==================== design 1
### Congestion heat map, design 1

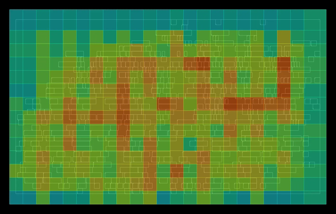
### Cells colored by class, design 1

Scale bar: 50 µm. Fill, decap, tap and diode cells in gray.
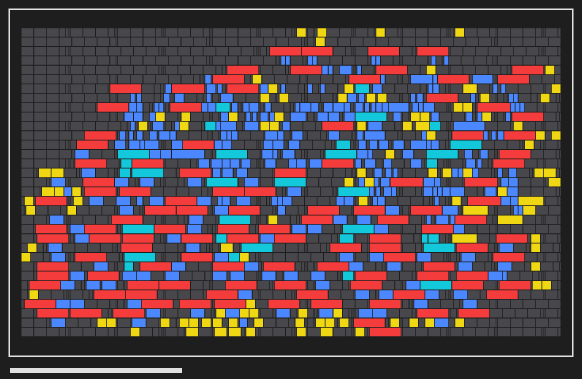
$ cat src/rtl/loader_pkg.sv
// Shared types and constants for the instruction-memory boot loader.
// Optional checksum stage is selected by LOADER_CHECKSUM_EN.
package loader_pkg;

    typedef enum logic [2:0] {
        IDLE   = 3'd0,
        LEN_HI = 3'd1,
        LEN_LO = 3'd2,
        DATA   = 3'd3,
        CHK    = 3'd4,
        DONE   = 3'd5,
        ERROR  = 3'd6
    } loader_state_e;

    localparam int BYTES_PER_WORD = 4;
    localparam int LEN_BYTES      = 2;

    // States in which the loader consumes stream bytes
    function automatic logic rx_state(input loader_state_e st);
        return (st == LEN_HI) || (st == LEN_LO) || (st == DATA) || (st == CHK);
    endfunction

endpackage

$ cat src/rtl/imem_loader_word_assembler.sv
// Packs accepted stream bytes (MSB first) into 32-bit words; the completed
// word and its one-cycle valid pulse appear the cycle after the 4th byte.
module word_assembler
    import loader_pkg::*;
(
    input  logic        clk,
    input  logic        rst,
    input  logic        clear,
    input  logic        byte_valid,
    input  logic [7:0]  byte_data,
    output logic [31:0] word,
    output logic        word_valid,
    output logic        last_byte
);

    localparam logic [1:0] LAST_IDX = 2'(BYTES_PER_WORD - 1);

    logic [23:0] shift_r;
    logic [1:0]  cnt_r;
    logic [31:0] word_r;
    logic        word_valid_r;

    assign word       = word_r;
    assign word_valid = word_valid_r;
    assign last_byte  = (cnt_r == LAST_IDX);

    // Byte shift register, wrapping byte counter and completed-word capture
    always_ff @(posedge clk or posedge rst) begin
        if (rst) begin
            shift_r      <= 24'd0;
            cnt_r        <= 2'd0;
            word_r       <= 32'd0;
            word_valid_r <= 1'b0;
        end else if (clear) begin
            cnt_r        <= 2'd0;
            word_valid_r <= 1'b0;
        end else begin
            word_valid_r <= byte_valid && (cnt_r == LAST_IDX);
            if (byte_valid) begin
                shift_r <= {shift_r[15:0], byte_data};
                cnt_r   <= cnt_r + 2'd1;
                if (cnt_r == LAST_IDX) begin
                    word_r <= {shift_r, byte_data};
                end
            end
        end
    end

endmodule

$ cat src/rtl/imem_loader.sv
// Boot-time instruction-memory writer: length-prefixed byte stream in, word writes out.
// Define LOADER_CHECKSUM_EN to append and verify an XOR checksum byte.
module imem_loader
    import loader_pkg::*;
#(
    parameter int ADDR_W = 8
) (
    input  logic              clk,
    input  logic              rst,
    input  logic              start,
    input  logic [7:0]        rxData,
    input  logic              rxValid,
    output logic              rxReady,
    output logic              imemWriteEn,
    output logic [ADDR_W-1:0] imemWriteAddr,
    output logic [31:0]       imemWriteData,
    output logic              cpuRst,
    output logic              done,
    output logic              error
);

    localparam logic [16:0] MAX_WORDS = 17'd1 << ADDR_W;

    loader_state_e state_r, next_state_s;

    logic [7:0]  len_hi_r;
    logic [15:0] len_r;
    logic [15:0] word_cnt_r;
    logic [15:0] len_full_s;
    logic        accept_s;
    logic        start_ok_s;
    logic        data_byte_s;
    logic        last_byte_s;
    logic        word_end_s;
    logic        last_word_s;

    assign accept_s    = rxValid && rxReady;
    assign start_ok_s  = start && ((state_r == IDLE) || (state_r == DONE) || (state_r == ERROR));
    assign data_byte_s = accept_s && (state_r == DATA);
    assign word_end_s  = data_byte_s && last_byte_s;
    assign last_word_s = word_end_s && ((word_cnt_r + 16'd1) == len_r);
    assign len_full_s  = {len_hi_r, rxData};

`ifdef LOADER_CHECKSUM_EN
    logic [7:0] chk_r;

    // Running XOR over data bytes only
    always_ff @(posedge clk or posedge rst) begin
        if (rst) begin
            chk_r <= 8'd0;
        end else if (start_ok_s) begin
            chk_r <= 8'd0;
        end else if (data_byte_s) begin
            chk_r <= chk_r ^ rxData;
        end
    end
`endif

    // State register
    always_ff @(posedge clk or posedge rst) begin
        if (rst) begin
            state_r <= IDLE;
        end else begin
            state_r <= next_state_s;
        end
    end

    // Next-state logic
    always_comb begin
        next_state_s = state_r;
        case (state_r)
            IDLE, DONE, ERROR: begin
                if (start) begin
                    next_state_s = LEN_HI;
                end else begin
                    next_state_s = state_r;
                end
            end
            LEN_HI: begin
                if (accept_s) begin
                    next_state_s = LEN_LO;
                end else begin
                    next_state_s = LEN_HI;
                end
            end
            LEN_LO: begin
                if (!accept_s) begin
                    next_state_s = LEN_LO;
                end else if (len_full_s == 16'd0) begin
                    next_state_s = DONE;
                end else if ({1'b0, len_full_s} > MAX_WORDS) begin
                    next_state_s = ERROR;
                end else begin
                    next_state_s = DATA;
                end
            end
            DATA: begin
                if (last_word_s) begin
`ifdef LOADER_CHECKSUM_EN
                    next_state_s = CHK;
`else
                    next_state_s = DONE;
`endif
                end else begin
                    next_state_s = DATA;
                end
            end
            CHK: begin
`ifdef LOADER_CHECKSUM_EN
                if (!accept_s) begin
                    next_state_s = CHK;
                end else if (rxData == chk_r) begin
                    next_state_s = DONE;
                end else begin
                    next_state_s = ERROR;
                end
`else
                next_state_s = ERROR;
`endif
            end
            default: next_state_s = ERROR;
        endcase
    end

    // Status outputs registered from the next state so they track state_r exactly
    always_ff @(posedge clk or posedge rst) begin
        if (rst) begin
            rxReady <= 1'b0;
            cpuRst  <= 1'b1;
            done    <= 1'b0;
            error   <= 1'b0;
        end else begin
            rxReady <= rx_state(next_state_s);
            cpuRst  <= (next_state_s != DONE);
            done    <= (next_state_s == DONE);
            error   <= (next_state_s == ERROR);
        end
    end

    // Length capture, word index and write address
    always_ff @(posedge clk or posedge rst) begin
        if (rst) begin
            len_hi_r      <= 8'd0;
            len_r         <= 16'd0;
            word_cnt_r    <= 16'd0;
            imemWriteAddr <= '0;
        end else begin
            if (accept_s && (state_r == LEN_HI)) begin
                len_hi_r <= rxData;
            end
            if (accept_s && (state_r == LEN_LO)) begin
                len_r <= len_full_s;
            end
            if (start_ok_s) begin
                word_cnt_r <= 16'd0;
            end else if (word_end_s) begin
                word_cnt_r    <= word_cnt_r + 16'd1;
                imemWriteAddr <= word_cnt_r[ADDR_W-1:0];
            end
        end
    end

    word_assembler u_asm (
        .clk        (clk),
        .rst        (rst),
        .clear      (start_ok_s),
        .byte_valid (data_byte_s),
        .byte_data  (rxData),
        .word       (imemWriteData),
        .word_valid (imemWriteEn),
        .last_byte  (last_byte_s)
    );

endmodule

$ cat config.mk
export PLATFORM = sky130hd
export DESIGN_NAME = imem_loader
export DESIGN_NICKNAME = d
export VERILOG_FILES = /design/src/rtl/loader_pkg.sv /design/src/rtl/imem_loader_word_assembler.sv /design/src/rtl/imem_loader.sv
export SDC_FILE = /design/constraint.sdc
export NUM_CORES = 1
export LEC_CHECK = 0
export CORE_ASPECT_RATIO = 0.6
export CORE_MARGIN = 3
export CORE_UTILIZATION = 35
export CTS_CLUSTER_DIAMETER = 50
export DETAILED_ROUTE_END_ITERATION = 6
export GPL_ROUTABILITY_DRIVEN = 1
export PLACE_DENSITY_LB_ADDON = 0.15
export SYNTH_ARGS = -nofsm -noshare
export SYNTH_HDL_FRONTEND = slang
export SYNTH_HIERARCHICAL = 1
export SYNTH_SLANG_ARGS = --single-unit
$ cat constraint.sdc
create_clock -name clk -period 2.2 [get_ports clk]
set_input_delay 0.33 -clock clk [delete_from_list [all_inputs] [get_ports clk]]
set_output_delay 0.33 -clock clk [all_outputs]
set_load 0.1 [all_outputs]
==> deck_impl_summary.md <==
Synthesis and Place & Route Summary

Logic synthesis
  • FFs w/ async S/R, synth: 1.00
  • Yosys xor share: 0.0455
  • #FFs+latches synth: roughly 110
  • Area fraction in mux cells: 0.177
  • Syn_nets: roughly 440

GRT
  • Vias in the first global route: 3748
  • GR Layer Usage met1: 0.237
  • Total gr overflow: 0

Worst setup path
  • CP peak stage delay: approximately 540 ps
  • Crit path to: done
  • Critical Path AT: 2520 ps
  • Reg2reg start: word_cnt_r[0]

Run status
  • Outcome: complete, no violations

Die
  • Die height: ~100 µm
  • Core area: ~14000 µm²
  • Num tapcells: between 150 and 200

Final timing
  • Setup-failing EPs final: 0
  • Min Tclk post-route: approximately 2200 ps

Pwr
  • Internal: 0.00527 W
  • Seq pwr: ~0.0032 W

Placement
  • Placement Cell Area: between 6000 and 7000 µm²
  • I/O Buffers: roughly 56

Clock network
  • Root buffer cell: clkbuf_16

Final layout
  • Post-layout util: 0.484

Routing
  • M1 WL: around 6400 µm
## Picture notes: 'Congestion heat map' of design 1
WL/cell: 16.3 µm
met3 Use GR: 0.0326
GRT Max-Usage Layer: met1

## Picture notes: 'Cells colored by class' of design 1
Key: remaining logic cells = blue [cells 290]; remaining buffers and delay cells = yellow [cells 109]; clock drivers and dummy loads = cyan [cells 32]; registers = red [cells 114]

-- cell usage in the layout, fill, tap and decap left out, types with 6 or more instances in the layout --
cell and count:
mux2_2 80, nor2_1 20, o31ai_1 8, clkdlybuf4s50_1 11, inv_6 6, dfrtp_1 109
xnor2_1 15, nand4_1 6, clkbuf_16 17, o21ai_0 21, nand2_1 45, buf_4 92
nand2b_1 6, xor2_1 10
-- critical path: cells and delay by family, from the launching register on --
kind / cells / cell delay, ps
buffers and inverters: 2 / 340
AOI/OAI and AO/OA: 3 / 370
and+or+nand+nor: 3 / 1000
DFF: 1 / 420

==================== design 2
$ cat config.mk
export PLATFORM = sky130hd
export DESIGN_NAME = mips_control_fsm_flat
export DESIGN_NICKNAME = d
export VERILOG_FILES = /design/src/rtl/mips_control_fsm_pkg.sv /design/src/rtl/mips_control_fsm_if.sv /design/src/rtl/mips_control_fsm_alu_control.sv /design/src/rtl/mips_control_fsm.sv /design/src/flat_wrapper.sv
export SDC_FILE = /design/constraint.sdc
export NUM_CORES = 1
export LEC_CHECK = 0
export ABC_AREA = 1
export CAP_MARGIN = 10
export CORE_MARGIN = 5
export CORE_UTILIZATION = 40
export CTS_CLUSTER_SIZE = 25
export DETAILED_ROUTE_END_ITERATION = 16
export HOLD_SLACK_MARGIN = 0.03
export PLACE_DENSITY_LB_ADDON = 0.08
export SLEW_MARGIN = 10
export SYNTH_ARGS = -nofsm -noshare
export SYNTH_HDL_FRONTEND = slang
export SYNTH_HIERARCHICAL = 1
export SYNTH_SLANG_ARGS = --single-unit
$ cat constraint.sdc
create_clock -name clk -period 2.55 [get_ports clk]
set_input_delay 0.3825 -clock clk [delete_from_list [all_inputs] [get_ports clk]]
set_output_delay 0.3825 -clock clk [all_outputs]
set_load 0.02 [all_outputs]
$ cat src/rtl/mips_control_fsm_pkg.sv
// Shared encodings for the multicycle MIPS control path: opcodes, Funct codes,
// ALU controls, datapath select values and the controller state enum.
package mips_pkg;

  localparam logic [5:0] OP_RTYPE = 6'h00;
  localparam logic [5:0] OP_J     = 6'h02;
  localparam logic [5:0] OP_BEQ   = 6'h04;
  localparam logic [5:0] OP_ADDI  = 6'h08;
  localparam logic [5:0] OP_LW    = 6'h23;
  localparam logic [5:0] OP_SW    = 6'h2B;

  localparam logic [5:0] FN_ADD = 6'h20;
  localparam logic [5:0] FN_SUB = 6'h22;
  localparam logic [5:0] FN_AND = 6'h24;
  localparam logic [5:0] FN_OR  = 6'h25;
  localparam logic [5:0] FN_SLT = 6'h2A;

  localparam logic [3:0] ALU_AND = 4'd0;
  localparam logic [3:0] ALU_OR  = 4'd1;
  localparam logic [3:0] ALU_ADD = 4'd2;
  localparam logic [3:0] ALU_SUB = 4'd6;
  localparam logic [3:0] ALU_SLT = 4'd7;

  // ALUOP_NONE marks states that leave the ALU idle, so ALUCtl reads 0 there.
  localparam logic [1:0] ALUOP_ADD   = 2'b00;
  localparam logic [1:0] ALUOP_SUB   = 2'b01;
  localparam logic [1:0] ALUOP_FUNCT = 2'b10;
  localparam logic [1:0] ALUOP_NONE  = 2'b11;

  localparam logic [1:0] SRCB_REG     = 2'b00;
  localparam logic [1:0] SRCB_FOUR    = 2'b01;
  localparam logic [1:0] SRCB_IMM     = 2'b10;
  localparam logic [1:0] SRCB_IMM_SH2 = 2'b11;

  localparam logic [1:0] PCSRC_ALU    = 2'b00;
  localparam logic [1:0] PCSRC_ALUOUT = 2'b01;
  localparam logic [1:0] PCSRC_JUMP   = 2'b10;

  typedef enum logic [3:0] {
    S_FETCH  = 4'd0,
    S_DECODE = 4'd1,
    S_MEMADR = 4'd2,
    S_MEMRD  = 4'd3,
    S_MEMWB  = 4'd4,
    S_MEMWR  = 4'd5,
    S_EXEC   = 4'd6,
    S_ALUWB  = 4'd7,
    S_BRANCH = 4'd8,
    S_ADDIEX = 4'd9,
    S_ADDIWB = 4'd10,
    S_JUMP   = 4'd11,
    S_INIT   = 4'd15
  } state_t;

endpackage

$ cat src/rtl/mips_control_fsm_if.sv
// Control bundle between the multicycle controller (master) and the datapath (slave).
interface mips_control_fsm_if;
  logic [5:0] Op;
  logic [5:0] Funct;
  logic       Zero;
  logic [3:0] ALUCtl;
  logic       ALUSrcA;
  logic [1:0] ALUSrcB;
  logic [1:0] PCSource;
  logic       PCEn;
  logic       IorD;
  logic       MemRead;
  logic       MemWrite;
  logic       IRWrite;
  logic       RegWrite;
  logic       RegDst;
  logic       MemtoReg;
  logic       Retire;
  logic       Illegal;
  logic [3:0] State;

  modport master (
    input  Op, Funct, Zero,
    output ALUCtl, ALUSrcA, ALUSrcB, PCSource, PCEn, IorD, MemRead, MemWrite,
           IRWrite, RegWrite, RegDst, MemtoReg, Retire, Illegal, State
  );

  modport slave (
    output Op, Funct, Zero,
    input  ALUCtl, ALUSrcA, ALUSrcB, PCSource, PCEn, IorD, MemRead, MemWrite,
           IRWrite, RegWrite, RegDst, MemtoReg, Retire, Illegal, State
  );
endinterface

$ cat src/rtl/mips_control_fsm_alu_control.sv
// Maps ALUOp (+ Funct for R-type) to the 4-bit ALU control; flags unsupported Funct
// independently of ALUOp so DECODE can use it for the legality check.
module alu_control
  import mips_pkg::*;
(
  input  logic [1:0] alu_op,
  input  logic [5:0] funct,
  output logic [3:0] alu_ctl,
  output logic       funct_bad
);

  logic [3:0] fn_ctl;

  always_comb begin
    fn_ctl    = ALU_AND;
    funct_bad = 1'b0;
    case (funct)
      FN_ADD:  fn_ctl = ALU_ADD;
      FN_SUB:  fn_ctl = ALU_SUB;
      FN_AND:  fn_ctl = ALU_AND;
      FN_OR:   fn_ctl = ALU_OR;
      FN_SLT:  fn_ctl = ALU_SLT;
      default: funct_bad = 1'b1;
    endcase
  end

  always_comb begin
    alu_ctl = ALU_AND;
    case (alu_op)
      ALUOP_ADD:   alu_ctl = ALU_ADD;
      ALUOP_SUB:   alu_ctl = ALU_SUB;
      ALUOP_FUNCT: alu_ctl = fn_ctl;
      default:     alu_ctl = ALU_AND;
    endcase
  end

endmodule

$ cat src/rtl/mips_control_fsm.sv
// Multicycle MIPS controller: Moore outputs from the state register, except PCEn (live Zero)
// and Illegal (live Op/Funct in DECODE). Async reset parks the machine in INIT with all outputs low.
module mips_control_fsm
  import mips_pkg::*;
(
  input  logic                 clk,
  input  logic                 reset,
  mips_control_fsm_if.master   bus
);

  state_t     state_q, state_d;
  logic [1:0] alu_op;
  logic [3:0] alu_ctl;
  logic       funct_bad;
  logic       pc_write, pc_write_cond;
  logic       alu_src_a, iord, mem_read, mem_write, ir_write;
  logic       reg_write, reg_dst, mem_to_reg, retire, illegal;
  logic [1:0] alu_src_b, pc_source;

  alu_control u_alu_control (
    .alu_op    (alu_op),
    .funct     (bus.Funct),
    .alu_ctl   (alu_ctl),
    .funct_bad (funct_bad)
  );

  always_ff @(posedge clk or posedge reset) begin
    if (reset) state_q <= S_INIT;
    else       state_q <= state_d;
  end

  always_comb begin
    state_d       = S_FETCH;
    alu_op        = ALUOP_NONE;
    alu_src_a     = 1'b0;
    alu_src_b     = SRCB_REG;
    pc_source     = PCSRC_ALU;
    pc_write      = 1'b0;
    pc_write_cond = 1'b0;
    iord          = 1'b0;
    mem_read      = 1'b0;
    mem_write     = 1'b0;
    ir_write      = 1'b0;
    reg_write     = 1'b0;
    reg_dst       = 1'b0;
    mem_to_reg    = 1'b0;
    retire        = 1'b0;
    illegal       = 1'b0;
    case (state_q)
      S_INIT: state_d = S_FETCH;
      S_FETCH: begin
        mem_read  = 1'b1;
        ir_write  = 1'b1;
        pc_write  = 1'b1;
        alu_src_b = SRCB_FOUR;
        alu_op    = ALUOP_ADD;
        state_d   = S_DECODE;
      end
      S_DECODE: begin
        // Branch target is precomputed here so BRANCH only needs the compare.
        alu_src_b = SRCB_IMM_SH2;
        alu_op    = ALUOP_ADD;
        case (bus.Op)
          OP_LW, OP_SW: state_d = S_MEMADR;
          OP_BEQ:       state_d = S_BRANCH;
          OP_ADDI:      state_d = S_ADDIEX;
          OP_J:         state_d = S_JUMP;
          OP_RTYPE: begin
            illegal = funct_bad;
            state_d = funct_bad ? S_FETCH : S_EXEC;
          end
          default: begin
            illegal = 1'b1;
            state_d = S_FETCH;
          end
        endcase
      end
      S_MEMADR: begin
        alu_src_a = 1'b1;
        alu_src_b = SRCB_IMM;
        alu_op    = ALUOP_ADD;
        state_d   = (bus.Op == OP_SW) ? S_MEMWR : S_MEMRD;
      end
      S_MEMRD: begin
        mem_read = 1'b1;
        iord     = 1'b1;
        state_d  = S_MEMWB;
      end
      S_MEMWB: begin
        reg_write  = 1'b1;
        mem_to_reg = 1'b1;
        retire     = 1'b1;
      end
      S_MEMWR: begin
        mem_write = 1'b1;
        iord      = 1'b1;
        retire    = 1'b1;
      end
      S_EXEC: begin
        alu_src_a = 1'b1;
        alu_op    = ALUOP_FUNCT;
        state_d   = S_ALUWB;
      end
      S_ALUWB: begin
        reg_write = 1'b1;
        reg_dst   = 1'b1;
        retire    = 1'b1;
      end
      S_BRANCH: begin
        alu_src_a     = 1'b1;
        alu_op        = ALUOP_SUB;
        pc_write_cond = 1'b1;
        pc_source     = PCSRC_ALUOUT;
        retire        = 1'b1;
      end
      S_ADDIEX: begin
        alu_src_a = 1'b1;
        alu_src_b = SRCB_IMM;
        alu_op    = ALUOP_ADD;
        state_d   = S_ADDIWB;
      end
      S_ADDIWB: begin
        reg_write = 1'b1;
        retire    = 1'b1;
      end
      S_JUMP: begin
        pc_write  = 1'b1;
        pc_source = PCSRC_JUMP;
        retire    = 1'b1;
      end
      default: state_d = S_FETCH;
    endcase
  end

  assign bus.ALUCtl   = alu_ctl;
  assign bus.ALUSrcA  = alu_src_a;
  assign bus.ALUSrcB  = alu_src_b;
  assign bus.PCSource = pc_source;
  assign bus.PCEn     = pc_write | (pc_write_cond & bus.Zero);
  assign bus.IorD     = iord;
  assign bus.MemRead  = mem_read;
  assign bus.MemWrite = mem_write;
  assign bus.IRWrite  = ir_write;
  assign bus.RegWrite = reg_write;
  assign bus.RegDst   = reg_dst;
  assign bus.MemtoReg = mem_to_reg;
  assign bus.Retire   = retire;
  assign bus.Illegal  = illegal;
  assign bus.State    = state_q;

endmodule

$ cat src/flat_wrapper.sv
// flat-port wrapper written by rule: the top's interface ports become plain ports
module mips_control_fsm_flat import mips_pkg::*;
  (clk, reset, bus_Op, bus_Funct, bus_Zero, bus_ALUCtl, bus_ALUSrcA, bus_ALUSrcB, bus_PCSource, bus_PCEn, bus_IorD, bus_MemRead, bus_MemWrite, bus_IRWrite, bus_RegWrite, bus_RegDst, bus_MemtoReg, bus_Retire, bus_Illegal, bus_State);
  mips_control_fsm_if bus_i ();
  input  logic clk;
  input  logic reset;
  input wire logic [$bits(bus_i.Op)-1:0] bus_Op;
  input wire logic [$bits(bus_i.Funct)-1:0] bus_Funct;
  input wire logic [$bits(bus_i.Zero)-1:0] bus_Zero;
  output wire logic [$bits(bus_i.ALUCtl)-1:0] bus_ALUCtl;
  output wire logic [$bits(bus_i.ALUSrcA)-1:0] bus_ALUSrcA;
  output wire logic [$bits(bus_i.ALUSrcB)-1:0] bus_ALUSrcB;
  output wire logic [$bits(bus_i.PCSource)-1:0] bus_PCSource;
  output wire logic [$bits(bus_i.PCEn)-1:0] bus_PCEn;
  output wire logic [$bits(bus_i.IorD)-1:0] bus_IorD;
  output wire logic [$bits(bus_i.MemRead)-1:0] bus_MemRead;
  output wire logic [$bits(bus_i.MemWrite)-1:0] bus_MemWrite;
  output wire logic [$bits(bus_i.IRWrite)-1:0] bus_IRWrite;
  output wire logic [$bits(bus_i.RegWrite)-1:0] bus_RegWrite;
  output wire logic [$bits(bus_i.RegDst)-1:0] bus_RegDst;
  output wire logic [$bits(bus_i.MemtoReg)-1:0] bus_MemtoReg;
  output wire logic [$bits(bus_i.Retire)-1:0] bus_Retire;
  output wire logic [$bits(bus_i.Illegal)-1:0] bus_Illegal;
  output wire logic [$bits(bus_i.State)-1:0] bus_State;
  assign bus_i.Op = bus_Op;
  assign bus_i.Funct = bus_Funct;
  assign bus_i.Zero = bus_Zero;
  assign bus_ALUCtl = bus_i.ALUCtl;
  assign bus_ALUSrcA = bus_i.ALUSrcA;
  assign bus_ALUSrcB = bus_i.ALUSrcB;
  assign bus_PCSource = bus_i.PCSource;
  assign bus_PCEn = bus_i.PCEn;
  assign bus_IorD = bus_i.IorD;
  assign bus_MemRead = bus_i.MemRead;
  assign bus_MemWrite = bus_i.MemWrite;
  assign bus_IRWrite = bus_i.IRWrite;
  assign bus_RegWrite = bus_i.RegWrite;
  assign bus_RegDst = bus_i.RegDst;
  assign bus_MemtoReg = bus_i.MemtoReg;
  assign bus_Retire = bus_i.Retire;
  assign bus_Illegal = bus_i.Illegal;
  assign bus_State = bus_i.State;
  mips_control_fsm u_core (.clk(clk), .reset(reset), .bus(bus_i));
endmodule
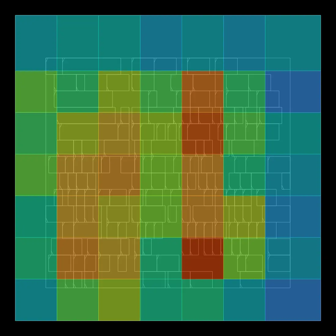
*Congestion heat map, design 2*
routing usage on met2: 0.289
WL/cell: 11.0 µm
GR Layer Usage met1: 0.158
GRT Total Usage: 0.152
post-layout util: 0.710

==> deck_impl_summary.md <==
Synthesis and Place & Route Summary

Clock network
  • CTS H-tree depth: 1
  • Clock Sinks: 4
  • Clock buffer depth: 2
  • CTS tree: built
  • Number of buffers created by CTS: 3
  • Worst-Skew Late Latency: around 220 ps

Worst setup path
  • Crit. path cell count: 12
  • Most frequent CP cell: inv_1
  • CP max stage cell: dfstp_2
  • Startpoint Class: flip-flop
  • Crit path launch: u_core/bus.State[3]
  • Critical path class: flip-flop to output port
  • CP top delay family: buffers and inverters
  • Critical Path AT: between 2000 and 2500 ps
  • Crit path to: bus_ALUCtl[0]
  • Reg2reg start: u_core/bus.State[0]
  • Crit path cell chain: inv_1 -> nor2_2 -> inv_1 -> nor2_2 -> inv_1 -> nand2_1 -> inv_2 -> nand2_1 -> inv_1 -> nand3_1 -> nand2_1 -> dlygate4sd2_1
  • WP buf/inv: 6
  • FF-to-FF End: u_core/bus.State[2]

Logic synthesis
  • FFs w/ async S/R, synth: 1.00
  • Basic Gates by Area: 0.520
  • Synth area leaders: dfstp_2 16%, nand2_1 14%, nor2_1 13%
  • #FFs+latches synth: 4
  • Syn_nets: approximately 140
  • Most used flip-flop cell: dfstp_2
  • Avg Cell Area, Syn: between 5 and 6 µm²
  • Yosys cell count: approximately 120
  • Yosys warnings: 6
  • Area fraction in mux cells: 0
  • EDFF count, synth: 0
  • Aoi share: 0.139

Final layout
  • Top Layout Cells: 32 x clkdlybuf4s50_1, 24 x nand2_1, 22 x nor2_1
  • Non-filler cells, final: 181
  • Dominant logic cell type in the layout: clkdlybuf4s50_1
  • Max FFs per register: 4

Placement
  • I/O Buffers: 36
  • HPWL after DPL: 1720 µm

Final timing
  • Fin crit share: 0.937
  • Fmax: between 400 and 500 MHz
  • Final setup margin: around 160 ps
  • Worst Skew: approximately 1.2 ps
  • Pins Over Slew Limit: 0
  • Setup-failing EPs final: 0
  • Unrepaired setup endpoints after global routing: no
  • Min Tclk post-route: 2390 ps

Die
  • # rows: 14
  • Starting Density: 0.428

Routing
  • DR WL met3: about 120 µm
  • ANT nets after route: 0
  • Via density: 4.76
  • Total number of vias: roughly 860
  • Met2 wire len: approximately 1000 µm
  • DR top layer: met4
  • M1 WL: about 860 µm
  • Pre-antenna DRT Iters: 4
  • Detailed Route Iter0 Violations: 16

Flow run
  • Log Warnings: 26

Pwr
  • PD cells: ~890 nW/µm²
  • Switching share of power: 0.511
  • Clock group share of total power: 0.074
  • Internal: about 0.00048 W
  • Peak VDD IR: approximately 0.00069 V
  • Combinational power: 0.000782 W

GRT
  • First-pass GRT wire length: around 3100 µm
  • Total gr overflow: 0
  • Initial antenna violation count: 0
  • GRT Max-Usage Layer: met2

Run status
  • Outcome: complete, no violations
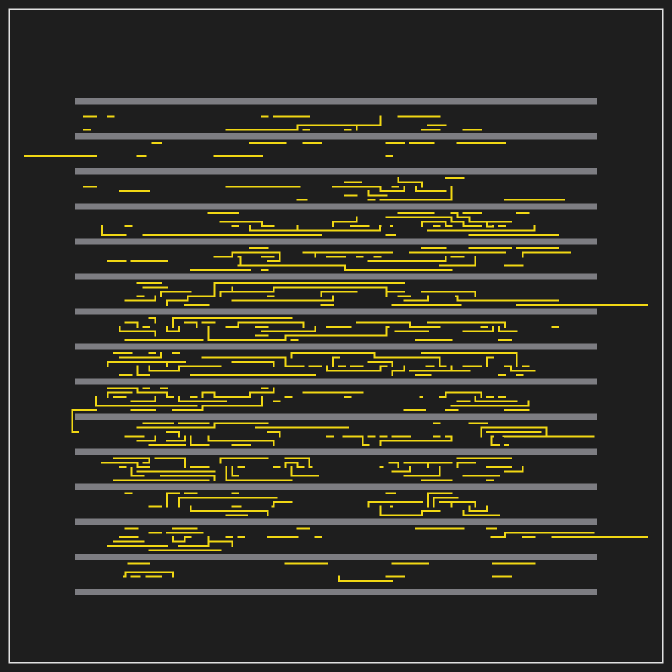
*The metal 1 layer, design 2*
Supply wires on this layer in gray.
The longest straight run is 14.7 µm. The layer carries 856 µm of wire.

[metrics by stage]
step / hold slack, ps / power (W) / area [µm²]
6_report: 524 / 0.000979 / 1090
3_3_place_gp: 668 / 0.000909 / 1070
2_1_floorplan: 338 / 0.000581 / 659
4_1_cts: 524 / 0.000990 / 1090
3_5_place_dp: 672 / 0.000921 / 1070
5_1_grt: 525 / 0.00105 / 1090
[final cells by class]
class	count	area [µm²]
Sequential cell	4	105
Timing Repair Buffer	41	400
Clock buffer	3	22.5
Multi-Input combinational cell	88	438
Tap cell	16	20.0
Fill cell	140	447
Inverter	29	109

==================== design 3
### Cells colored by class, design 3

Scale bar: 50 µm. Fill, decap, tap and diode cells in gray.
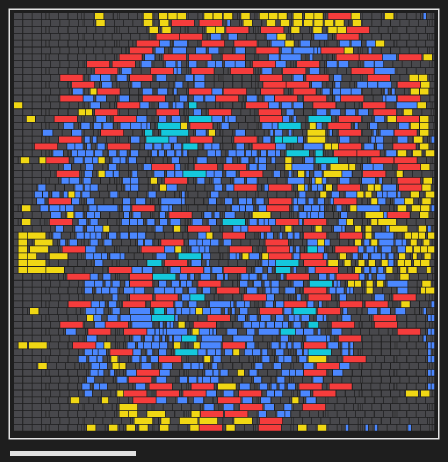
### The metal 4 layer, design 3

Scale bar: 50 µm. Supply wires on this layer in gray.
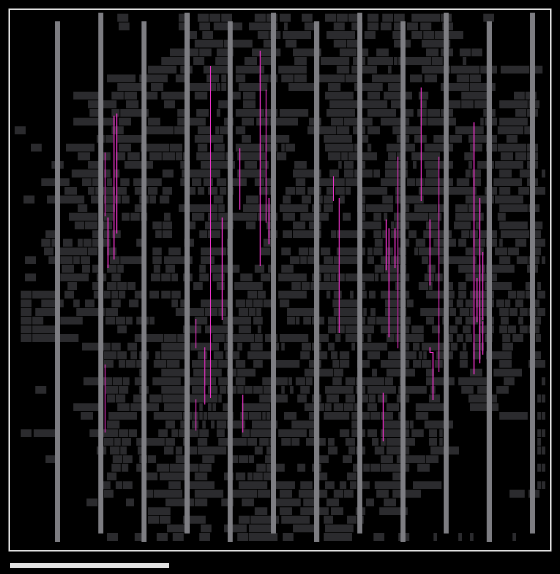
File: src/rtl/issue_queue_8.sv
// 8-entry out-of-order issue queue (reservation station).
// Tracks operand readiness by tag wakeup and issues the granted entry.
module issue_queue_8 #(
  parameter int RRF_SEL = 6,
  parameter int DEPTH   = 8
) (
  input  logic                       clk,
  input  logic                       rst_n,
  input  logic                       flush,
  input  logic                       disp_valid,
  output logic                       disp_ready,
  input  logic [RRF_SEL-1:0]         disp_age,
  input  logic [RRF_SEL-1:0]         disp_src1_tag,
  input  logic [RRF_SEL-1:0]         disp_src2_tag,
  input  logic                       disp_src1_rdy,
  input  logic                       disp_src2_rdy,
  input  logic                       wk_valid0,
  input  logic                       wk_valid1,
  input  logic [RRF_SEL-1:0]         wk_tag0,
  input  logic [RRF_SEL-1:0]         wk_tag1,
  output logic [DEPTH-1:0]           req,
  output logic [DEPTH*RRF_SEL-1:0]   age_flat,
  output logic [DEPTH*3-1:0]         index_flat,
  input  logic                       sel_grant,
  input  logic [2:0]                 sel_index,
  output logic                       issue_valid,
  output logic [RRF_SEL-1:0]         issue_age,
  output logic [RRF_SEL-1:0]         issue_src1_tag,
  output logic [RRF_SEL-1:0]         issue_src2_tag,
  output logic                       issue_err
);

  typedef logic [RRF_SEL-1:0] tag_t;

  logic [DEPTH-1:0] valid_q, valid_d;
  logic [DEPTH-1:0] s1rdy_q, s1rdy_d;
  logic [DEPTH-1:0] s2rdy_q, s2rdy_d;
  tag_t             age_q  [DEPTH];
  tag_t             age_d  [DEPTH];
  tag_t             s1tag_q[DEPTH];
  tag_t             s1tag_d[DEPTH];
  tag_t             s2tag_q[DEPTH];
  tag_t             s2tag_d[DEPTH];

  logic             iss_valid_q, iss_valid_d;
  logic             iss_err_q, iss_err_d;
  tag_t             iss_age_q, iss_age_d;
  tag_t             iss_s1_q, iss_s1_d;
  tag_t             iss_s2_q, iss_s2_d;

  logic [2:0]       alloc_idx;
  logic             disp_fire;
  logic             grant_ok;
  logic             grant_bad;

  function automatic logic wake(input tag_t t);
    return (wk_valid0 && (wk_tag0 == t)) ||
           (wk_valid1 && (wk_tag1 == t));
  endfunction

  assign req        = valid_q & s1rdy_q & s2rdy_q;
  assign disp_ready = ~&valid_q;
  assign disp_fire  = disp_valid & disp_ready & ~flush;
  assign grant_ok   = sel_grant & req[sel_index] & ~flush;
  assign grant_bad  = sel_grant & ~req[sel_index] & ~flush;

  for (genvar g = 0; g < DEPTH; g++) begin : g_flat
    assign age_flat[g*RRF_SEL +: RRF_SEL] = age_q[g];
    assign index_flat[g*3 +: 3]           = 3'(g);
  end

  // Lowest-index free slot, judged on the pre-edge valid vector
  always_comb begin
    alloc_idx = '0;
    for (int i = DEPTH-1; i >= 0; i--) begin
      if (!valid_q[i]) alloc_idx = 3'(i);
    end
  end

  // Entry next state: wakeup, grant release, dispatch write, flush
  always_comb begin
    valid_d = valid_q;
    s1rdy_d = s1rdy_q;
    s2rdy_d = s2rdy_q;
    age_d   = age_q;
    s1tag_d = s1tag_q;
    s2tag_d = s2tag_q;
    for (int i = 0; i < DEPTH; i++) begin
      if (valid_q[i]) begin
        if (wake(s1tag_q[i])) s1rdy_d[i] = 1'b1;
        if (wake(s2tag_q[i])) s2rdy_d[i] = 1'b1;
      end
    end
    if (grant_ok) valid_d[sel_index] = 1'b0;
    if (disp_fire) begin
      valid_d[alloc_idx] = 1'b1;
      age_d[alloc_idx]   = disp_age;
      s1tag_d[alloc_idx] = disp_src1_tag;
      s2tag_d[alloc_idx] = disp_src2_tag;
      s1rdy_d[alloc_idx] = disp_src1_rdy | wake(disp_src1_tag);
      s2rdy_d[alloc_idx] = disp_src2_rdy | wake(disp_src2_tag);
    end
    if (flush) valid_d = '0;
  end

  // Issue register next state; payload holds when nothing issues
  always_comb begin
    iss_valid_d = grant_ok;
    iss_err_d   = grant_bad;
    iss_age_d   = iss_age_q;
    iss_s1_d    = iss_s1_q;
    iss_s2_d    = iss_s2_q;
    if (grant_ok) begin
      iss_age_d = age_q[sel_index];
      iss_s1_d  = s1tag_q[sel_index];
      iss_s2_d  = s2tag_q[sel_index];
    end
  end

  // Entry storage
  always_ff @(posedge clk or negedge rst_n) begin
    if (!rst_n) begin
      valid_q <= '0;
      s1rdy_q <= '0;
      s2rdy_q <= '0;
      for (int i = 0; i < DEPTH; i++) begin
        age_q[i]   <= '0;
        s1tag_q[i] <= '0;
        s2tag_q[i] <= '0;
      end
    end else begin
      valid_q <= valid_d;
      s1rdy_q <= s1rdy_d;
      s2rdy_q <= s2rdy_d;
      age_q   <= age_d;
      s1tag_q <= s1tag_d;
      s2tag_q <= s2tag_d;
    end
  end

  // Issue output registers
  always_ff @(posedge clk or negedge rst_n) begin
    if (!rst_n) begin
      iss_valid_q <= 1'b0;
      iss_err_q   <= 1'b0;
      iss_age_q   <= '0;
      iss_s1_q    <= '0;
      iss_s2_q    <= '0;
    end else begin
      iss_valid_q <= iss_valid_d;
      iss_err_q   <= iss_err_d;
      iss_age_q   <= iss_age_d;
      iss_s1_q    <= iss_s1_d;
      iss_s2_q    <= iss_s2_d;
    end
  end

  assign issue_valid    = iss_valid_q;
  assign issue_err      = iss_err_q;
  assign issue_age      = iss_age_q;
  assign issue_src1_tag = iss_s1_q;
  assign issue_src2_tag = iss_s2_q;

endmodule

File: config.mk
export PLATFORM = sky130hd
export DESIGN_NAME = issue_queue_8
export DESIGN_NICKNAME = d
export VERILOG_FILES = /design/src/rtl/issue_queue_8.sv
export SDC_FILE = /design/constraint.sdc
export NUM_CORES = 1
export LEC_CHECK = 0
export ABC_CLOCK_PERIOD_IN_PS = 2260
export CAP_MARGIN = 15
export CORE_UTILIZATION = 40
export CTS_BUF_LIST = sky130_fd_sc_hd__clkbuf_8 sky130_fd_sc_hd__clkbuf_16
export CTS_CLUSTER_DIAMETER = 50
export DETAILED_ROUTE_END_ITERATION = 10
export PLACE_DENSITY = 0.63
export SLEW_MARGIN = 20
export SYNTH_ARGS = -nofsm -noshare
export SYNTH_HDL_FRONTEND = slang
export SYNTH_SLANG_ARGS = --single-unit
File: constraint.sdc
create_clock -name clk -period 2.26 [get_ports clk]
set_input_delay 0.339 -clock clk [delete_from_list [all_inputs] [get_ports clk]]
set_output_delay 0.339 -clock clk [all_outputs]
set_load 0.05 [all_outputs]
==> deck_impl_summary.md <==
Synthesis and Place & Route Summary

Final layout
  • Multi-In Gates: about 700
  • CLK BUF: 17
  • Dominant logic cell type in the layout: dfrtp_1
  • Post-layout util: 0.512

Run status
  • Outcome: complete, no violations

Worst setup path
  • CP peak stage delay: slightly above 400 ps
  • Critical path class: flip-flop to output port
  • Cell depth of the worst flop-to-flop path: 5

Logic synthesis
  • Synth area leaders: dfrtp_1 42%, mux2_2 16%, xnor2_1 9.3%
  • Cell variety after synth: between 50 and 60

Final timing
  • Final Hold Viols: 0

Clock network
  • Root buffer cell: clkbuf_16
  • Clock Sinks: 188

Die
  • Num tapcells: about 380
  • Boundary Pins: 143

Placement
  • Placement Cell Area: 13500 µm²
About 'Cells colored by class' of design 3:
Key: registers = red [cells 188]; remaining logic cells = blue [cells 707]; remaining buffers and delay cells = yellow [cells 226]; clock drivers and dummy loads = cyan [cells 32]

About 'The metal 4 layer' of design 3:
22 nets have wire on it. The layer carries 967 µm of wire. The layer holds 2.6% of the routed length.

report_power, final:
part	switching, W	total [W]	internal (W)	leakage (nW)
registers	0.000299	0.00389	0.00359	2.52
logic	0.00116	0.00205	0.000898	3.41
clock network	0.00160	0.00322	0.00162	0.308
sequential cells by signal (all words and copies together) (netlist names):
register        cells
age_flat           48
s1tag_q            48
s2tag_q            48
s1rdy_q             8
s2rdy_q             8
valid_q             8
issue_age           6
issue_src1_tag      6
issue_src2_tag      6
issue_err           1
issue_valid         1

==================== design 4
### src/rtl/mmio_timer.sv
// Purpose: memory-mapped countdown timer (CTRL/PRESET/COUNT) with a level interrupt output.
// Latency: reads are combinational from addr; irq rises PRESET+3 edges after an EN write (IM set).
// Backpressure: none; the responder accepts every access in the cycle it is presented.
module mmio_timer #(
    parameter logic [31:0] BASE_ADDR  = 32'h0000_7F00,
    parameter logic [31:0] PRESET_RST = 32'h0
) (
    input  logic        clk,
    input  logic        reset,
    input  logic [31:0] addr,
    input  logic [31:0] wdata,
    input  logic [3:0]  byteen,
    output logic [31:0] rdata,
    output logic        hit,
    output logic        irq
);

    typedef enum logic [1:0] {
        IDLE = 2'd0,
        LOAD = 2'd1,
        CNT  = 2'd2,
        INT  = 2'd3
    } state_t;

    state_t      state;
    state_t      state_nxt;
    logic [3:0]  ctrl;
    logic [31:0] preset;
    logic [31:0] count;
    logic [31:0] count_nxt;
    logic        pending;

    logic        en;
    logic        auto_reload;
    logic        im;
    logic        wr;
    logic        wr_ctrl;
    logic        wr_preset;
    logic [31:0] preset_merged;
    logic        pend_set;
    logic        pend_clr;
    logic        en_clr;
    logic        unused_addr_bits;

    assign en          = ctrl[0];
    assign auto_reload = (ctrl[2:1] == 2'b01);
    assign im          = ctrl[3];

    assign hit       = (addr[31:4] == BASE_ADDR[31:4]);
    assign wr        = hit & (|byteen);
    assign wr_ctrl   = wr & (addr[3:2] == 2'd0);
    assign wr_preset = wr & (addr[3:2] == 2'd1);

    // Word offset only; byte offset within the word is not decoded.
    assign unused_addr_bits = ^addr[1:0];

    assign irq = pending & im;

    // Read mux: selected register when the window is hit, zero otherwise.
    always_comb begin
        rdata = 32'h0;
        if (hit) begin
            case (addr[3:2])
                2'd0:    rdata = {28'h0, ctrl};
                2'd1:    rdata = preset;
                2'd2:    rdata = count;
                default: rdata = 32'h0;
            endcase
        end
    end

    // Byte-lane merge of write data into the current PRESET value.
    always_comb begin
        preset_merged = preset;
        for (int i = 0; i < 4; i++) begin
            if (byteen[i]) begin
                preset_merged[8*i +: 8] = wdata[8*i +: 8];
            end
        end
    end

    // Next-state logic, evaluated on pre-edge register values.
    always_comb begin
        state_nxt = state;
        count_nxt = count;
        pend_set  = 1'b0;
        pend_clr  = 1'b0;
        en_clr    = 1'b0;
        case (state)
            IDLE: begin
                if (en) state_nxt = LOAD;
            end
            LOAD: begin
                count_nxt = preset;
                state_nxt = CNT;
            end
            CNT: begin
                if (!en) begin
                    state_nxt = IDLE;
                end else if (count == 32'h0) begin
                    state_nxt = INT;
                    pend_set  = 1'b1;
                end else begin
                    count_nxt = count - 32'd1;
                end
            end
            INT: begin
                if (auto_reload) begin
                    state_nxt = LOAD;
                    pend_clr  = 1'b1;
                end else begin
                    state_nxt = IDLE;
                    en_clr    = 1'b1;
                end
            end
            default: state_nxt = IDLE;
        endcase
    end

    // FSM state and counter registers.
    always_ff @(posedge clk or negedge reset) begin
        if (!reset) begin
            state <= IDLE;
            count <= 32'h0;
        end else begin
            state <= state_nxt;
            count <= count_nxt;
        end
    end

    // CTRL: a CPU write beats the one-shot EN clear in the same cycle.
    always_ff @(posedge clk or negedge reset) begin
        if (!reset) begin
            ctrl <= 4'h0;
        end else if (wr_ctrl && byteen[0]) begin
            ctrl <= wdata[3:0];
        end else if (en_clr) begin
            ctrl[0] <= 1'b0;
        end
    end

    // PRESET: lane-merged CPU writes; sampled by the FSM only in LOAD.
    always_ff @(posedge clk or negedge reset) begin
        if (!reset) begin
            preset <= PRESET_RST;
        end else if (wr_preset) begin
            preset <= preset_merged;
        end
    end

    // Pending: a set from the FSM wins over any clear in the same cycle.
    always_ff @(posedge clk or negedge reset) begin
        if (!reset) begin
            pending <= 1'b0;
        end else if (pend_set) begin
            pending <= 1'b1;
        end else if (wr_ctrl || wr_preset || pend_clr) begin
            pending <= 1'b0;
        end
    end

endmodule

### config.mk
export PLATFORM = sky130hd
export DESIGN_NAME = mmio_timer
export DESIGN_NICKNAME = d
export VERILOG_FILES = /design/src/rtl/mmio_timer.sv
export SDC_FILE = /design/constraint.sdc
export NUM_CORES = 1
export LEC_CHECK = 0
export CAP_MARGIN = 5
export CORE_AREA = 4 4 127 104
export CTS_CLUSTER_DIAMETER = 150
export CTS_CLUSTER_SIZE = 14
export DETAILED_ROUTE_END_ITERATION = 16
export DIE_AREA = 0 0 131 108
export PLACE_DENSITY = 0.63
export SYNTH_ARGS = -nofsm -noshare
export SYNTH_HDL_FRONTEND = slang
export SYNTH_SLANG_ARGS = --single-unit
### constraint.sdc
create_clock -name clk -period 4.38 [get_ports clk]
set_input_delay 0.438 -clock clk [delete_from_list [all_inputs] [get_ports clk]]
set_output_delay 0.438 -clock clk [all_outputs]
set_load 0.05 [all_outputs]
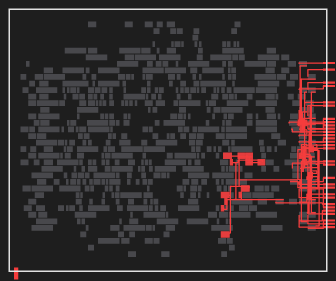
*Nets reached from selected ports, design 4*
Key: addr = red [bits 32, direction input, edge 30 right, 2 bottom, end cells 20, buffers 30, wire 930 µm]

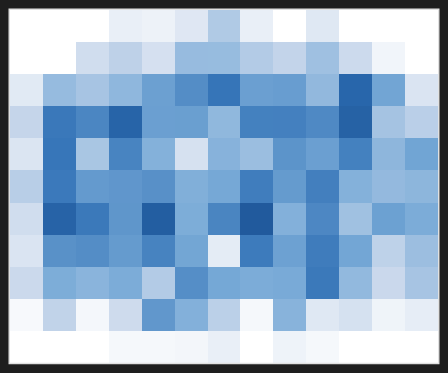
*Local utilization, design 4*
13 x 11 tiles, from white (low) to dark blue (high), 0 to 100% covered.
The mean over all tiles is 37%. 4.2% of the tiles are over 75% full. 12% of the tiles are nearly empty. The fullest tile reaches 83%.

==> deck_impl_summary.md <==
Synthesis and Place & Route Summary

Clock network
  • Worst-Skew Late Latency: about 340 ps
  • Cts repair resizes: 0
  • Clock buffer depth: 2
  • CTS tree: built

Logic synthesis
  • Top comb family, area: AND-OR/OR-AND gates
  • Yosys xor share: 0
  • Aoi share: 0.213
  • Syn_nets: around 520
  • Adder Area Share: 0.00305
  • Register share after synthesis: 0.433
  • Most used flip-flop cell: dfrtp_1
  • Commonest cells post-synth: 71 x dfrtp_1, 61 x nor2_1, 36 x clkbuf_1
  • Basic Gates by Area: 0.200

GRT
  • Initial antenna violation count: 0
  • Largest net degree at the start of global routing: about 47
  • Vias in the first global route: 3930
  • Total gr overflow: 0
  • Met3 Use GR: 0.0509
  • GR Layer Usage met1: 0.240

Run status
  • Outcome: complete, no violations

Worst setup path
  • WP data required: around 4600 ps
  • Crit path to: ctrl[3]
  • Reg2reg start: count[0]
  • Crit path cell chain: clkdlybuf4s50_1 -> nor4_1 -> nand4_1 -> nor3_1 -> nand4_1 -> nor4b_1 -> mux2_2
  • WP buf/inv: 1
  • Critical Path AT: 3500 ps
  • Crit Path Max Fanout: 14
  • CP peak stage delay: about 1100 ps
  • Crit. path cell count: 7
  • CP top delay family: simple AND/OR/NAND/NOR gates

Die
  • Die height: approximately 110 µm
  • # rows: 36
  • Boundary Pins: around 100

Routing
  • Total Wirelength: between 10000 and 15000 µm
  • DRC: 0
  • Detailed Route Iter0 Violations: 283
  • Via density: between 5 and 6
  • DR WL met3: 961 µm
  • DR top layer: met4

Hold path
  • Hold/Removal Path Class: primary input to async pin

Pwr
  • P_sw: 0.000314 W
  • Switching share of power: 0.204
  • Combinational Power Share: 0.060
  • Combinational power: roughly 0.000093 W
  • Peak VDD IR: 0.000187 V

Final layout
  • # fillers: 1164
  • Proportion of layout cells with a drive suffix above 1: 0.194
  • Non-filler cells, final: 692
  • Post-layout util: 0.455
  • Design Area, Final: between 5000 and 6000 µm²
  • Area growth syn-to-layout: 33.2%

Placement
  • Placed cells: about 680

Final timing
  • Slew @ Worst Pin: ~1100 ps
  • Unrepaired setup endpoints after global routing: no
cells by family (layout without fill, tap and decap cells):
group,Yosys count,count (layout)
DFF,71,71
AOI/OAI and AO/OA,136,136
and+or+nand+nor,160,160
muxes,40,40
buffers and inverters,45,132
adders and majority gates,1,1
area by class of cell:
type	instances	area, µm²	area share
multi-input combinational	337	2160	0.395
sequential	71	1780	0.325
timing repair buffer	108	988	0.181
clock buffer	10	239	0.0437
tap	152	190	0.0348
clock inverter	6	83.8	0.0153
inverter	8	30.0	0.00549

==================== design 5
### Cells colored by class, design 5

Scale bar: 20 µm. Fill, decap, tap and diode cells in gray.
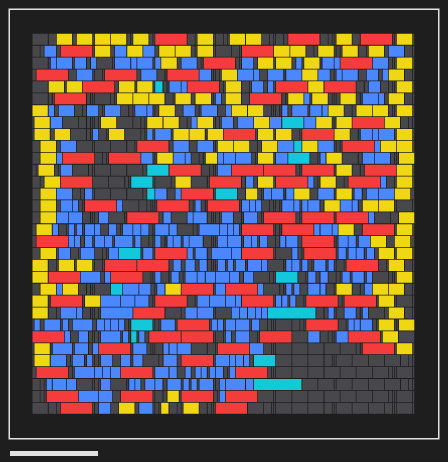
### The metal 1 layer, design 5

Supply wires on this layer in gray.
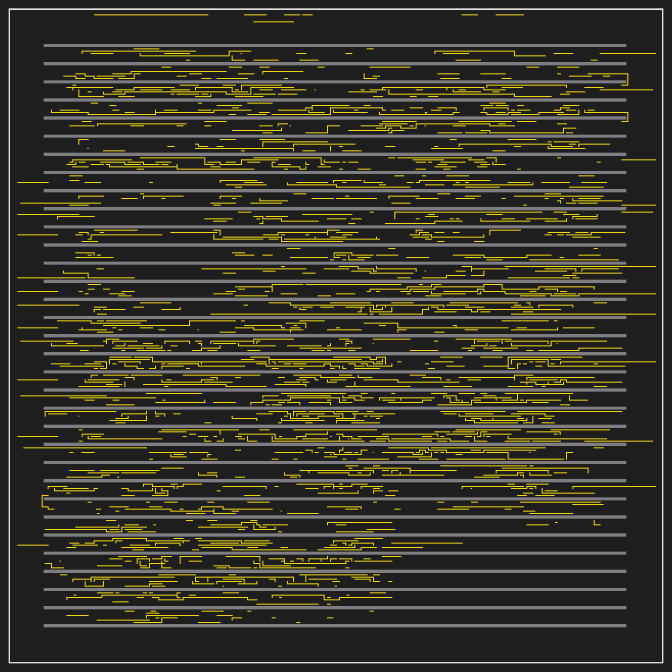
## src/rtl/frame_pkg.sv

```systemverilog
// ---------------------------------------------------------------------------
// frame_pkg
// Shared definitions for the frame-buffer write arbiter slice: image-buffer
// geometry, brightness width, stream FSM state encoding and grant encoding.
// No ports (package).
// ---------------------------------------------------------------------------
package frame_pkg;

   localparam int ADDR_W    = 13;     // image-buffer address width
   localparam int PIX_W     = 30;     // {R10,G10,B10}
   localparam int IMG_WORDS = 7680;   // 240 rows x 32 words, row = addr[12:5]
   localparam int BRT_W     = 4;      // drive-block brightness width

   localparam logic [ADDR_W-1:0] LAST_ADDR = ADDR_W'(IMG_WORDS - 1);

   typedef enum logic {
      WAIT_SOF = 1'b0,
      ACTIVE   = 1'b1
   } vid_state_t;

   typedef enum logic {
      VID  = 1'b0,
      HOST = 1'b1
   } grant_t;

   // True when a host address lands inside the visible frame.
   function automatic logic addr_in_frame(input logic [ADDR_W-1:0] addr);
      return addr <= LAST_ADDR;
   endfunction

endpackage

```

## src/rtl/brightness_fader.sv

```systemverilog
// ---------------------------------------------------------------------------
// brightness_fader
// Holds the brightness target written by the host and walks the driven
// brightness toward it one step every FADE_DIV clocks, so a brightness change
// appears as a fade instead of a jump.
//
// Ports:
//   iSysclk      system clock
//   iReset       synchronous active-high reset
//   iBrtWr       load a new target (restarts the step timer)
//   iBrtVal      new brightness target
//   oBrightness  brightness presented to the drive block
// ---------------------------------------------------------------------------
module brightness_fader
   import frame_pkg::*;
#(
   parameter int               FADE_DIV  = 1024,
   parameter logic [BRT_W-1:0] BRT_RESET = 4'd8
) (
   input  logic             iSysclk,
   input  logic             iReset,
   input  logic             iBrtWr,
   input  logic [BRT_W-1:0] iBrtVal,
   output logic [BRT_W-1:0] oBrightness
);

   localparam int               CNT_W    = $clog2(FADE_DIV);
   localparam logic [CNT_W-1:0] CNT_LAST = CNT_W'(FADE_DIV - 1);

   logic [BRT_W-1:0] target;
   logic [CNT_W-1:0] fade_cnt;

   // One unit toward the target; never overshoots.
   function automatic logic [BRT_W-1:0] step_toward(input logic [BRT_W-1:0] cur,
                                                    input logic [BRT_W-1:0] tgt);
      if (tgt > cur)
         return cur + BRT_W'(1);
      else if (tgt < cur)
         return cur - BRT_W'(1);
      return cur;
   endfunction

   // A retarget keeps the current brightness and only restarts the timer,
   // so a mid-fade write never causes a visible jump.
   always_ff @(posedge iSysclk) begin
      if (iReset) begin
         target      <= BRT_RESET;
         oBrightness <= BRT_RESET;
         fade_cnt    <= '0;
      end else if (iBrtWr) begin
         target   <= iBrtVal;
         fade_cnt <= '0;
      end else if (oBrightness != target) begin
         if (fade_cnt == CNT_LAST) begin
            oBrightness <= step_toward(oBrightness, target);
            fade_cnt    <= '0;
         end else begin
            fade_cnt <= fade_cnt + CNT_W'(1);
         end
      end else begin
         fade_cnt <= '0;
      end
   end

endmodule

```

## src/rtl/frame_write_arbiter.sv

```systemverilog
// ---------------------------------------------------------------------------
// frame_write_arbiter
// Shares the drive block's image-buffer write port between a SOF-framed
// raster video stream and a host random-access write port (round-robin), and
// owns the drive block's brightness input via a fader.
//
// Ports:
//   iSysclk, iReset              clock, synchronous active-high reset
//   iVidValid/iVidSof/iVidPixel  stream beat; oVidReady accepts it
//   iHostReq/iHostAddr/iHostData host write, held until oHostAck
//   oHostAck                     1-cycle pulse alongside the host write
//   iBrtWr/iBrtVal               new brightness target
//   iErrClr                      clears the sticky error flags
//   oWREN/oAddress/oImage        registered write port to the drive block
//   oBrightness                  brightness to the drive block
//   oFrameDone                   pulse with the write of the last frame word
//   oSofErr                      sticky: SOF arrived mid-frame
//   oAddrErr                     sticky: host address outside the frame
// ---------------------------------------------------------------------------
module frame_write_arbiter
   import frame_pkg::*;
#(
   parameter int               FADE_DIV  = 1024,
   parameter logic [BRT_W-1:0] BRT_RESET = 4'd8
) (
   input  logic              iSysclk,
   input  logic              iReset,
   input  logic              iVidValid,
   input  logic              iVidSof,
   input  logic [PIX_W-1:0]  iVidPixel,
   output logic              oVidReady,
   input  logic              iHostReq,
   input  logic [ADDR_W-1:0] iHostAddr,
   input  logic [PIX_W-1:0]  iHostData,
   output logic              oHostAck,
   input  logic              iBrtWr,
   input  logic [BRT_W-1:0]  iBrtVal,
   input  logic              iErrClr,
   output logic              oWREN,
   output logic [ADDR_W-1:0] oAddress,
   output logic [PIX_W-1:0]  oImage,
   output logic [BRT_W-1:0]  oBrightness,
   output logic              oFrameDone,
   output logic              oSofErr,
   output logic              oAddrErr
);

   vid_state_t        state, state_nxt;
   logic [ADDR_W-1:0] vid_addr, vid_addr_nxt;
   grant_t            last_grant;
   logic              host_hold;

   logic              host_elig_p0;
   logic              vid_rdy_p0;
   logic              gnt_vid_p0;
   logic              gnt_host_p0;
   logic              host_ok_p0;
   logic              vld_p0;
   logic [ADDR_W-1:0] addr_p0;
   logic [PIX_W-1:0]  data_p0;
   logic              done_p0;
   logic              sof_err_set_p0;
   logic              addr_err_set_p0;

   logic              vld_p1;
   logic              ack_p1;
   logic              done_p1;
   logic [ADDR_W-1:0] addr_p1;
   logic [PIX_W-1:0]  data_p1;
   logic              sof_err;
   logic              addr_err;

   // ---- stage p0: arbitration ----
   // While waiting for SOF every beat is taken (non-SOF beats are dropped)
   // and an SOF beat beats the host, so a frame start is never delayed.
   // In a frame the stream only backs off when the host is waiting and the
   // stream had the previous grant.
   always_comb begin
      host_elig_p0 = iHostReq && !host_hold;
      vid_rdy_p0   = 1'b1;
      gnt_vid_p0   = 1'b0;
      if (state == WAIT_SOF) begin
         gnt_vid_p0 = iVidValid && iVidSof;
      end else begin
         vid_rdy_p0 = !(host_elig_p0 && (last_grant == VID));
         gnt_vid_p0 = iVidValid && vid_rdy_p0;
      end
      gnt_host_p0 = host_elig_p0 && !gnt_vid_p0;
   end

   // Stream FSM next state and raster address.
   always_comb begin
      state_nxt      = state;
      vid_addr_nxt   = vid_addr;
      done_p0        = 1'b0;
      sof_err_set_p0 = 1'b0;
      if (gnt_vid_p0) begin
         if (iVidSof) begin
            // SOF always restarts the raster; mid-frame it is also an error.
            vid_addr_nxt   = ADDR_W'(1);
            state_nxt      = ACTIVE;
            sof_err_set_p0 = (state == ACTIVE);
         end else if (vid_addr == LAST_ADDR) begin
            vid_addr_nxt = '0;
            state_nxt    = WAIT_SOF;
            done_p0      = 1'b1;
         end else begin
            vid_addr_nxt = vid_addr + ADDR_W'(1);
         end
      end
   end

   // Write-port source select. An out-of-frame host write is acked but
   // suppressed on the write port.
   always_comb begin
      host_ok_p0      = addr_in_frame(iHostAddr);
      vld_p0          = 1'b0;
      addr_p0         = vid_addr;
      data_p0         = iVidPixel;
      addr_err_set_p0 = 1'b0;
      if (gnt_vid_p0) begin
         vld_p0  = 1'b1;
         addr_p0 = iVidSof ? '0 : vid_addr;
      end else if (gnt_host_p0) begin
         vld_p0          = host_ok_p0;
         addr_p0         = iHostAddr;
         data_p0         = iHostData;
         addr_err_set_p0 = !host_ok_p0;
      end
   end

   always_ff @(posedge iSysclk) begin
      if (iReset) begin
         state      <= WAIT_SOF;
         vid_addr   <= '0;
         last_grant <= HOST;
         host_hold  <= 1'b0;
      end else begin
         state     <= state_nxt;
         vid_addr  <= vid_addr_nxt;
         // Blocks the same held request from being granted in its ack cycle.
         host_hold <= gnt_host_p0;
         if (gnt_vid_p0)
            last_grant <= VID;
         else if (gnt_host_p0)
            last_grant <= HOST;
      end
   end

   // ---- stage p1: registered write port and status ----
   // Address/data only move on a real write so they hold between writes.
   always_ff @(posedge iSysclk) begin
      if (iReset) begin
         vld_p1   <= 1'b0;
         ack_p1   <= 1'b0;
         done_p1  <= 1'b0;
         addr_p1  <= '0;
         data_p1  <= '0;
         sof_err  <= 1'b0;
         addr_err <= 1'b0;
      end else begin
         vld_p1  <= vld_p0;
         ack_p1  <= gnt_host_p0;
         done_p1 <= done_p0;
         if (vld_p0) begin
            addr_p1 <= addr_p0;
            data_p1 <= data_p0;
         end
         // A new error in the clear cycle still sets the flag.
         sof_err  <= sof_err_set_p0  || (sof_err  && !iErrClr);
         addr_err <= addr_err_set_p0 || (addr_err && !iErrClr);
      end
   end

   brightness_fader #(
      .FADE_DIV  (FADE_DIV),
      .BRT_RESET (BRT_RESET)
   ) u_fader (
      .iSysclk     (iSysclk),
      .iReset      (iReset),
      .iBrtWr      (iBrtWr),
      .iBrtVal     (iBrtVal),
      .oBrightness (oBrightness)
   );

   assign oVidReady  = vid_rdy_p0;
   assign oWREN      = vld_p1;
   assign oAddress   = addr_p1;
   assign oImage     = data_p1;
   assign oHostAck   = ack_p1;
   assign oFrameDone = done_p1;
   assign oSofErr    = sof_err;
   assign oAddrErr   = addr_err;

endmodule

```

## config.mk

```make
export PLATFORM = sky130hd
export DESIGN_NAME = frame_write_arbiter
export DESIGN_NICKNAME = d
export VERILOG_FILES = /design/src/rtl/frame_pkg.sv /design/src/rtl/brightness_fader.sv /design/src/rtl/frame_write_arbiter.sv
export SDC_FILE = /design/constraint.sdc
export NUM_CORES = 1
export LEC_CHECK = 0
export CORE_MARGIN = 5
export CORE_UTILIZATION = 48
export CTS_CLUSTER_DIAMETER = 120
export DETAILED_ROUTE_END_ITERATION = 10
export PLACE_DENSITY = 0.83
export SYNTH_ARGS = -nofsm -noshare
export SYNTH_HDL_FRONTEND = slang
export SYNTH_SLANG_ARGS = --single-unit
```

## constraint.sdc

```tcl
create_clock -name iSysclk -period 5.1 [get_ports iSysclk]
set_input_delay 0.765 -clock iSysclk [delete_from_list [all_inputs] [get_ports iSysclk]]
set_output_delay 0.765 -clock iSysclk [all_outputs]
set_load 0.05 [all_outputs]
```

==> deck_impl_summary.md <==
Synthesis and Place & Route Summary

Run status
  • Outcome: complete, no violations

Final timing
  • Min Tclk post-route: between 3000 and 4000 ps
  • Worst hold-check slack: about 470 ps
  • Fin crit share: 0.613

Worst setup path
  • Critical path class: primary input to output port
  • Crit path launch: iHostReq
  • Most frequent CP cell: clkdlybuf4s50_1
  • WP buf/inv: 2
  • CP peak stage delay: approximately 710 ps
  • FF-to-FF End: u_fader.oBrightness[3]

Clock network
  • Clock buffer depth: 2
  • CTS H-tree depth: 3
  • Worst-Skew Late Latency: 340 ps

Die
  • Starting Density: 0.487

Placement
  • Placed cells: between 600 and 700
  • GP Congestion: approximately 0.83

Routing
  • DRC: 0
  • Pre-antenna DRT Iters: 5

Final layout
  • Combinational share of cell area: 0.365
  • Flip-flops: just over 80
  • Design Area, Final: between 5000 and 6000 µm²
  • Buffers outside the clock class: between 100 and 150
  • Non-filler cells, final: about 650
  • # fillers: approximately 640

Logic synthesis
  • Yosys stat area: around 3700 µm²
  • #FFs+latches synth: approximately 80
  • Basic Gates by Area: 0.186
  • Yosys xor share: 0.0331

Hold path
  • Hold path endpoint: u_fader.fade_cnt[0]

GRT
  • Total gr overflow: 0
Notes on 'Cells colored by class' of design 5 above:
Key: clock drivers and dummy loads = cyan [cells 16]; remaining buffers and delay cells = yellow [cells 139]; registers = red [cells 81]; remaining logic cells = blue [cells 311]

Notes on 'The metal 1 layer' of design 5 above:
The layer holds 43% of the routed length. The longest straight run is 23.5 µm.

[cells by family (layout without fill, tap and decap cells)]
family / after synthesis / count (layout)
XOR/XNOR: 14 / 14
AND/OR/NAND/NOR: 147 / 147
multiplexers: 35 / 35
adder cells (fa/ha/maj): 9 / 9
buffers and inverters: 36 / 163
AND-OR/OR-AND: 98 / 98
flip-flops: 81 / 81
[per-layer routing]
layer / track usage / share of wire / up-vias
li1: - / - / 1737
met1: 0.276 / 0.43 / 1658
met2: 0.349 / 0.49 / 120
met3: 0.0471 / 0.062 / 21
met4: 0.0799 / 0.022 / 0
met5: 0 / 0 / -

==================== design 6
### The metal 1 layer, design 6

Supply wires on this layer in gray.
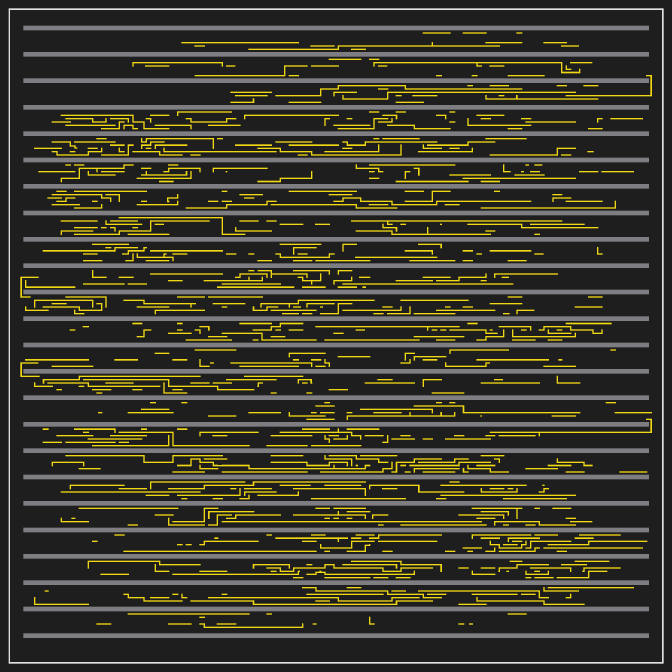
### Cells colored by class, design 6

Scale bar: 20 µm. Fill, decap, tap and diode cells in gray.
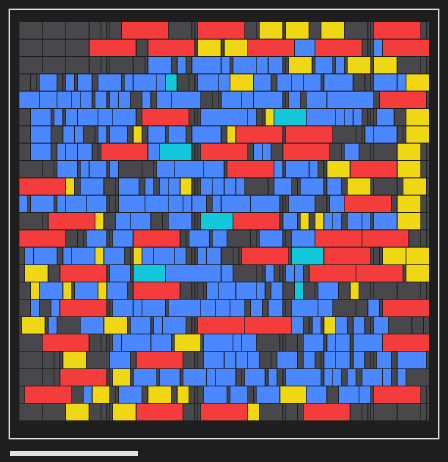
<file path="src/rtl/seven_segment_bcd_reader.sv">
// Reads back a two-digit BCD value from a multiplexed active-low seven-segment bus.
// Each digit is debounced over STABLE_CNT matching samples before it is decoded and committed.
module seven_segment_bcd_reader #(
  parameter int STABLE_CNT = 4
) (
  input  logic       clk,
  input  logic       rst,
  input  logic [6:0] seg,
  input  logic [1:0] dig_en,
  output logic [3:0] bcd_ones,
  output logic [3:0] bcd_tens,
  output logic       valid,
  output logic [6:0] bin,
  output logic       upd,
  output logic       code_err,
  output logic       sel_err
);

  localparam logic [3:0] STABLE = 4'(STABLE_CNT);

  // Returns {legal, value}; blank (7F) is legal and reads as zero.
  function automatic logic [4:0] decode_seg(input logic [6:0] s);
    case (s)
      7'h01:   decode_seg = {1'b1, 4'd0};
      7'h4F:   decode_seg = {1'b1, 4'd1};
      7'h12:   decode_seg = {1'b1, 4'd2};
      7'h06:   decode_seg = {1'b1, 4'd3};
      7'h4C:   decode_seg = {1'b1, 4'd4};
      7'h24:   decode_seg = {1'b1, 4'd5};
      7'h20:   decode_seg = {1'b1, 4'd6};
      7'h0F:   decode_seg = {1'b1, 4'd7};
      7'h00:   decode_seg = {1'b1, 4'd8};
      7'h04:   decode_seg = {1'b1, 4'd9};
      7'h7F:   decode_seg = {1'b1, 4'd0};
      default: decode_seg = {1'b0, 4'd0};
    endcase
  endfunction

  // Index 0 is the ones digit, index 1 the tens digit.
  logic [1:0][6:0] cand_q, cand_d;
  logic [1:0][3:0] cnt_q, cnt_d;
  logic [1:0][3:0] bcd_q, bcd_d;
  logic [1:0]      ok_q, ok_d;
  logic [1:0][4:0] dec_s;
  logic [1:0]      take_s;
  logic            commit_q, commit_d;
  logic            valid_q, valid_d;
  logic [6:0]      bin_q, bin_d;
  logic            upd_q, upd_d;
  logic            code_err_q, code_err_d;
  logic            sel_err_q, sel_err_d;

  // Next-state logic for both digit filters, commit decode and the binary result.
  always_comb begin
    cand_d     = cand_q;
    cnt_d      = cnt_q;
    bcd_d      = bcd_q;
    ok_d       = ok_q;
    commit_d   = 1'b0;
    code_err_d = 1'b0;
    sel_err_d  = (dig_en == 2'b11);
    for (int i = 0; i < 2; i++) begin
      dec_s[i]  = decode_seg(cand_q[i]);
      take_s[i] = (dig_en[0] ^ dig_en[1]) & dig_en[i];
      if (take_s[i]) begin
        if ((cnt_q[i] == 4'd0) || (seg != cand_q[i])) begin
          cand_d[i] = seg;
          cnt_d[i]  = 4'd1;
        end else if (cnt_q[i] != STABLE) begin
          cnt_d[i] = cnt_q[i] + 4'd1;
          if (cnt_q[i] == (STABLE - 4'd1)) begin
            commit_d = 1'b1;
            if (dec_s[i][4]) begin
              bcd_d[i] = dec_s[i][3:0];
              ok_d[i]  = 1'b1;
            end else begin
              ok_d[i]    = 1'b0;
              code_err_d = 1'b1;
            end
          end else begin
            ok_d[i] = ok_q[i];
          end
        end else begin
          cnt_d[i] = cnt_q[i];
        end
      end else begin
        cnt_d[i] = cnt_q[i];
      end
    end
    valid_d = ok_d[0] & ok_d[1];
    // bin follows the commit by one cycle so it always sees settled digits.
    upd_d = commit_q;
    if (commit_q) begin
      bin_d = ({3'b000, bcd_q[1]} * 7'd10) + {3'b000, bcd_q[0]};
    end else begin
      bin_d = bin_q;
    end
  end

  // State and output registers with synchronous reset.
  always_ff @(posedge clk) begin
    if (rst) begin
      cand_q     <= {2{7'h7F}};
      cnt_q      <= '0;
      bcd_q      <= '0;
      ok_q       <= 2'b00;
      commit_q   <= 1'b0;
      valid_q    <= 1'b0;
      bin_q      <= 7'd0;
      upd_q      <= 1'b0;
      code_err_q <= 1'b0;
      sel_err_q  <= 1'b0;
    end else begin
      cand_q     <= cand_d;
      cnt_q      <= cnt_d;
      bcd_q      <= bcd_d;
      ok_q       <= ok_d;
      commit_q   <= commit_d;
      valid_q    <= valid_d;
      bin_q      <= bin_d;
      upd_q      <= upd_d;
      code_err_q <= code_err_d;
      sel_err_q  <= sel_err_d;
    end
  end

  assign bcd_ones = bcd_q[0];
  assign bcd_tens = bcd_q[1];
  assign valid    = valid_q;
  assign bin      = bin_q;
  assign upd      = upd_q;
  assign code_err = code_err_q;
  assign sel_err  = sel_err_q;

endmodule

</file>
<file path="config.mk">
export PLATFORM = sky130hd
export DESIGN_NAME = seven_segment_bcd_reader
export DESIGN_NICKNAME = d
export VERILOG_FILES = /design/src/rtl/seven_segment_bcd_reader.sv
export SDC_FILE = /design/constraint.sdc
export NUM_CORES = 1
export LEC_CHECK = 0
export CAP_MARGIN = 20
export CORE_UTILIZATION = 60
export CTS_CLUSTER_DIAMETER = 30
export CTS_CLUSTER_SIZE = 12
export DETAILED_ROUTE_END_ITERATION = 10
export GPL_TIMING_DRIVEN = 0
export PLACE_DENSITY = 0.82
export SETUP_SLACK_MARGIN = 0.02
export SYNTH_ARGS = -nofsm -noshare
export SYNTH_HDL_FRONTEND = slang
export SYNTH_SLANG_ARGS = --single-unit
</file>
<file path="constraint.sdc">
create_clock -name clk -period 5 [get_ports clk]
set_input_delay 1 -clock clk [delete_from_list [all_inputs] [get_ports clk]]
set_output_delay 1 -clock clk [all_outputs]
set_load 0.02 [all_outputs]
</file>
==> deck_impl_summary.md <==
Synthesis and Place & Route Summary

Final layout
  • CLK BUF: 6
  • Max FFs per register: 14
  • # fillers: 313
  • Fin nets: 344
  • Design Area, Final: just under 3000 µm²
  • Proportion of layout cells with a drive suffix above 1: 0.0685
  • Non-filler cells, final: 371
  • Clk tree area frac: 0.0261
  • Multi-In Gates: between 200 and 250

Routing
  • Total number of vias: 2112
  • DRC: 0
  • Via density: 5.69

Placement
  • GP Congestion: ~0.90
  • Placement Cell Area: 2900 µm²
  • I/O Buffers: 29

Final timing
  • Slew @ Worst Pin: 533 ps
  • Slew HR: 0.645
  • Final Hold Viols: 0

Logic synthesis
  • Yosys top cell by instances: dfxtp_1
  • Syn Inst Count: between 200 and 300
  • Syn_nets: 308
  • Basic Gates by Area: 0.233
  • Most used flip-flop cell: dfxtp_1
  • #FFs+latches synth: roughly 44
  • Synthesized area: ~2500 µm²

Clock network
  • CTS Hold Bufs: 0
  • Cts repair resizes: 0
  • Clock Sinks: roughly 44

GRT
  • Initial antenna violation count: 0

Pwr
  • Combinational Power Share: 0.137
  • Combinational power: a little over 0.00009 W
  • Switching share of power: 0.259
  • Peak VDD IR: 0.000159 V
  • PD cells: about 220 nW/µm²

Die
  • Die height: ~67 µm

Run status
  • Outcome: complete, no violations

Worst setup path
  • Critical path class: primary input to flip-flop
About 'The metal 1 layer' of design 6:
The layer carries 2530 µm of wire. The layer holds 46% of the routed length.

About 'Cells colored by class' of design 6:
Key: registers = red [cells 44]; remaining logic cells = blue [cells 220]; remaining buffers and delay cells = yellow [cells 50]; clock drivers and dummy loads = cyan [cells 7]

[final timing paths]
path,from,end,slack [ps],cells past startpoint
worst max-delay path,dig_en[0],valid,2190,5
worst min-delay path,bin[6],bin[6],470,2
worst max register to register,cand_q[13],valid,2980,6
worst min register to register,bin[6],bin[6],470,2
[layer usage]
layer	track usage	share of wire	vias up
met1	0.342	0.46	986
li1	-	-	1074
met5	0	0	-
met3	0.0479	0.039	4
met2	0.468	0.49	48
met4	0.0957	0.0081	0

==================== design 7
### The metal 1 layer, design 7

Supply wires on this layer in gray.
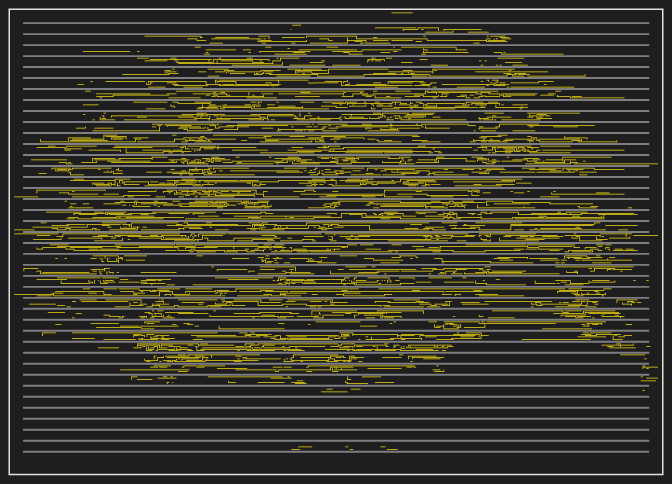
### Congestion heat map, design 7

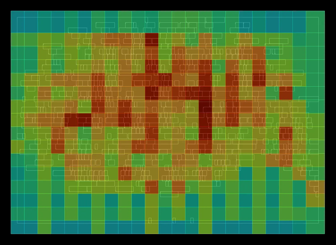
**src/rtl/mmio_timer.sv**
```systemverilog
// mmio_timer: bus-mapped prescaled 32-bit timer with compare match and level irq.
// Ports: clk, rst (async active-low), addr/wdata/we bus in, rdata/hit/irq out.
module mmio_timer #(
    parameter logic [31:0] BASE    = 32'h0000_1000,
    parameter int unsigned PRESC_W = 16
) (
    input  logic        clk,
    input  logic        rst,
    input  logic [31:0] addr,
    input  logic [31:0] wdata,
    input  logic        we,
    output logic [31:0] rdata,
    output logic        hit,
    output logic        irq
);

    localparam logic [2:0] SEL_CTRL = 3'd0;
    localparam logic [2:0] SEL_PRES = 3'd1;
    localparam logic [2:0] SEL_CNT  = 3'd2;
    localparam logic [2:0] SEL_CMP  = 3'd3;
    localparam logic [2:0] SEL_STAT = 3'd4;

    localparam logic [PRESC_W-1:0] P_ONE = 1;

    logic [2:0]         r_ctrl;
    logic [PRESC_W-1:0] r_presc;
    logic [PRESC_W-1:0] r_pcnt;
    logic [31:0]        r_count;
    logic [31:0]        r_cmp;
    logic               r_match;

    logic [31:0] w_off;
    logic        w_hit;
    logic [2:0]  w_sel;
    logic        w_is_ctrl;
    logic        w_is_pres;
    logic        w_is_cnt;
    logic        w_is_cmp;
    logic        w_is_stat;
    logic        w_wr_ctrl;
    logic        w_wr_pres;
    logic        w_wr_cnt;
    logic        w_wr_cmp;
    logic        w_wr_stat;
    logic        w_pmatch;
    logic        w_tick;
    logic        w_cmp_eq;
    logic        w_set;
    logic [31:0] w_pres_ext;

    // Offset subtraction wraps for addr < BASE, so one compare covers both ends.
    assign w_off = addr - BASE;
    assign w_hit = (w_off < 32'h14) && (addr[1:0] == 2'b00);
    assign w_sel = w_off[4:2];

    assign w_is_ctrl = w_hit && (w_sel == SEL_CTRL);
    assign w_is_pres = w_hit && (w_sel == SEL_PRES);
    assign w_is_cnt  = w_hit && (w_sel == SEL_CNT);
    assign w_is_cmp  = w_hit && (w_sel == SEL_CMP);
    assign w_is_stat = w_hit && (w_sel == SEL_STAT);

    assign w_wr_ctrl = we && w_is_ctrl;
    assign w_wr_pres = we && w_is_pres;
    assign w_wr_cnt  = we && w_is_cnt;
    assign w_wr_cmp  = we && w_is_cmp;
    assign w_wr_stat = we && w_is_stat;

    // A PRESCALE write restarts the prescaler and suppresses this cycle's tick.
    assign w_pmatch = (r_pcnt == r_presc);
    assign w_tick   = r_ctrl[0] && w_pmatch && !w_wr_pres;
    assign w_cmp_eq = (r_count == r_cmp);
    // A COUNT write pre-empts both the increment and the match check.
    assign w_set    = w_tick && !w_wr_cnt && w_cmp_eq;

    always_ff @(posedge clk or negedge rst) begin
        if (!rst) begin
            r_ctrl  <= '0;
            r_presc <= '0;
            r_pcnt  <= '0;
            r_count <= '0;
            r_cmp   <= 32'hFFFF_FFFF;
            r_match <= 1'b0;
        end else begin
            if (w_wr_pres) begin
                r_presc <= wdata[PRESC_W-1:0];
                r_pcnt  <= '0;
            end else if (r_ctrl[0]) begin
                r_pcnt <= w_pmatch ? '0 : r_pcnt + P_ONE;
            end

            if (w_wr_cnt) begin
                r_count <= wdata;
            end else if (w_tick) begin
                if (!w_cmp_eq) begin
                    r_count <= r_count + 32'd1;
                end else if (r_ctrl[1]) begin
                    r_count <= '0;
                end
            end

            if (w_wr_cmp) begin
                r_cmp <= wdata;
            end

            // One-shot disables itself, but an explicit CTRL write wins.
            if (w_wr_ctrl) begin
                r_ctrl <= wdata[2:0];
            end else if (w_set && !r_ctrl[1]) begin
                r_ctrl[0] <= 1'b0;
            end

            // Hardware set beats a same-cycle write-1-to-clear.
            if (w_set) begin
                r_match <= 1'b1;
            end else if (w_wr_stat && wdata[0]) begin
                r_match <= 1'b0;
            end
        end
    end

    always_comb begin
        w_pres_ext = '0;
        w_pres_ext[PRESC_W-1:0] = r_presc;
    end

    always_comb begin
        rdata = '0;
        unique case (1'b1)
            w_is_ctrl: rdata = {29'd0, r_ctrl};
            w_is_pres: rdata = w_pres_ext;
            w_is_cnt:  rdata = r_count;
            w_is_cmp:  rdata = r_cmp;
            w_is_stat: rdata = {31'd0, r_match};
            default:   rdata = '0;
        endcase
    end

    assign hit = w_hit;
    assign irq = r_match && r_ctrl[2];

endmodule

```
**config.mk**
```make
export PLATFORM = sky130hd
export DESIGN_NAME = mmio_timer
export DESIGN_NICKNAME = d
export VERILOG_FILES = /design/src/rtl/mmio_timer.sv
export SDC_FILE = /design/constraint.sdc
export NUM_CORES = 1
export LEC_CHECK = 0
export CAP_MARGIN = 0
export CORE_ASPECT_RATIO = 0.7
export CORE_MARGIN = 3
export CORE_UTILIZATION = 38
export CTS_BUF_LIST = sky130_fd_sc_hd__clkbuf_8
export DETAILED_ROUTE_END_ITERATION = 8
export DONT_BUFFER_PORTS = 1
export GPL_ROUTABILITY_DRIVEN = 0
export PLACE_DENSITY_LB_ADDON = 0.3
export SKIP_CTS_REPAIR_TIMING = 1
export SLEW_MARGIN = 20
export SYNTH_ARGS = -nofsm -noshare
export SYNTH_HDL_FRONTEND = slang
export SYNTH_SLANG_ARGS = --single-unit
```
**constraint.sdc**
```tcl
create_clock -name clk -period 4.32 [get_ports clk]
set_input_delay 0.648 -clock clk [delete_from_list [all_inputs] [get_ports clk]]
set_output_delay 0.648 -clock clk [all_outputs]
set_load 0.02 [all_outputs]
```
==> deck_impl_summary.md <==
Synthesis and Place & Route Summary

Logic synthesis
  • Register share after synthesis: 0.396
  • Synth area leaders: dfrtp_1 26%, dfstp_2 13%, mux2_2 8.2%

Worst setup path
  • Startpoint Class: primary input
  • Crit path to: rdata[11]
  • WP data required: 3670 ps
  • CP top delay family: simple AND/OR/NAND/NOR gates
  • Crit. path cell count: 9

Routing
  • DRC: 0
  • ANT nets after route: 0
  • Total number of vias: ~5500

Die
  • # rows: 39
  • Die area: roughly 19000 µm²

Pwr
  • Pwr Total: roughly 0.0016 W

Run status
  • Outcome: complete, no violations

Clock network
  • Clock Sinks: about 100
Notes on 'The metal 1 layer' of design 7 above:
The longest straight run is 50.6 µm. 658 nets have wire on it. The layer carries 9090 µm of wire.

Notes on 'Congestion heat map' of design 7 above:
routing usage on met2: 0.298
GR Layer Usage met1: 0.311
met3 Use GR: 0.0756
GRT Total Usage: 0.209
WL/cell: 22.3 µm

[through the flow]
| step | hold slack [ps] | std cells | utilization | setup slack (ps) |
|---|---|---|---|---|
| 6_report | 103 | 887 | 0.414 | 1030 |
| 5_1_grt | 70.6 | 886 | 0.414 | 813 |
| 4_1_cts | -67.6 | 885 | 0.412 | 1050 |
| 3_5_place_dp | 356 | 869 | 0.400 | 1060 |
| 3_3_place_gp | 356 | 869 | 0.400 | 1110 |
| 2_1_floorplan | 352 | 677 | - | 1130 |

==================== design 8
### The metal 1 layer, design 8

Supply wires on this layer in gray.
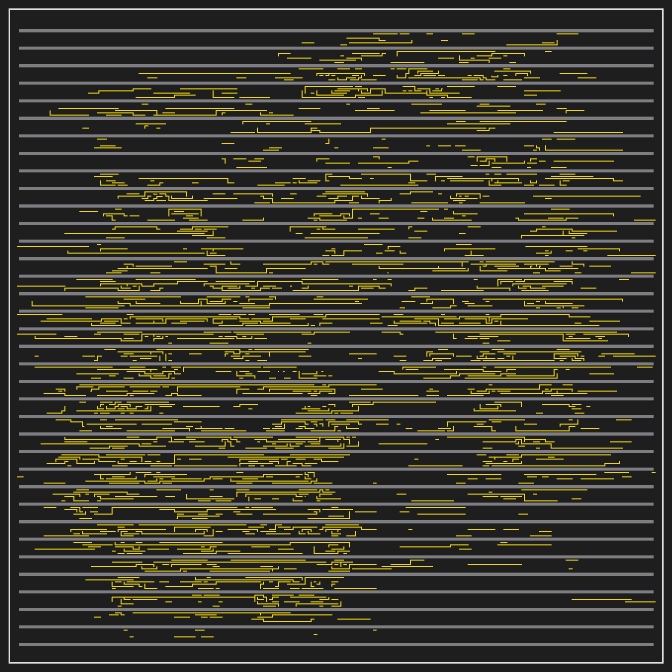
### Cells colored by class, design 8

Scale bar: 20 µm. Fill, decap, tap and diode cells in gray.
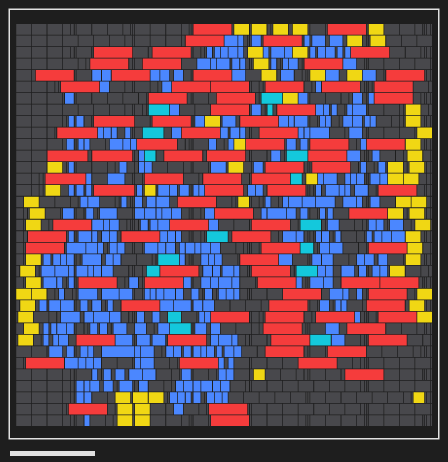
### Nets reached from selected ports, design 8

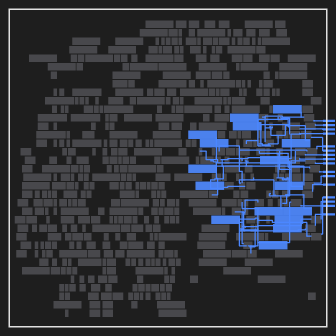
**src/rtl/viterbi_frame_ctrl.sv**
```systemverilog
`timescale 1ns/1ps
// -----------------------------------------------------------------------------
// viterbi_frame_ctrl
//
// Frame sequencer and checker for an encoder -> channel -> Viterbi decoder loop.
// A frame is a PRBS-7 payload of frame_len bits followed by K-1 zero tail bits
// that flush the encoder trellis. Every payload bit driven to the encoder is
// also pushed into a DEC_LAT-deep check pipeline, so it lines up with the bit
// the decoder returns DEC_LAT cycles later. Decoded bits are counted and
// compared, and the per-frame totals are reported on bit_cnt / err_cnt.
//
// Ports
//   clk              in   rising-edge clock
//   rst              in   asynchronous reset, active low
//   start            in   begin a frame (only looked at in IDLE)
//   abort            in   cancel the current frame, back to IDLE, no done
//   frame_len        in   payload length in bits, captured when start is taken
//   encoder_i        out  registered data bit to the encoder
//   enable_encoder_i out  registered encoder enable
//   decoder_o        in   decoded bit from the decoder
//   busy             out  high from the accepted start until done/abort
//   done             out  one-cycle pulse when a frame has fully drained
//   bit_cnt          out  payload bits compared in the current/last frame
//   err_cnt          out  mismatches in the current/last frame (saturating)
//   state_dbg        out  current FSM state, for checkers and debug
//
// Control protocol: start is a request that is accepted on any rising edge
// where the FSM is IDLE, start=1 and abort=0; it is ignored at all other
// times. busy rises the cycle after acceptance and stays high until the cycle
// done pulses (or the cycle after abort). abort is honoured on every edge in
// every state and always wins over start.
// -----------------------------------------------------------------------------
module viterbi_frame_ctrl #(
    parameter int         K       = 3,
    parameter int         DEC_LAT = 16,
    parameter int         LEN_W   = 16,
    parameter logic [6:0] SEED    = 7'h7F
) (
    input  logic             clk,
    input  logic             rst,
    input  logic             start,
    input  logic             abort,
    input  logic [LEN_W-1:0] frame_len,
    output logic             encoder_i,
    output logic             enable_encoder_i,
    input  logic             decoder_o,
    output logic             busy,
    output logic             done,
    output logic [LEN_W-1:0] bit_cnt,
    output logic [LEN_W-1:0] err_cnt,
    output logic [2:0]       state_dbg
);

    typedef enum logic [2:0] {
        S_IDLE    = 3'd0,
        S_PAYLOAD = 3'd1,
        S_TAIL    = 3'd2,
        S_DRAIN   = 3'd3,
        S_DONE    = 3'd4
    } state_t;

    // cnt_q counts the cycles still to go in the current phase after the one
    // being driven, so a phase ends when cnt_q reaches zero.
    localparam logic [LEN_W-1:0] TAIL_LAST  = LEN_W'(K - 2);
    localparam logic [LEN_W-1:0] DRAIN_LAST = LEN_W'(DEC_LAT - 1);

    state_t             state_q, state_d;
    logic [LEN_W-1:0]   cnt_q, cnt_d;
    logic [6:0]         lfsr_q, lfsr_d;
    logic               enc_q, enc_d;
    logic               en_q, en_d;
    logic               busy_q, busy_d;
    logic               done_q, done_d;
    logic [LEN_W-1:0]   bit_cnt_q, bit_cnt_d;
    logic [LEN_W-1:0]   err_cnt_q, err_cnt_d;
    logic [DEC_LAT-1:0] pv_q, pv_d;   // check pipeline: valid flags
    logic [DEC_LAT-1:0] pb_q, pb_d;   // check pipeline: sent bits

    // x^7+x^6+1 PRBS. lfsr_q[0] is the next bit to send; the register shifts
    // right and the new bit enters at the top.
    function automatic logic [6:0] lfsr_step(input logic [6:0] s);
        return {s[0] ^ s[1], s[6:1]};
    endfunction

    always_comb begin
        state_d   = state_q;
        cnt_d     = cnt_q;
        lfsr_d    = lfsr_q;
        enc_d     = enc_q;
        en_d      = en_q;
        busy_d    = busy_q;
        done_d    = 1'b0;
        bit_cnt_d = bit_cnt_q;
        err_cnt_d = err_cnt_q;

        // The pipeline samples what is on the encoder port this cycle; only
        // payload bits are marked valid, tail and idle bits are not checked.
        for (int i = 1; i < DEC_LAT; i++) begin
            pv_d[i] = pv_q[i-1];
            pb_d[i] = pb_q[i-1];
        end
        pv_d[0] = (state_q == S_PAYLOAD);
        pb_d[0] = enc_q;

        // The pipeline output lines up with decoder_o this cycle.
        if (pv_q[DEC_LAT-1]) begin
            bit_cnt_d = bit_cnt_q + 1'b1;
            if ((decoder_o != pb_q[DEC_LAT-1]) && (err_cnt_q != '1)) begin
                err_cnt_d = err_cnt_q + 1'b1;
            end
        end

        case (state_q)
            S_IDLE: begin
                if (start) begin
                    busy_d    = 1'b1;
                    bit_cnt_d = '0;
                    err_cnt_d = '0;
                    en_d      = 1'b1;
                    if (frame_len != '0) begin
                        // First payload bit goes out the very next cycle.
                        state_d = S_PAYLOAD;
                        enc_d   = SEED[0];
                        lfsr_d  = lfsr_step(SEED);
                        cnt_d   = frame_len - 1'b1;
                    end else begin
                        state_d = S_TAIL;
                        enc_d   = 1'b0;
                        lfsr_d  = SEED;
                        cnt_d   = TAIL_LAST;
                    end
                end
            end
            S_PAYLOAD: begin
                if (cnt_q != '0) begin
                    enc_d  = lfsr_q[0];
                    lfsr_d = lfsr_step(lfsr_q);
                    cnt_d  = cnt_q - 1'b1;
                end else begin
                    state_d = S_TAIL;
                    enc_d   = 1'b0;
                    cnt_d   = TAIL_LAST;
                end
            end
            S_TAIL: begin
                enc_d = 1'b0;
                if (cnt_q != '0) begin
                    cnt_d = cnt_q - 1'b1;
                end else begin
                    state_d = S_DRAIN;
                    en_d    = 1'b0;
                    cnt_d   = DRAIN_LAST;
                end
            end
            S_DRAIN: begin
                // DEC_LAT cycles after the last tail bit every payload bit
                // has reached the compare point, so the pipeline is empty.
                if (cnt_q != '0) begin
                    cnt_d = cnt_q - 1'b1;
                end else begin
                    state_d = S_DONE;
                    done_d  = 1'b1;
                    busy_d  = 1'b0;
                end
            end
            S_DONE: begin
                state_d = S_IDLE;
            end
            default: begin
                state_d = S_IDLE;
                en_d    = 1'b0;
                enc_d   = 1'b0;
                busy_d  = 1'b0;
            end
        endcase

        // Abort beats everything: counters keep the value they already hold
        // (the compare in this cycle is dropped), in-flight bits are voided.
        if (abort) begin
            state_d   = S_IDLE;
            cnt_d     = cnt_q;
            lfsr_d    = lfsr_q;
            enc_d     = 1'b0;
            en_d      = 1'b0;
            busy_d    = 1'b0;
            done_d    = 1'b0;
            bit_cnt_d = bit_cnt_q;
            err_cnt_d = err_cnt_q;
            pv_d      = '0;
        end
    end

    always_ff @(posedge clk or negedge rst) begin
        if (!rst) begin
            state_q   <= S_IDLE;
            cnt_q     <= '0;
            lfsr_q    <= SEED;
            enc_q     <= 1'b0;
            en_q      <= 1'b0;
            busy_q    <= 1'b0;
            done_q    <= 1'b0;
            bit_cnt_q <= '0;
            err_cnt_q <= '0;
            pv_q      <= '0;
            pb_q      <= '0;
        end else begin
            state_q   <= state_d;
            cnt_q     <= cnt_d;
            lfsr_q    <= lfsr_d;
            enc_q     <= enc_d;
            en_q      <= en_d;
            busy_q    <= busy_d;
            done_q    <= done_d;
            bit_cnt_q <= bit_cnt_d;
            err_cnt_q <= err_cnt_d;
            pv_q      <= pv_d;
            pb_q      <= pb_d;
        end
    end

    assign encoder_i        = enc_q;
    assign enable_encoder_i = en_q;
    assign busy             = busy_q;
    assign done             = done_q;
    assign bit_cnt          = bit_cnt_q;
    assign err_cnt          = err_cnt_q;
    assign state_dbg        = state_q;

endmodule

```
**config.mk**
```make
export PLATFORM = sky130hd
export DESIGN_NAME = viterbi_frame_ctrl
export DESIGN_NICKNAME = d
export VERILOG_FILES = /design/src/rtl/viterbi_frame_ctrl.sv
export SDC_FILE = /design/constraint.sdc
export NUM_CORES = 1
export LEC_CHECK = 0
export CAP_MARGIN = 0
export CELL_PAD_IN_SITES_DETAIL_PLACEMENT = 0
export CELL_PAD_IN_SITES_GLOBAL_PLACEMENT = 1
export CORE_UTILIZATION = 46
export CTS_CLUSTER_SIZE = 30
export DETAILED_ROUTE_END_ITERATION = 10
export GPL_ROUTABILITY_DRIVEN = 0
export PLACE_DENSITY = 0.95
export SETUP_SLACK_MARGIN = 0.3
export SLEW_MARGIN = 20
export SYNTH_ARGS = -nofsm -noshare
export SYNTH_HDL_FRONTEND = slang
export SYNTH_SLANG_ARGS = --single-unit
```
**constraint.sdc**
```tcl
create_clock -name clk -period 3.86 [get_ports clk]
set_input_delay 0.965 -clock clk [delete_from_list [all_inputs] [get_ports clk]]
set_output_delay 0.965 -clock clk [all_outputs]
set_load 0.005 [all_outputs]
```
==> deck_impl_summary.md <==
Synthesis and Place & Route Summary

Final layout
  • Signal inverters: 8
  • Design Area, Final: approximately 5400 µm²
  • # fillers: between 800 and 900
  • Combinational share of cell area: 0.381

Worst setup path
  • Reg2reg start: cnt_q[0]
  • CP peak stage delay: 730 ps
  • FF-to-FF End: cnt_q[1]
  • Crit path to: cnt_q[1]

Die
  • # rows: 35

Run status
  • Outcome: complete, no violations

GRT
  • Routing usage on met2: 0.334
  • Vias in the first global route: around 3600
  • Met3 Use GR: 0.0312

Hold path
  • Hold/Removal Path Class: flip-flop to flip-flop

Final timing
  • Slew HR: 0.385

Logic synthesis
  • FFs w/ async S/R, synth: 1.00
  • Yosys warnings: 0
  • Yosys cell count: about 470
  • Area fraction in mux cells: 0.00249
  • Commonest cells post-synth: 87 x dfrtp_1, 70 x nor2_1, 32 x a21oi_1

Flow run
  • Log Warnings: 27

Clock network
  • Worst-Skew Late Latency: approximately 360 ps
  • CTS tree: built
About 'The metal 1 layer' of design 8:
The layer holds 48% of the routed length. The layer carries 4760 µm of wire. The longest straight run is 36.3 µm. 508 nets have wire on it.

About 'Cells colored by class' of design 8:
Key: remaining buffers and delay cells = yellow [cells 64]; clock drivers and dummy loads = cyan [cells 16]; registers = red [cells 94]; remaining logic cells = blue [cells 358]

About 'Nets reached from selected ports' of design 8:
Key: err_cnt = blue [bits 16, direction output, edge right, end cells 16, buffers 16, wire 723 µm]

metrics by stage:
stage               hold slack [ps]  instances
global placement                333        645
CTS                             358        661
finish                          356        661
floorplan                       331        465
global route                    370        661
detailed placement              336        645
cells by family (layout without fill, tap and decap cells):
| group | after synthesis | count (layout) |
|---|---|---|
| compound gates | 97 | 97 |
| xor+xnor | 42 | 42 |
| fa+ha+maj | 5 | 5 |
| buf+inv | 21 | 88 |
| flops | 94 | 94 |
| mux | 1 | 1 |
| simple gates | 205 | 205 |

==================== design 9
### Nets reached from selected ports, design 9

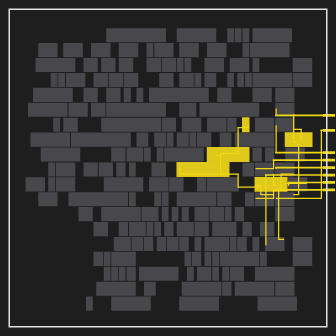
**src/rtl/port_uart_tx.sv**
```systemverilog
// port_uart_tx: memory-mapped 8N1 UART transmitter with a one-entry holding
// register. It shares the CPU output bus with the output port bank and exposes
// {overrun, hold_full, busy} on port_status for the input-port read mux.
module port_uart_tx #(
    parameter int          CLKS_PER_BIT = 16,
    parameter logic [7:0]  TX_ADDR      = 8'hF0,
    parameter logic [7:0]  CTRL_ADDR    = 8'hF1
) (
    input  logic       clk,
    input  logic       reset,
    input  logic [7:0] address,
    input  logic [7:0] data_in,
    input  logic       write,
    output logic       tx,
    output logic       busy,
    output logic       done,
    output logic [7:0] port_status
);

    localparam int                CNT_W    = $clog2(CLKS_PER_BIT);
    localparam logic [CNT_W-1:0]  CNT_LAST = CNT_W'(CLKS_PER_BIT - 1);

    typedef enum logic [1:0] {IDLE, START, DATA, STOP} state_t;

    state_t           state, state_n;
    logic [7:0]       shift, shift_n;
    logic [7:0]       hold, hold_n;
    logic [2:0]       idx, idx_n;
    logic [CNT_W-1:0] cnt, cnt_n;
    logic             hold_full, hold_full_n;
    logic             overrun, overrun_n;
    logic             done_n, tx_n;
    logic             tx_wr, ctrl_clr, bit_end, stop_end, set_ovr;

    // State, counters, holding register and registered outputs.
    always_ff @(posedge clk) begin
        if (reset) begin
            state     <= IDLE;
            idx       <= '0;
            cnt       <= '0;
            hold      <= '0;
            hold_full <= 1'b0;
            overrun   <= 1'b0;
            done      <= 1'b0;
            tx        <= 1'b1;
            busy      <= 1'b0;
        end else begin
            state     <= state_n;
            idx       <= idx_n;
            cnt       <= cnt_n;
            hold      <= hold_n;
            hold_full <= hold_full_n;
            overrun   <= overrun_n;
            done      <= done_n;
            tx        <= tx_n;
            busy      <= (state_n != IDLE);
        end
    end

    // Shifter contents are only observed in DATA, after a load, so no reset.
    always_ff @(posedge clk) begin
        shift <= shift_n;
    end

    // Next-state, bus write handling and next output levels.
    always_comb begin
        state_n     = state;
        shift_n     = shift;
        hold_n      = hold;
        idx_n       = idx;
        hold_full_n = hold_full;
        done_n      = 1'b0;
        set_ovr     = 1'b0;

        tx_wr    = write && (address == TX_ADDR);
        ctrl_clr = write && (address == CTRL_ADDR) && data_in[0];
        bit_end  = (cnt == CNT_LAST);
        stop_end = (state == STOP) && bit_end;
        cnt_n    = bit_end ? '0 : cnt + 1'b1;

        case (state)
            IDLE: begin
                cnt_n = '0;
                if (tx_wr && !hold_full) begin
                    shift_n = data_in;
                    state_n = START;
                end
            end
            START: begin
                if (bit_end) begin
                    state_n = DATA;
                    idx_n   = '0;
                end
            end
            DATA: begin
                if (bit_end) begin
                    shift_n = {1'b0, shift[7:1]};
                    idx_n   = idx + 3'd1;
                    if (idx == 3'd7) begin
                        state_n = STOP;
                    end
                end
            end
            STOP: begin
                if (bit_end) begin
                    done_n = 1'b1;
                    if (hold_full) begin
                        // Held byte goes straight out; a simultaneous write refills hold.
                        shift_n = hold;
                        state_n = START;
                        if (tx_wr) begin
                            hold_n = data_in;
                        end else begin
                            hold_full_n = 1'b0;
                        end
                    end else if (tx_wr) begin
                        shift_n = data_in;
                        state_n = START;
                    end else begin
                        state_n = IDLE;
                    end
                end
            end
            default: state_n = IDLE;
        endcase

        // Writes that neither start a frame nor coincide with a stop completion.
        if (tx_wr && !stop_end && !((state == IDLE) && !hold_full)) begin
            if (!hold_full) begin
                hold_n      = data_in;
                hold_full_n = 1'b1;
            end else begin
                set_ovr = 1'b1;
            end
        end

        // Sticky overrun: a set in the same cycle beats a clear.
        if (set_ovr) begin
            overrun_n = 1'b1;
        end else if (ctrl_clr) begin
            overrun_n = 1'b0;
        end else begin
            overrun_n = overrun;
        end

        case (state_n)
            START:   tx_n = 1'b0;
            DATA:    tx_n = shift_n[0];
            default: tx_n = 1'b1;
        endcase
    end

    assign port_status = {5'b0, overrun, hold_full, busy};

endmodule

```
**config.mk**
```make
export PLATFORM = sky130hd
export DESIGN_NAME = port_uart_tx
export DESIGN_NICKNAME = d
export VERILOG_FILES = /design/src/rtl/port_uart_tx.sv
export SDC_FILE = /design/constraint.sdc
export NUM_CORES = 1
export LEC_CHECK = 0
export CAP_MARGIN = 25
export CORE_MARGIN = 2
export CORE_UTILIZATION = 55
export DETAILED_ROUTE_END_ITERATION = 10
export PLACE_DENSITY = 0.83
export SETUP_SLACK_MARGIN = 0.3
export SLEW_MARGIN = 10
export SYNTH_ARGS = -nofsm -noshare
export SYNTH_HDL_FRONTEND = slang
export SYNTH_SLANG_ARGS = --single-unit
```
**constraint.sdc**
```tcl
create_clock -name clk -period 3.25 [get_ports clk]
set_input_delay 0.65 -clock clk [delete_from_list [all_inputs] [get_ports clk]]
set_output_delay 0.65 -clock clk [all_outputs]
set_load 0.05 [all_outputs]
```
==> deck_impl_summary.md <==
Synthesis and Place & Route Summary

Pwr
  • Pwr Total: between 0.0006 and 0.0007 W

Routing
  • Total number of vias: about 1300
  • Detailed Route Iter0 Violations: between 50 and 60
  • Met2 wire len: between 1500 and 2000 µm
  • M1 WL: roughly 1400 µm

Worst setup path
  • Crit Path Max Fanout: 11
  • WP data required: about 3500 ps
  • Crit path to: tx
  • Crit path cell chain: clkdlybuf4s50_1 -> or4b_4 -> nor4_4 -> o21ai_0 -> a22oi_1 -> a22oi_1
  • Worst setup EP type: flip-flop
  • Reg2reg start: state[0]
  • R2r setup slk: between 900 and 1000 ps
  • Most frequent CP cell: a22oi_1
  • CP top delay family: simple AND/OR/NAND/NOR gates
  • CP peak stage delay: 570 ps
  • WP buf/inv: 1

GRT
  • GR Layer Usage met1: 0.258
  • GRT Total Usage: 0.213

Final timing
  • Setup-failing EPs final: 0
  • Fmax: about 400 MHz
  • Slew @ Worst Pin: roughly 730 ps
  • Final Hold Viols: 0
  • Slew HR: 0.510

Die
  • Boundary Pins: 30
  • Core area: about 2700 µm²

Logic synthesis
  • Syn Inst Count: roughly 170
  • Yosys top cell by instances: nor2_1
  • #FFs+latches synth: 30
  • Top comb family, area: simple AND/OR/NAND/NOR gates
  • Adder Area Share: 0.0237
  • Area fraction in mux cells: 0.0569
  • Commonest cells post-synth: 29 x nor2_1, 23 x dfxtp_1, 10 x a22oi_1, 10 x nand2_1, 9 x mux2i_1
  • Cell taking the most area after synthesis: dfxtp_1
  • EDFF count, synth: 7
  • Yosys stat area: 1580 µm²

Clock network
  • Worst-Skew Late Latency: approximately 330 ps
  • CTS Hold Bufs: 0
  • Post-CTS Setup Inserts: 0
  • Root buffer cell: clkbuf_4
  • Number of buffers created by CTS: 5
  • Clock buffer depth: 2

Placement
  • Pre-CTS setup slack: approximately 400 ps
  • HPWL after DPL: between 2000 and 2500 µm

Final layout
  • Largest registers: hold (8), shift (8), cnt (4)
  • Post-layout util: 0.665
  • Cell type taking the most area: multi-input combinational cells
  • # fillers: between 200 and 250
  • CLK BUF: 6
  • Fin nets: 210
  • Comb gate area: approximately 800 µm²
  • Antenna Cells: 0
  • Top Layout Cells: 29 x nor2_1, 24 x clkdlybuf4s50_1, 23 x dfxtp_1

Hold path
  • Hold Path Depth: 2
  • Hold_sp: overrun

Run status
  • Outcome: complete, no violations
## Picture notes: 'Nets reached from selected ports' of design 9
Key: address = yellow [bits 8, direction input, edge right, end cells 7, buffers 8, wire 190 µm]

## logic make-up after synthesis
group	Yosys count
adder cells (fa/ha/maj)	3
multiplexers	9
other	1
XOR/XNOR	3
AND-OR/OR-AND	41
AND/OR/NAND/NOR	62
buffers and inverters	22
flip-flops	30
## where the power goes
group / leakage [nW] / internal, W / switching [W]
logic: 0.492 / 0.0000221 / 0.0000263
clock network: 0.0297 / 0.0000811 / 0.000128
registers: 0.243 / 0.000380 / 0.000000606
total: 0.765 / 0.000483 / 0.000154

==================== design 10
### Cells colored by class, design 10

Scale bar: 20 µm. Fill, decap, tap and diode cells in gray.
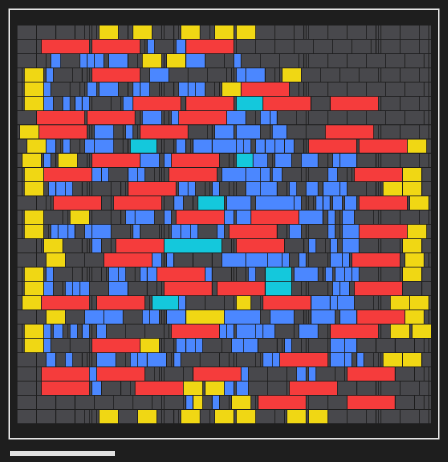
### Local utilization, design 10

8 x 8 tiles, from white (low) to dark blue (high), 0 to 100% covered.
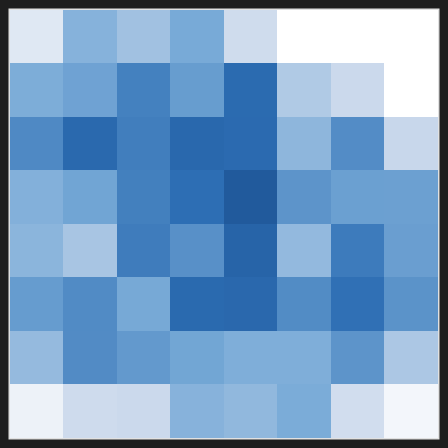
## config.mk

```make
export PLATFORM = sky130hd
export DESIGN_NAME = lookahead_borrow_subtractor
export DESIGN_NICKNAME = d
export VERILOG_FILES = /design/src/rtl/lookahead_borrow_subtractor.sv
export SDC_FILE = /design/constraint.sdc
export NUM_CORES = 1
export LEC_CHECK = 0
export CAP_MARGIN = 40
export CORE_UTILIZATION = 41
export DETAILED_ROUTE_END_ITERATION = 7
export PLACE_DENSITY = 0.67
export RECOVER_POWER = 25
export SLEW_MARGIN = 15
export SYNTH_ARGS = -nofsm -noshare
export SYNTH_HDL_FRONTEND = slang
export SYNTH_SLANG_ARGS = --single-unit
```

## constraint.sdc

```tcl
create_clock -name clk -period 3.05 [get_ports clk]
set_clock_uncertainty 0.15 [all_clocks]
set_input_delay 0.305 -clock clk [delete_from_list [all_inputs] [get_ports clk]]
set_output_delay 0.305 -clock clk [all_outputs]
set_load 0.005 [all_outputs]
```

## src/rtl/lookahead_borrow_subtractor.sv

```systemverilog
// Multi-cycle subtractor: resolves CHUNK bits per cycle with a two-level
// borrow-lookahead slice, handing the running borrow from slice to slice.
module lookahead_borrow_subtractor #(
  parameter int unsigned WIDTH = 16,
  parameter int unsigned CHUNK = 4
) (
  input  logic             clk,
  input  logic             rst,
  input  logic             in_valid,
  output logic             in_ready,
  input  logic [WIDTH-1:0] a,
  input  logic [WIDTH-1:0] b,
  input  logic             b_i,
  output logic             out_valid,
  input  logic             out_ready,
  output logic [WIDTH-1:0] d,
  output logic             b_o,
  output logic             zero
);

  localparam int unsigned N    = (CHUNK == 0) ? 1 : WIDTH / CHUNK;
  localparam int unsigned IdxW = (N > 1) ? $clog2(N) : 1;

  if ((CHUNK == 0) || (WIDTH == 0) || ((WIDTH % CHUNK) != 0)) begin : gen_cfg_err
    $error("WIDTH must be a positive multiple of CHUNK");
  end

  typedef enum logic [1:0] {StIdle, StCalc, StDone} state_e;

  state_e           state_q, state_d;
  logic [WIDTH-1:0] a_q, b_q, d_q;
  logic [IdxW-1:0]  idx_q;
  logic             borrow_q, b_o_q, zero_q;

  logic [CHUNK-1:0] a_sl, b_sl, g, p, d_sl;
  logic [CHUNK:0]   c;
  logic [WIDTH-1:0] slice_mask, d_next;
  logic             last;
  int unsigned      shamt;

  // Borrow out of bit 'top' as a flat OR of AND terms over g, p and the slice borrow-in.
  function automatic logic slice_borrow(input logic [CHUNK-1:0] g_v,
                                        input logic [CHUNK-1:0] p_v,
                                        input logic             bin,
                                        input int unsigned      top);
    logic acc, term;
    acc = 1'b0;
    for (int unsigned j = 0; j < CHUNK; j++) begin
      if (j <= top) begin
        term = g_v[j];
        for (int unsigned k = j + 1; k < CHUNK; k++) begin
          if (k <= top) term = term & p_v[k];
        end
        acc = acc | term;
      end
    end
    term = bin;
    for (int unsigned k = 0; k < CHUNK; k++) begin
      if (k <= top) term = term & p_v[k];
    end
    return acc | term;
  endfunction

  // Operand copies shift right each cycle, so the active slice is always the low CHUNK bits.
  always_comb begin
    shamt = 32'(idx_q) * CHUNK;
    a_sl  = a_q[CHUNK-1:0];
    b_sl  = b_q[CHUNK-1:0];
    g     = ~a_sl & b_sl;
    p     = ~(a_sl ^ b_sl);
    c     = '0;
    c[0]  = borrow_q;
    for (int unsigned i = 0; i < CHUNK; i++) begin
      c[i+1] = slice_borrow(g, p, borrow_q, i);
    end
    d_sl       = a_sl ^ b_sl ^ c[CHUNK-1:0];
    slice_mask = WIDTH'({CHUNK{1'b1}}) << shamt;
    d_next     = (d_q & ~slice_mask) | (WIDTH'(d_sl) << shamt);
    last       = (idx_q == IdxW'(N - 1));
  end

  always_comb begin
    state_d = state_q;
    unique case (state_q)
      StIdle:  if (in_valid)  state_d = StCalc;
      StCalc:  if (last)      state_d = StDone;
      StDone:  if (out_ready) state_d = StIdle;
      default: state_d = StIdle;
    endcase
  end

  always_ff @(posedge clk or posedge rst) begin
    if (rst) begin
      state_q  <= StIdle;
      a_q      <= '0;
      b_q      <= '0;
      d_q      <= '0;
      idx_q    <= '0;
      borrow_q <= 1'b0;
      b_o_q    <= 1'b0;
      zero_q   <= 1'b0;
    end else begin
      state_q <= state_d;
      if ((state_q == StIdle) && in_valid) begin
        a_q      <= a;
        b_q      <= b;
        borrow_q <= b_i;
        idx_q    <= '0;
      end
      if (state_q == StCalc) begin
        a_q      <= a_q >> CHUNK;
        b_q      <= b_q >> CHUNK;
        d_q      <= d_next;
        borrow_q <= c[CHUNK];
        idx_q    <= idx_q + IdxW'(1);
        if (last) begin
          b_o_q  <= c[CHUNK];
          zero_q <= (d_next == '0);
        end
      end
    end
  end

  assign in_ready  = (state_q == StIdle);
  assign out_valid = (state_q == StDone);
  assign d         = d_q;
  assign b_o       = b_o_q;
  assign zero      = zero_q;

endmodule

```

==> deck_impl_summary.md <==
Synthesis and Place & Route Summary

Clock network
  • Root buffer cell: clkbuf_8
  • Number of buffers created by CTS: 5
  • Worst-Skew Late Latency: slightly above 300 ps
  • Clock buffer depth: 2

Die
  • Core area: 6030 µm²

Routing
  • Pre-antenna DRT Iters: 4
  • WL/cell: ~13 µm
  • Detailed Route Iter0 Violations: about 77

Final layout
  • Cell type taking the most area: sequential cells
  • Proportion of layout cells with a drive suffix above 1: 0.0476

GRT
  • GRT Total Usage: 0.180
  • Vias in the first global route: between 1500 and 2000

Placement
  • Placed cells: roughly 380
  • I/O Buffers: between 50 and 60

Pwr
  • Clock group share of total power: 0.155
  • Switching share of power: 0.389
  • PD cells: approximately 980 nW/µm²
  • Pwr Total: 0.00327 W

Final timing
  • Worst hold-check slack: ~340 ps
  • Fmax: around 470 MHz

Logic synthesis
  • Synthesized area: approximately 2600 µm²
  • Register share after synthesis: 0.528
  • Synth area leaders: dfrtp_1 53%, nand2_1 8.2%, mux2i_1 8.1%
  • Avg Cell Area, Syn: 9.96 µm²

Run status
  • Outcome: complete, no violations

Worst setup path
  • Crit Path Max Fanout: 4
Notes on 'Cells colored by class' of design 10 above:
Key: remaining buffers and delay cells = yellow [cells 59]; registers = red [cells 55]; clock drivers and dummy loads = cyan [cells 8]; remaining logic cells = blue [cells 193]

Notes on 'Local utilization' of design 10 above:
14% of the tiles are over 75% full. The emptiest ninth of the die: top right. The densest ninth of the die: middle. 6.2% of the tiles are nearly empty. The mean over all tiles is 49%. The fullest tile reaches 83%.

worst paths after layout:
path | slack, ps | depth (start not counted) | to
setup / recovery | 920 | 7 | d[15]
hold / removal | 340 | 2 | b_q[11]
setup reg to reg | 920 | 7 | d[15]
hold reg to reg | 340 | 2 | b_q[11]
max in group asynchronous | 1240 | 3 | d[4]
min in group asynchronous | 720 | 3 | a_q[15]
routing by layer:
metal  share of wire  track usage  wire length (µm)
met3           0.036       0.0422               186
met5               0            0                 0
met2            0.48        0.290              2510
met4           0.015       0.0632                76
met1            0.47        0.235              2470

==================== design 11
File: src/rtl/rv_rf_sb.sv
// rv_rf_sb: integer register file with a per-register busy scoreboard.
// Two read ports with write bypass, one write port, one issue port.
module rv_rf_sb #(
   parameter int XLEN     = 32,
   parameter int NUM_REGS = 32,
   parameter int AW       = $clog2(NUM_REGS),
   parameter int READ_REG = 0,
   parameter int ZERO_REG = 1
) (
   input  logic            clk,
   input  logic            rst,
   input  logic [AW-1:0]   rd_addr1_i,
   input  logic [AW-1:0]   rd_addr2_i,
   output logic [XLEN-1:0] rd_data1_o,
   output logic [XLEN-1:0] rd_data2_o,
   output logic            rd_busy1_o,
   output logic            rd_busy2_o,
   input  logic            wr_en_i,
   input  logic [AW-1:0]   wr_addr_i,
   input  logic [XLEN-1:0] wr_data_i,
   input  logic            iss_en_i,
   input  logic [AW-1:0]   iss_addr_i,
   output logic            busy_any_o
);

   localparam logic HAS_ZERO = (ZERO_REG != 0);

   logic [XLEN-1:0]     regs [NUM_REGS];
   logic [NUM_REGS-1:0] busy;

   logic wr_ok;
   logic iss_ok;

   logic [AW-1:0]   rd_addr [2];
   logic [XLEN-1:0] rd_data [2];
   logic            rd_busy [2];

   // Writes and issues aimed at a hardwired zero register are dropped.
   assign wr_ok  = wr_en_i && !(HAS_ZERO && wr_addr_i == '0);
   assign iss_ok = iss_en_i && !(HAS_ZERO && iss_addr_i == '0);

   assign rd_addr[0] = rd_addr1_i;
   assign rd_addr[1] = rd_addr2_i;

   // Data array: cleared on reset, written by writeback.
   always_ff @(posedge clk or posedge rst) begin
      if (rst) begin
         for (int i = 0; i < NUM_REGS; i++) begin
            regs[i] <= '0;
         end
      end else if (wr_ok) begin
         regs[wr_addr_i] <= wr_data_i;
      end
   end

   // Scoreboard: writeback clears, issue sets; issue is last so it wins.
   always_ff @(posedge clk or posedge rst) begin
      if (rst) begin
         busy <= '0;
      end else begin
         if (wr_ok) begin
            busy[wr_addr_i] <= 1'b0;
         end
         if (iss_ok) begin
            busy[iss_addr_i] <= 1'b1;
         end
      end
   end

   // Read lookup per port: zero register, then writeback bypass, then array.
   always_comb begin
      for (int p = 0; p < 2; p++) begin
         rd_data[p] = regs[rd_addr[p]];
         rd_busy[p] = busy[rd_addr[p]];
         if (HAS_ZERO && rd_addr[p] == '0) begin
            rd_data[p] = '0;
            rd_busy[p] = 1'b0;
         end else if (wr_en_i && wr_addr_i == rd_addr[p]) begin
            rd_data[p] = wr_data_i;
            rd_busy[p] = 1'b0;
         end
      end
   end

   generate
      if (READ_REG != 0) begin : g_rd_reg
         // Registered read: lookup result captured for one cycle of latency.
         always_ff @(posedge clk or posedge rst) begin
            if (rst) begin
               rd_data1_o <= '0;
               rd_data2_o <= '0;
               rd_busy1_o <= 1'b0;
               rd_busy2_o <= 1'b0;
            end else begin
               rd_data1_o <= rd_data[0];
               rd_data2_o <= rd_data[1];
               rd_busy1_o <= rd_busy[0];
               rd_busy2_o <= rd_busy[1];
            end
         end
      end else begin : g_rd_comb
         assign rd_data1_o = rd_data[0];
         assign rd_data2_o = rd_data[1];
         assign rd_busy1_o = rd_busy[0];
         assign rd_busy2_o = rd_busy[1];
      end
   endgenerate

   // Drain indicator reflects stored state only, not the bypass.
   assign busy_any_o = |busy;

endmodule

File: config.mk
export PLATFORM = sky130hd
export DESIGN_NAME = rv_rf_sb
export DESIGN_NICKNAME = d
export VERILOG_FILES = /design/src/rtl/rv_rf_sb.sv
export SDC_FILE = /design/constraint.sdc
export NUM_CORES = 2
export LEC_CHECK = 0
export CAP_MARGIN = 20
export CORE_MARGIN = 3
export CORE_UTILIZATION = 32
export CTS_CLUSTER_SIZE = 30
export DETAILED_ROUTE_END_ITERATION = 10
export PLACE_DENSITY_LB_ADDON = 0.15
export SYNTH_ARGS = -nofsm -noshare
export SYNTH_HDL_FRONTEND = slang
export SYNTH_SLANG_ARGS = --single-unit
File: constraint.sdc
create_clock -name clk -period 40.6 [get_ports clk]
set_clock_uncertainty 0.2 [all_clocks]
set_input_delay 6.09 -clock clk [delete_from_list [all_inputs] [get_ports clk]]
set_output_delay 6.09 -clock clk [all_outputs]
set_load 0.02 [all_outputs]
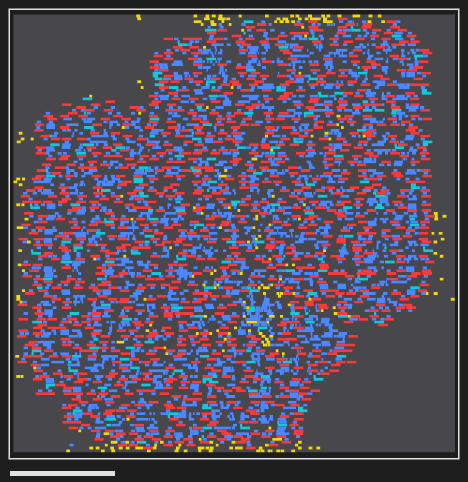
*Cells colored by class, design 11*
Scale bar: 100 µm. Fill, decap, tap and diode cells in gray.
Key: clock drivers and dummy loads = cyan [cells 230]; remaining logic cells = blue [cells 2345]; registers = red [cells 1056]; remaining buffers and delay cells = yellow [cells 246]

==> deck_impl_summary.md <==
Synthesis and Place & Route Summary

Run status
  • Outcome: complete, no violations

Final layout
  • Top Layout Cells: 1056 x dfrtp_1, 1013 x mux2_2, 456 x mux4_2
  • Comb gate area: about 28000 µm²
  • Multi-In Gates: around 2300
  • CLK BUF: 198
  • Max FFs per register: roughly 1000
  • FF/Latch Area: 26400 µm²
  • Antenna Cells: 6
  • Flop share of the area: 0.413
  • Cell type taking the most area: multi-input combinational cells
  • Largest registers: regs (1024), busy (32)

Die
  • Die Width: between 400 and 500 µm
  • Die area: roughly 180000 µm²
  • Starting Density: 0.323
  • Boundary Pins: 123

Routing
  • M1 WL: roughly 92000 µm
  • Pre-antenna DRT Iters: 5

Placement
  • GP Congestion: 0.759
  • Pre-CTS setup slack: 23780 ps
  • HPWL after DPL: approximately 120000 µm
  • Placed cells: between 5000 and 6000

Hold path
  • Hold path endpoint: regs[1020]
  • Hold/Removal Path Class: flip-flop to flip-flop
  • Hold_sp: regs[1020]
  • Hold Path Depth: 0

Logic synthesis
  • Synth area leaders: dfrtp_1 47%, mux2_2 20%, mux4_2 18%
  • Register share after synthesis: 0.468
  • FFs w/ async S/R, synth: 1.00
  • Top-area cell share: 0.468
  • Yosys top cell by instances: dfrtp_1

Flow run
  • Log Warnings: 33

Final timing
  • Setup-failing EPs final: 0
  • Final setup margin: around 24000 ps
  • Min Tclk post-route: 16870 ps

Worst setup path
  • Crit. path cell count: 9
  • CP top delay family: buffers and inverters
  • Cell depth of the worst flop-to-flop path: 1

Clock network
  • Worst-Skew Late Latency: approximately 780 ps

GRT
  • Routing usage on met2: 0.372
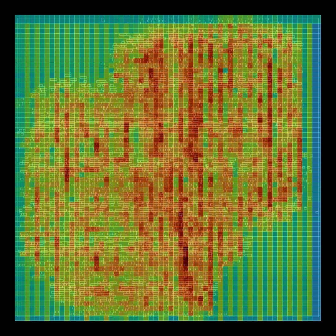
*Congestion heat map, design 11*
GRT Total Usage: 0.229
GRT Max-Usage Layer: met2

kinds of logic (layout without fill, tap and decap cells):
kind of cell / count (synthesis) / after routing / synth area share
AND-OR/OR-AND: 435 / 435 / 0.0554
other: 0 / 6 / 0
AND/OR/NAND/NOR: 249 / 249 / 0.0225
XOR/XNOR: 10 / 10 / 0.00155
multiplexers: 1643 / 1643 / 0.415
flip-flops: 1056 / 1056 / 0.468
buffers and inverters: 455 / 484 / 0.0371
report_power, final:
group	switching, W	leakage, nW	internal, W
registers	0.000149	13.5	0.00125
clock network	0.000484	2.06	0.000676
logic	0.000272	11.5	0.000375

==================== design 12
### Nets reached from selected ports, design 12

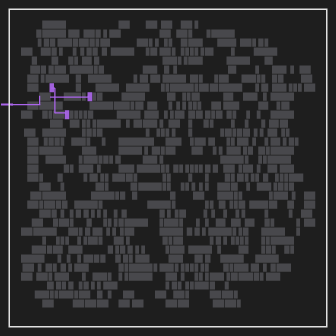
### Local utilization, design 12

10 x 10 tiles, from white (low) to dark blue (high), 0 to 100% covered.
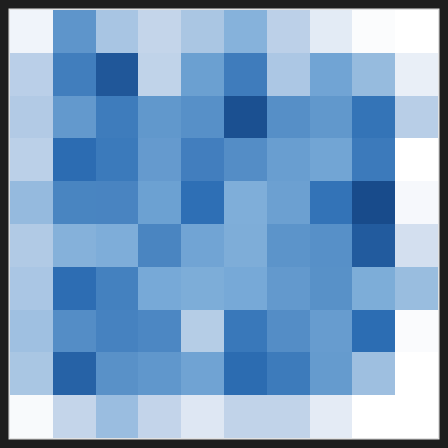
File: src/rtl/eth_stall_watchdog.sv
// Passive AXI-Stream RX tap that fires a level trigger on link stall
// or excessive errored frames, latching the cause for software.
module eth_stall_watchdog #(
  parameter int TIMEOUT_WIDTH  = 24,
  parameter int ERR_CNT_WIDTH  = 8,
  parameter int FIRE_CNT_WIDTH = 8,
  parameter int ARM_BEATS      = 1,
  parameter bit TRIGGER_LEVEL  = 1'b0
) (
  input  logic                      clk,
  input  logic                      aresetn,
  input  logic                      s_tvalid,
  input  logic                      s_tready,
  input  logic                      s_tlast,
  input  logic                      s_tuser,
  input  logic                      enable,
  input  logic                      clear,
  input  logic [TIMEOUT_WIDTH-1:0]  Timeout,
  input  logic [ERR_CNT_WIDTH-1:0]  ErrThreshold,
  output logic                      ResetTrigger,
  output logic [1:0]                state,
  output logic [1:0]                cause,
  output logic [ERR_CNT_WIDTH-1:0]  err_count,
  output logic [FIRE_CNT_WIDTH-1:0] fire_count
);

  localparam int AW = (ARM_BEATS < 2) ? 1 : $clog2(ARM_BEATS + 1);

  typedef enum logic [1:0] {
    S_DIS   = 2'd0,
    S_ARM   = 2'd1,
    S_MON   = 2'd2,
    S_FIRED = 2'd3
  } st_e;

  st_e                      st_q, st_d;
  logic                     trig_q, trig_d;
  logic [1:0]               cause_q, cause_d;
  logic [ERR_CNT_WIDTH-1:0] err_q, err_d, err_inc;
  logic [FIRE_CNT_WIDTH-1:0] fire_q, fire_d, fire_inc;
  logic [TIMEOUT_WIDTH-1:0] idle_q, idle_d, idle_sat;
  logic [TIMEOUT_WIDTH:0]   idle_nxt;
  logic [AW-1:0]            arm_q, arm_d;
  logic                     hs, err_frame;
  logic                     to_hit, er_hit;

  assign hs        = s_tvalid & s_tready;
  assign err_frame = hs & s_tlast & s_tuser;

  assign err_inc  = (err_frame && err_q != '1) ?
                    err_q + ERR_CNT_WIDTH'(1) : err_q;
  assign fire_inc = (fire_q != '1) ?
                    fire_q + FIRE_CNT_WIDTH'(1) : fire_q;
  // one bit wider so the compare cannot wrap at all-ones
  assign idle_nxt = {1'b0, idle_q} + (TIMEOUT_WIDTH+1)'(1);
  assign idle_sat = (idle_q != '1) ?
                    idle_nxt[TIMEOUT_WIDTH-1:0] : idle_q;

  assign to_hit = (Timeout != '0) && !hs &&
                  (idle_nxt >= {1'b0, Timeout});
  assign er_hit = (ErrThreshold != '0) &&
                  (err_inc >= ErrThreshold);

  always_comb begin
    st_d    = st_q;
    trig_d  = trig_q;
    cause_d = cause_q;
    err_d   = err_q;
    fire_d  = fire_q;
    idle_d  = idle_q;
    arm_d   = arm_q;
    if (!enable || clear) begin
      st_d    = enable ? S_ARM : S_DIS;
      trig_d  = !TRIGGER_LEVEL;
      cause_d = '0;
      err_d   = '0;
      idle_d  = '0;
      arm_d   = '0;
    end else begin
      unique case (st_q)
        S_DIS: st_d = S_ARM;
        S_ARM: begin
          err_d = err_inc;
          if (hs) begin
            if (arm_q == AW'(ARM_BEATS - 1)) begin
              st_d   = S_MON;
              idle_d = '0;
              arm_d  = '0;
            end else begin
              arm_d = arm_q + AW'(1);
            end
          end
        end
        S_MON: begin
          err_d  = err_inc;
          idle_d = hs ? '0 : idle_sat;
          if (to_hit || er_hit) begin
            st_d    = S_FIRED;
            trig_d  = TRIGGER_LEVEL;
            cause_d = {er_hit, to_hit};
            fire_d  = fire_inc;
          end
        end
        S_FIRED: ;
        default: st_d = S_DIS;
      endcase
    end
  end

  always_ff @(posedge clk) begin
    if (!aresetn) begin
      st_q    <= S_DIS;
      trig_q  <= !TRIGGER_LEVEL;
      cause_q <= '0;
      err_q   <= '0;
      fire_q  <= '0;
      idle_q  <= '0;
      arm_q   <= '0;
    end else begin
      st_q    <= st_d;
      trig_q  <= trig_d;
      cause_q <= cause_d;
      err_q   <= err_d;
      fire_q  <= fire_d;
      idle_q  <= idle_d;
      arm_q   <= arm_d;
    end
  end

  assign ResetTrigger = trig_q;
  assign state        = st_q;
  assign cause        = cause_q;
  assign err_count    = err_q;
  assign fire_count   = fire_q;

endmodule
File: config.mk
export PLATFORM = sky130hd
export DESIGN_NAME = eth_stall_watchdog
export DESIGN_NICKNAME = d
export VERILOG_FILES = /design/src/rtl/eth_stall_watchdog.sv
export SDC_FILE = /design/constraint.sdc
export NUM_CORES = 1
export LEC_CHECK = 0
export ABC_AREA = 1
export CORE_MARGIN = 3
export CORE_UTILIZATION = 45
export CTS_CLUSTER_DIAMETER = 100
export DETAILED_ROUTE_END_ITERATION = 7
export GPL_ROUTABILITY_DRIVEN = 0
export PLACE_DENSITY_LB_ADDON = 0.05
export REMOVE_ABC_BUFFERS = 1
export SYNTH_ARGS = -nofsm -noshare
export SYNTH_HDL_FRONTEND = slang
export SYNTH_SLANG_ARGS = --single-unit
File: constraint.sdc
create_clock -name clk -period 5.54 [get_ports clk]
set_clock_uncertainty 0.05 [all_clocks]
set_input_delay 0.554 -clock clk [delete_from_list [all_inputs] [get_ports clk]]
set_output_delay 0.554 -clock clk [all_outputs]
set_load 0.02 [all_outputs]
==> deck_impl_summary.md <==
Synthesis and Place & Route Summary

Run status
  • Outcome: complete, no violations

Pwr
  • Combinational power: ~0.00009 W
  • Peak VDD IR: 0.0000949 V
  • Pwr Total: between 0.0006 and 0.0007 W
  • Combinational Power Share: 0.131
  • Power Clock: about 0.00027 W

Flow run
  • Log Warnings: 28

Hold path
  • Hold Path Depth: 2
  • Hold_sp: cause[0]

Clock network
  • Clock Sinks: roughly 45
  • Clock transition at path regs: around 100 ps
  • Worst-Skew Late Latency: between 300 and 400 ps
  • CTS H-tree depth: 2

Worst setup path
  • WP data required: roughly 5700 ps
  • Worst setup EP type: flip-flop
  • Critical path class: primary input to flip-flop
  • WP buf/inv: 2
  • FF-to-FF End: fire_count[3]
  • Crit path to: fire_count[3]
  • CP peak stage delay: 450 ps

Final timing
  • Worst hold-check slack: roughly 420 ps
  • Final Hold Viols: 0
  • Final setup margin: between 2000 and 2500 ps
  • Min Tclk post-route: between 3000 and 4000 ps
  • Slew @ Worst Pin: approximately 1000 ps
  • Slew HR: 0.332
  • Setup TNS: 0 ps

Logic synthesis
  • FFs w/ async S/R, synth: 0
  • Basic Gates by Area: 0.306
  • Yosys xor share: 0.0842
  • Register share after synthesis: 0.250
  • Area fraction in mux cells: 0
  • Synthesized area: 3610 µm²

Routing
  • DR WL met3: roughly 290 µm
  • Detailed Route Iter0 Violations: 97
  • DR top layer: met4
  • Met2 wire len: 4210 µm
  • DRC: 0

GRT
  • GRT Total Usage: 0.204
  • Largest net degree at the start of global routing: 30
  • GRT Max-Usage Layer: met2
  • Met3 Use GR: 0.0284

Placement
  • Placed cells: 691

Final layout
  • Buffers outside the clock class: 60
  • Flip-flops: 45
  • Signal inverters: around 94
  • Max FFs per register: 24
  • FF/Latch Area: between 900 and 1000 µm²

Die
  • Die area: approximately 9100 µm²
  • Core area: just under 8000 µm²
  • Die Width: around 96 µm
About 'Nets reached from selected ports' of design 12:
Key: aresetn = purple [bits 1, direction input, edge left, end cells 3, buffers 1, wire 35.0 µm]

About 'Local utilization' of design 12:
6.0% of the tiles are nearly empty. The mean over all tiles is 47%. 9.0% of the tiles are over 75% full. The fullest tile reaches 89%.

==> synth_stat cells (all sizes together) (4+ instances only) <==
cell | number | area, µm²
nand2 | 125 | 484
inv | 94 | 353
nor2 | 63 | 257
dfxtp | 45 | 901
a21oi | 39 | 195
ha | 39 | 488
nand3 | 32 | 183
xor2 | 23 | 201
a22oi | 13 | 97.6
nor3 | 12 | 80.1
o21ai | 12 | 60.1
nand4 | 11 | 75.1
xnor2 | 10 | 103
buf | 4 | 31.3
clkbuf | 4 | 15.0


==> screenshots <==
The metal 4 layer.
panel A
Scale bar: 100 µm. Supply wires on this layer in gray.
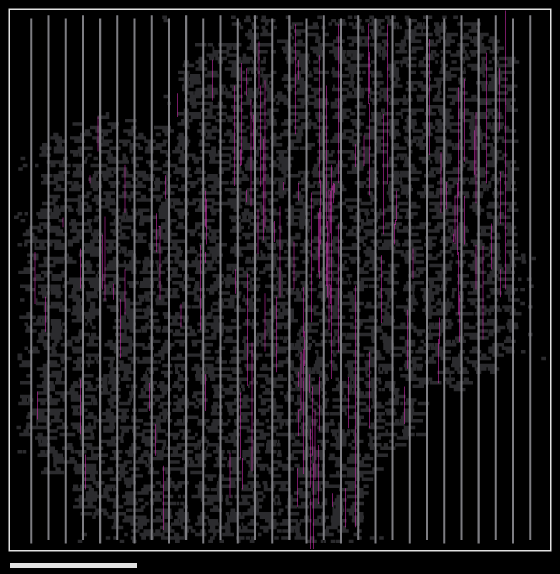
panel B
Scale bar: 50 µm. Supply wires on this layer in gray.
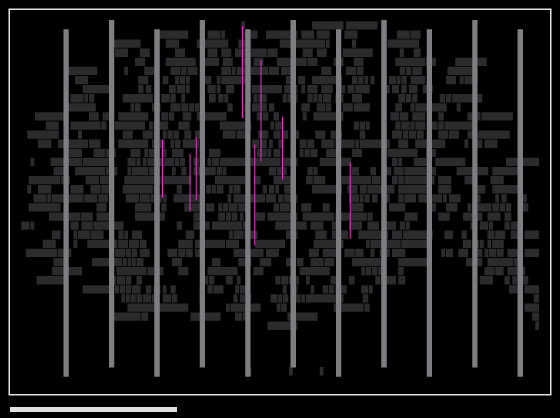
panel C
Scale bar: 20 µm. Supply wires on this layer in gray.
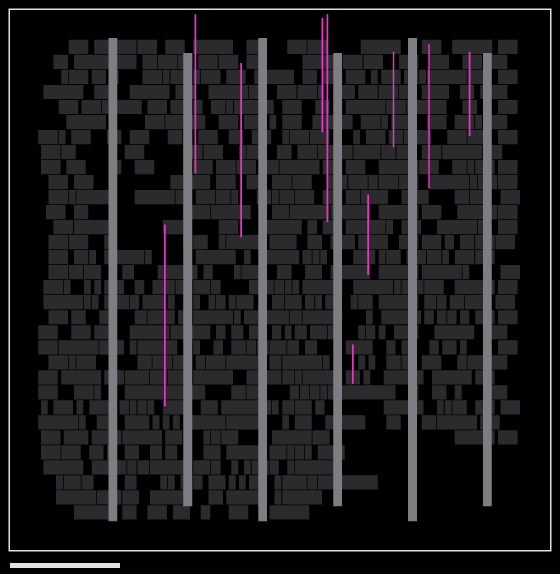
| from | picture |
|---|---|
| design 11 | panel A |
| design 7 | panel B |
| design 5 | panel C |
- largest die: panel A
- smallest die: panel C

Key to panel B:
7 nets have wire on it. The layer carries 180 µm of wire. The wires run mostly vertical. The layer holds 0.91% of the routed length.


==> layout pictures side by side <==
The metal 1 layer.
Supply wires on this layer in gray.
picture 1
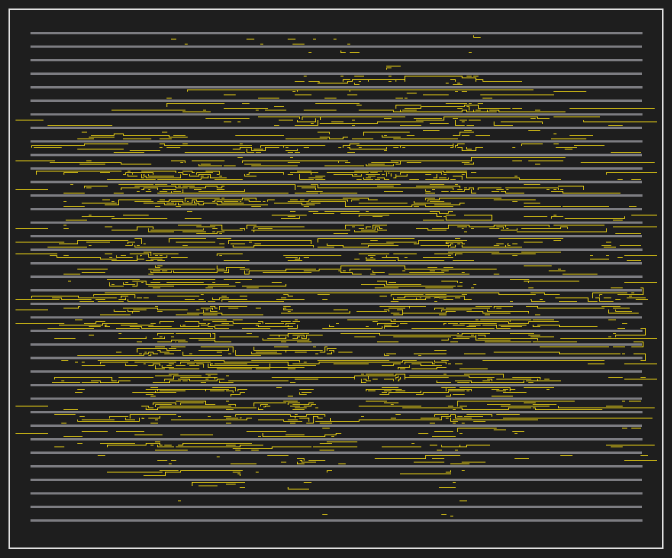
picture 2
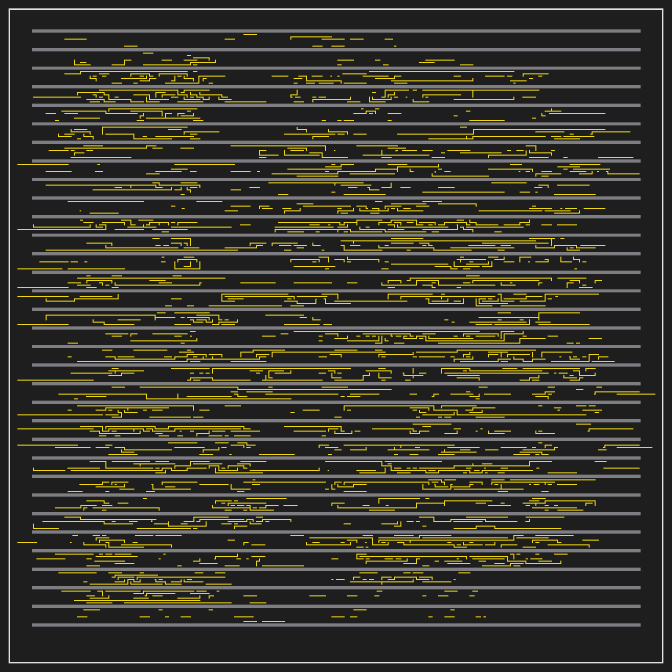
picture 3
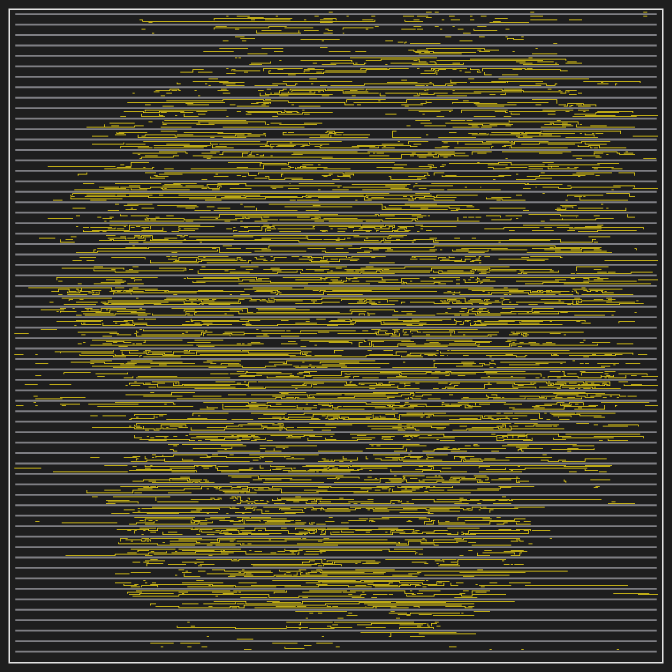
picture 4
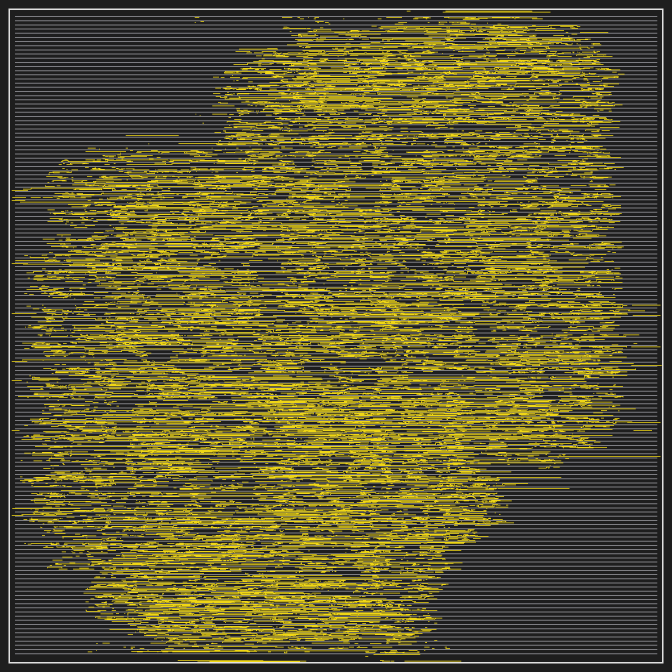
picture 5
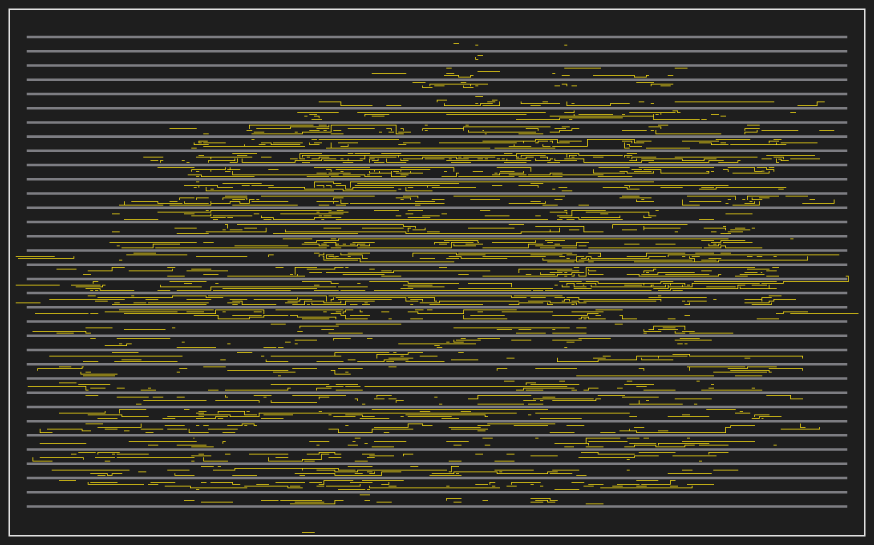
- design 4 = picture 1
- design 12 = picture 2
- design 11 = picture 4
- design 1 = picture 5
- design 3 = picture 3

Key to picture 4:
3632 nets have wire on it. The layer holds 44% of the routed length. The wires run mostly horizontal. The layer carries 91.5 mm of wire.

Power and IR drop assume default switching activity.
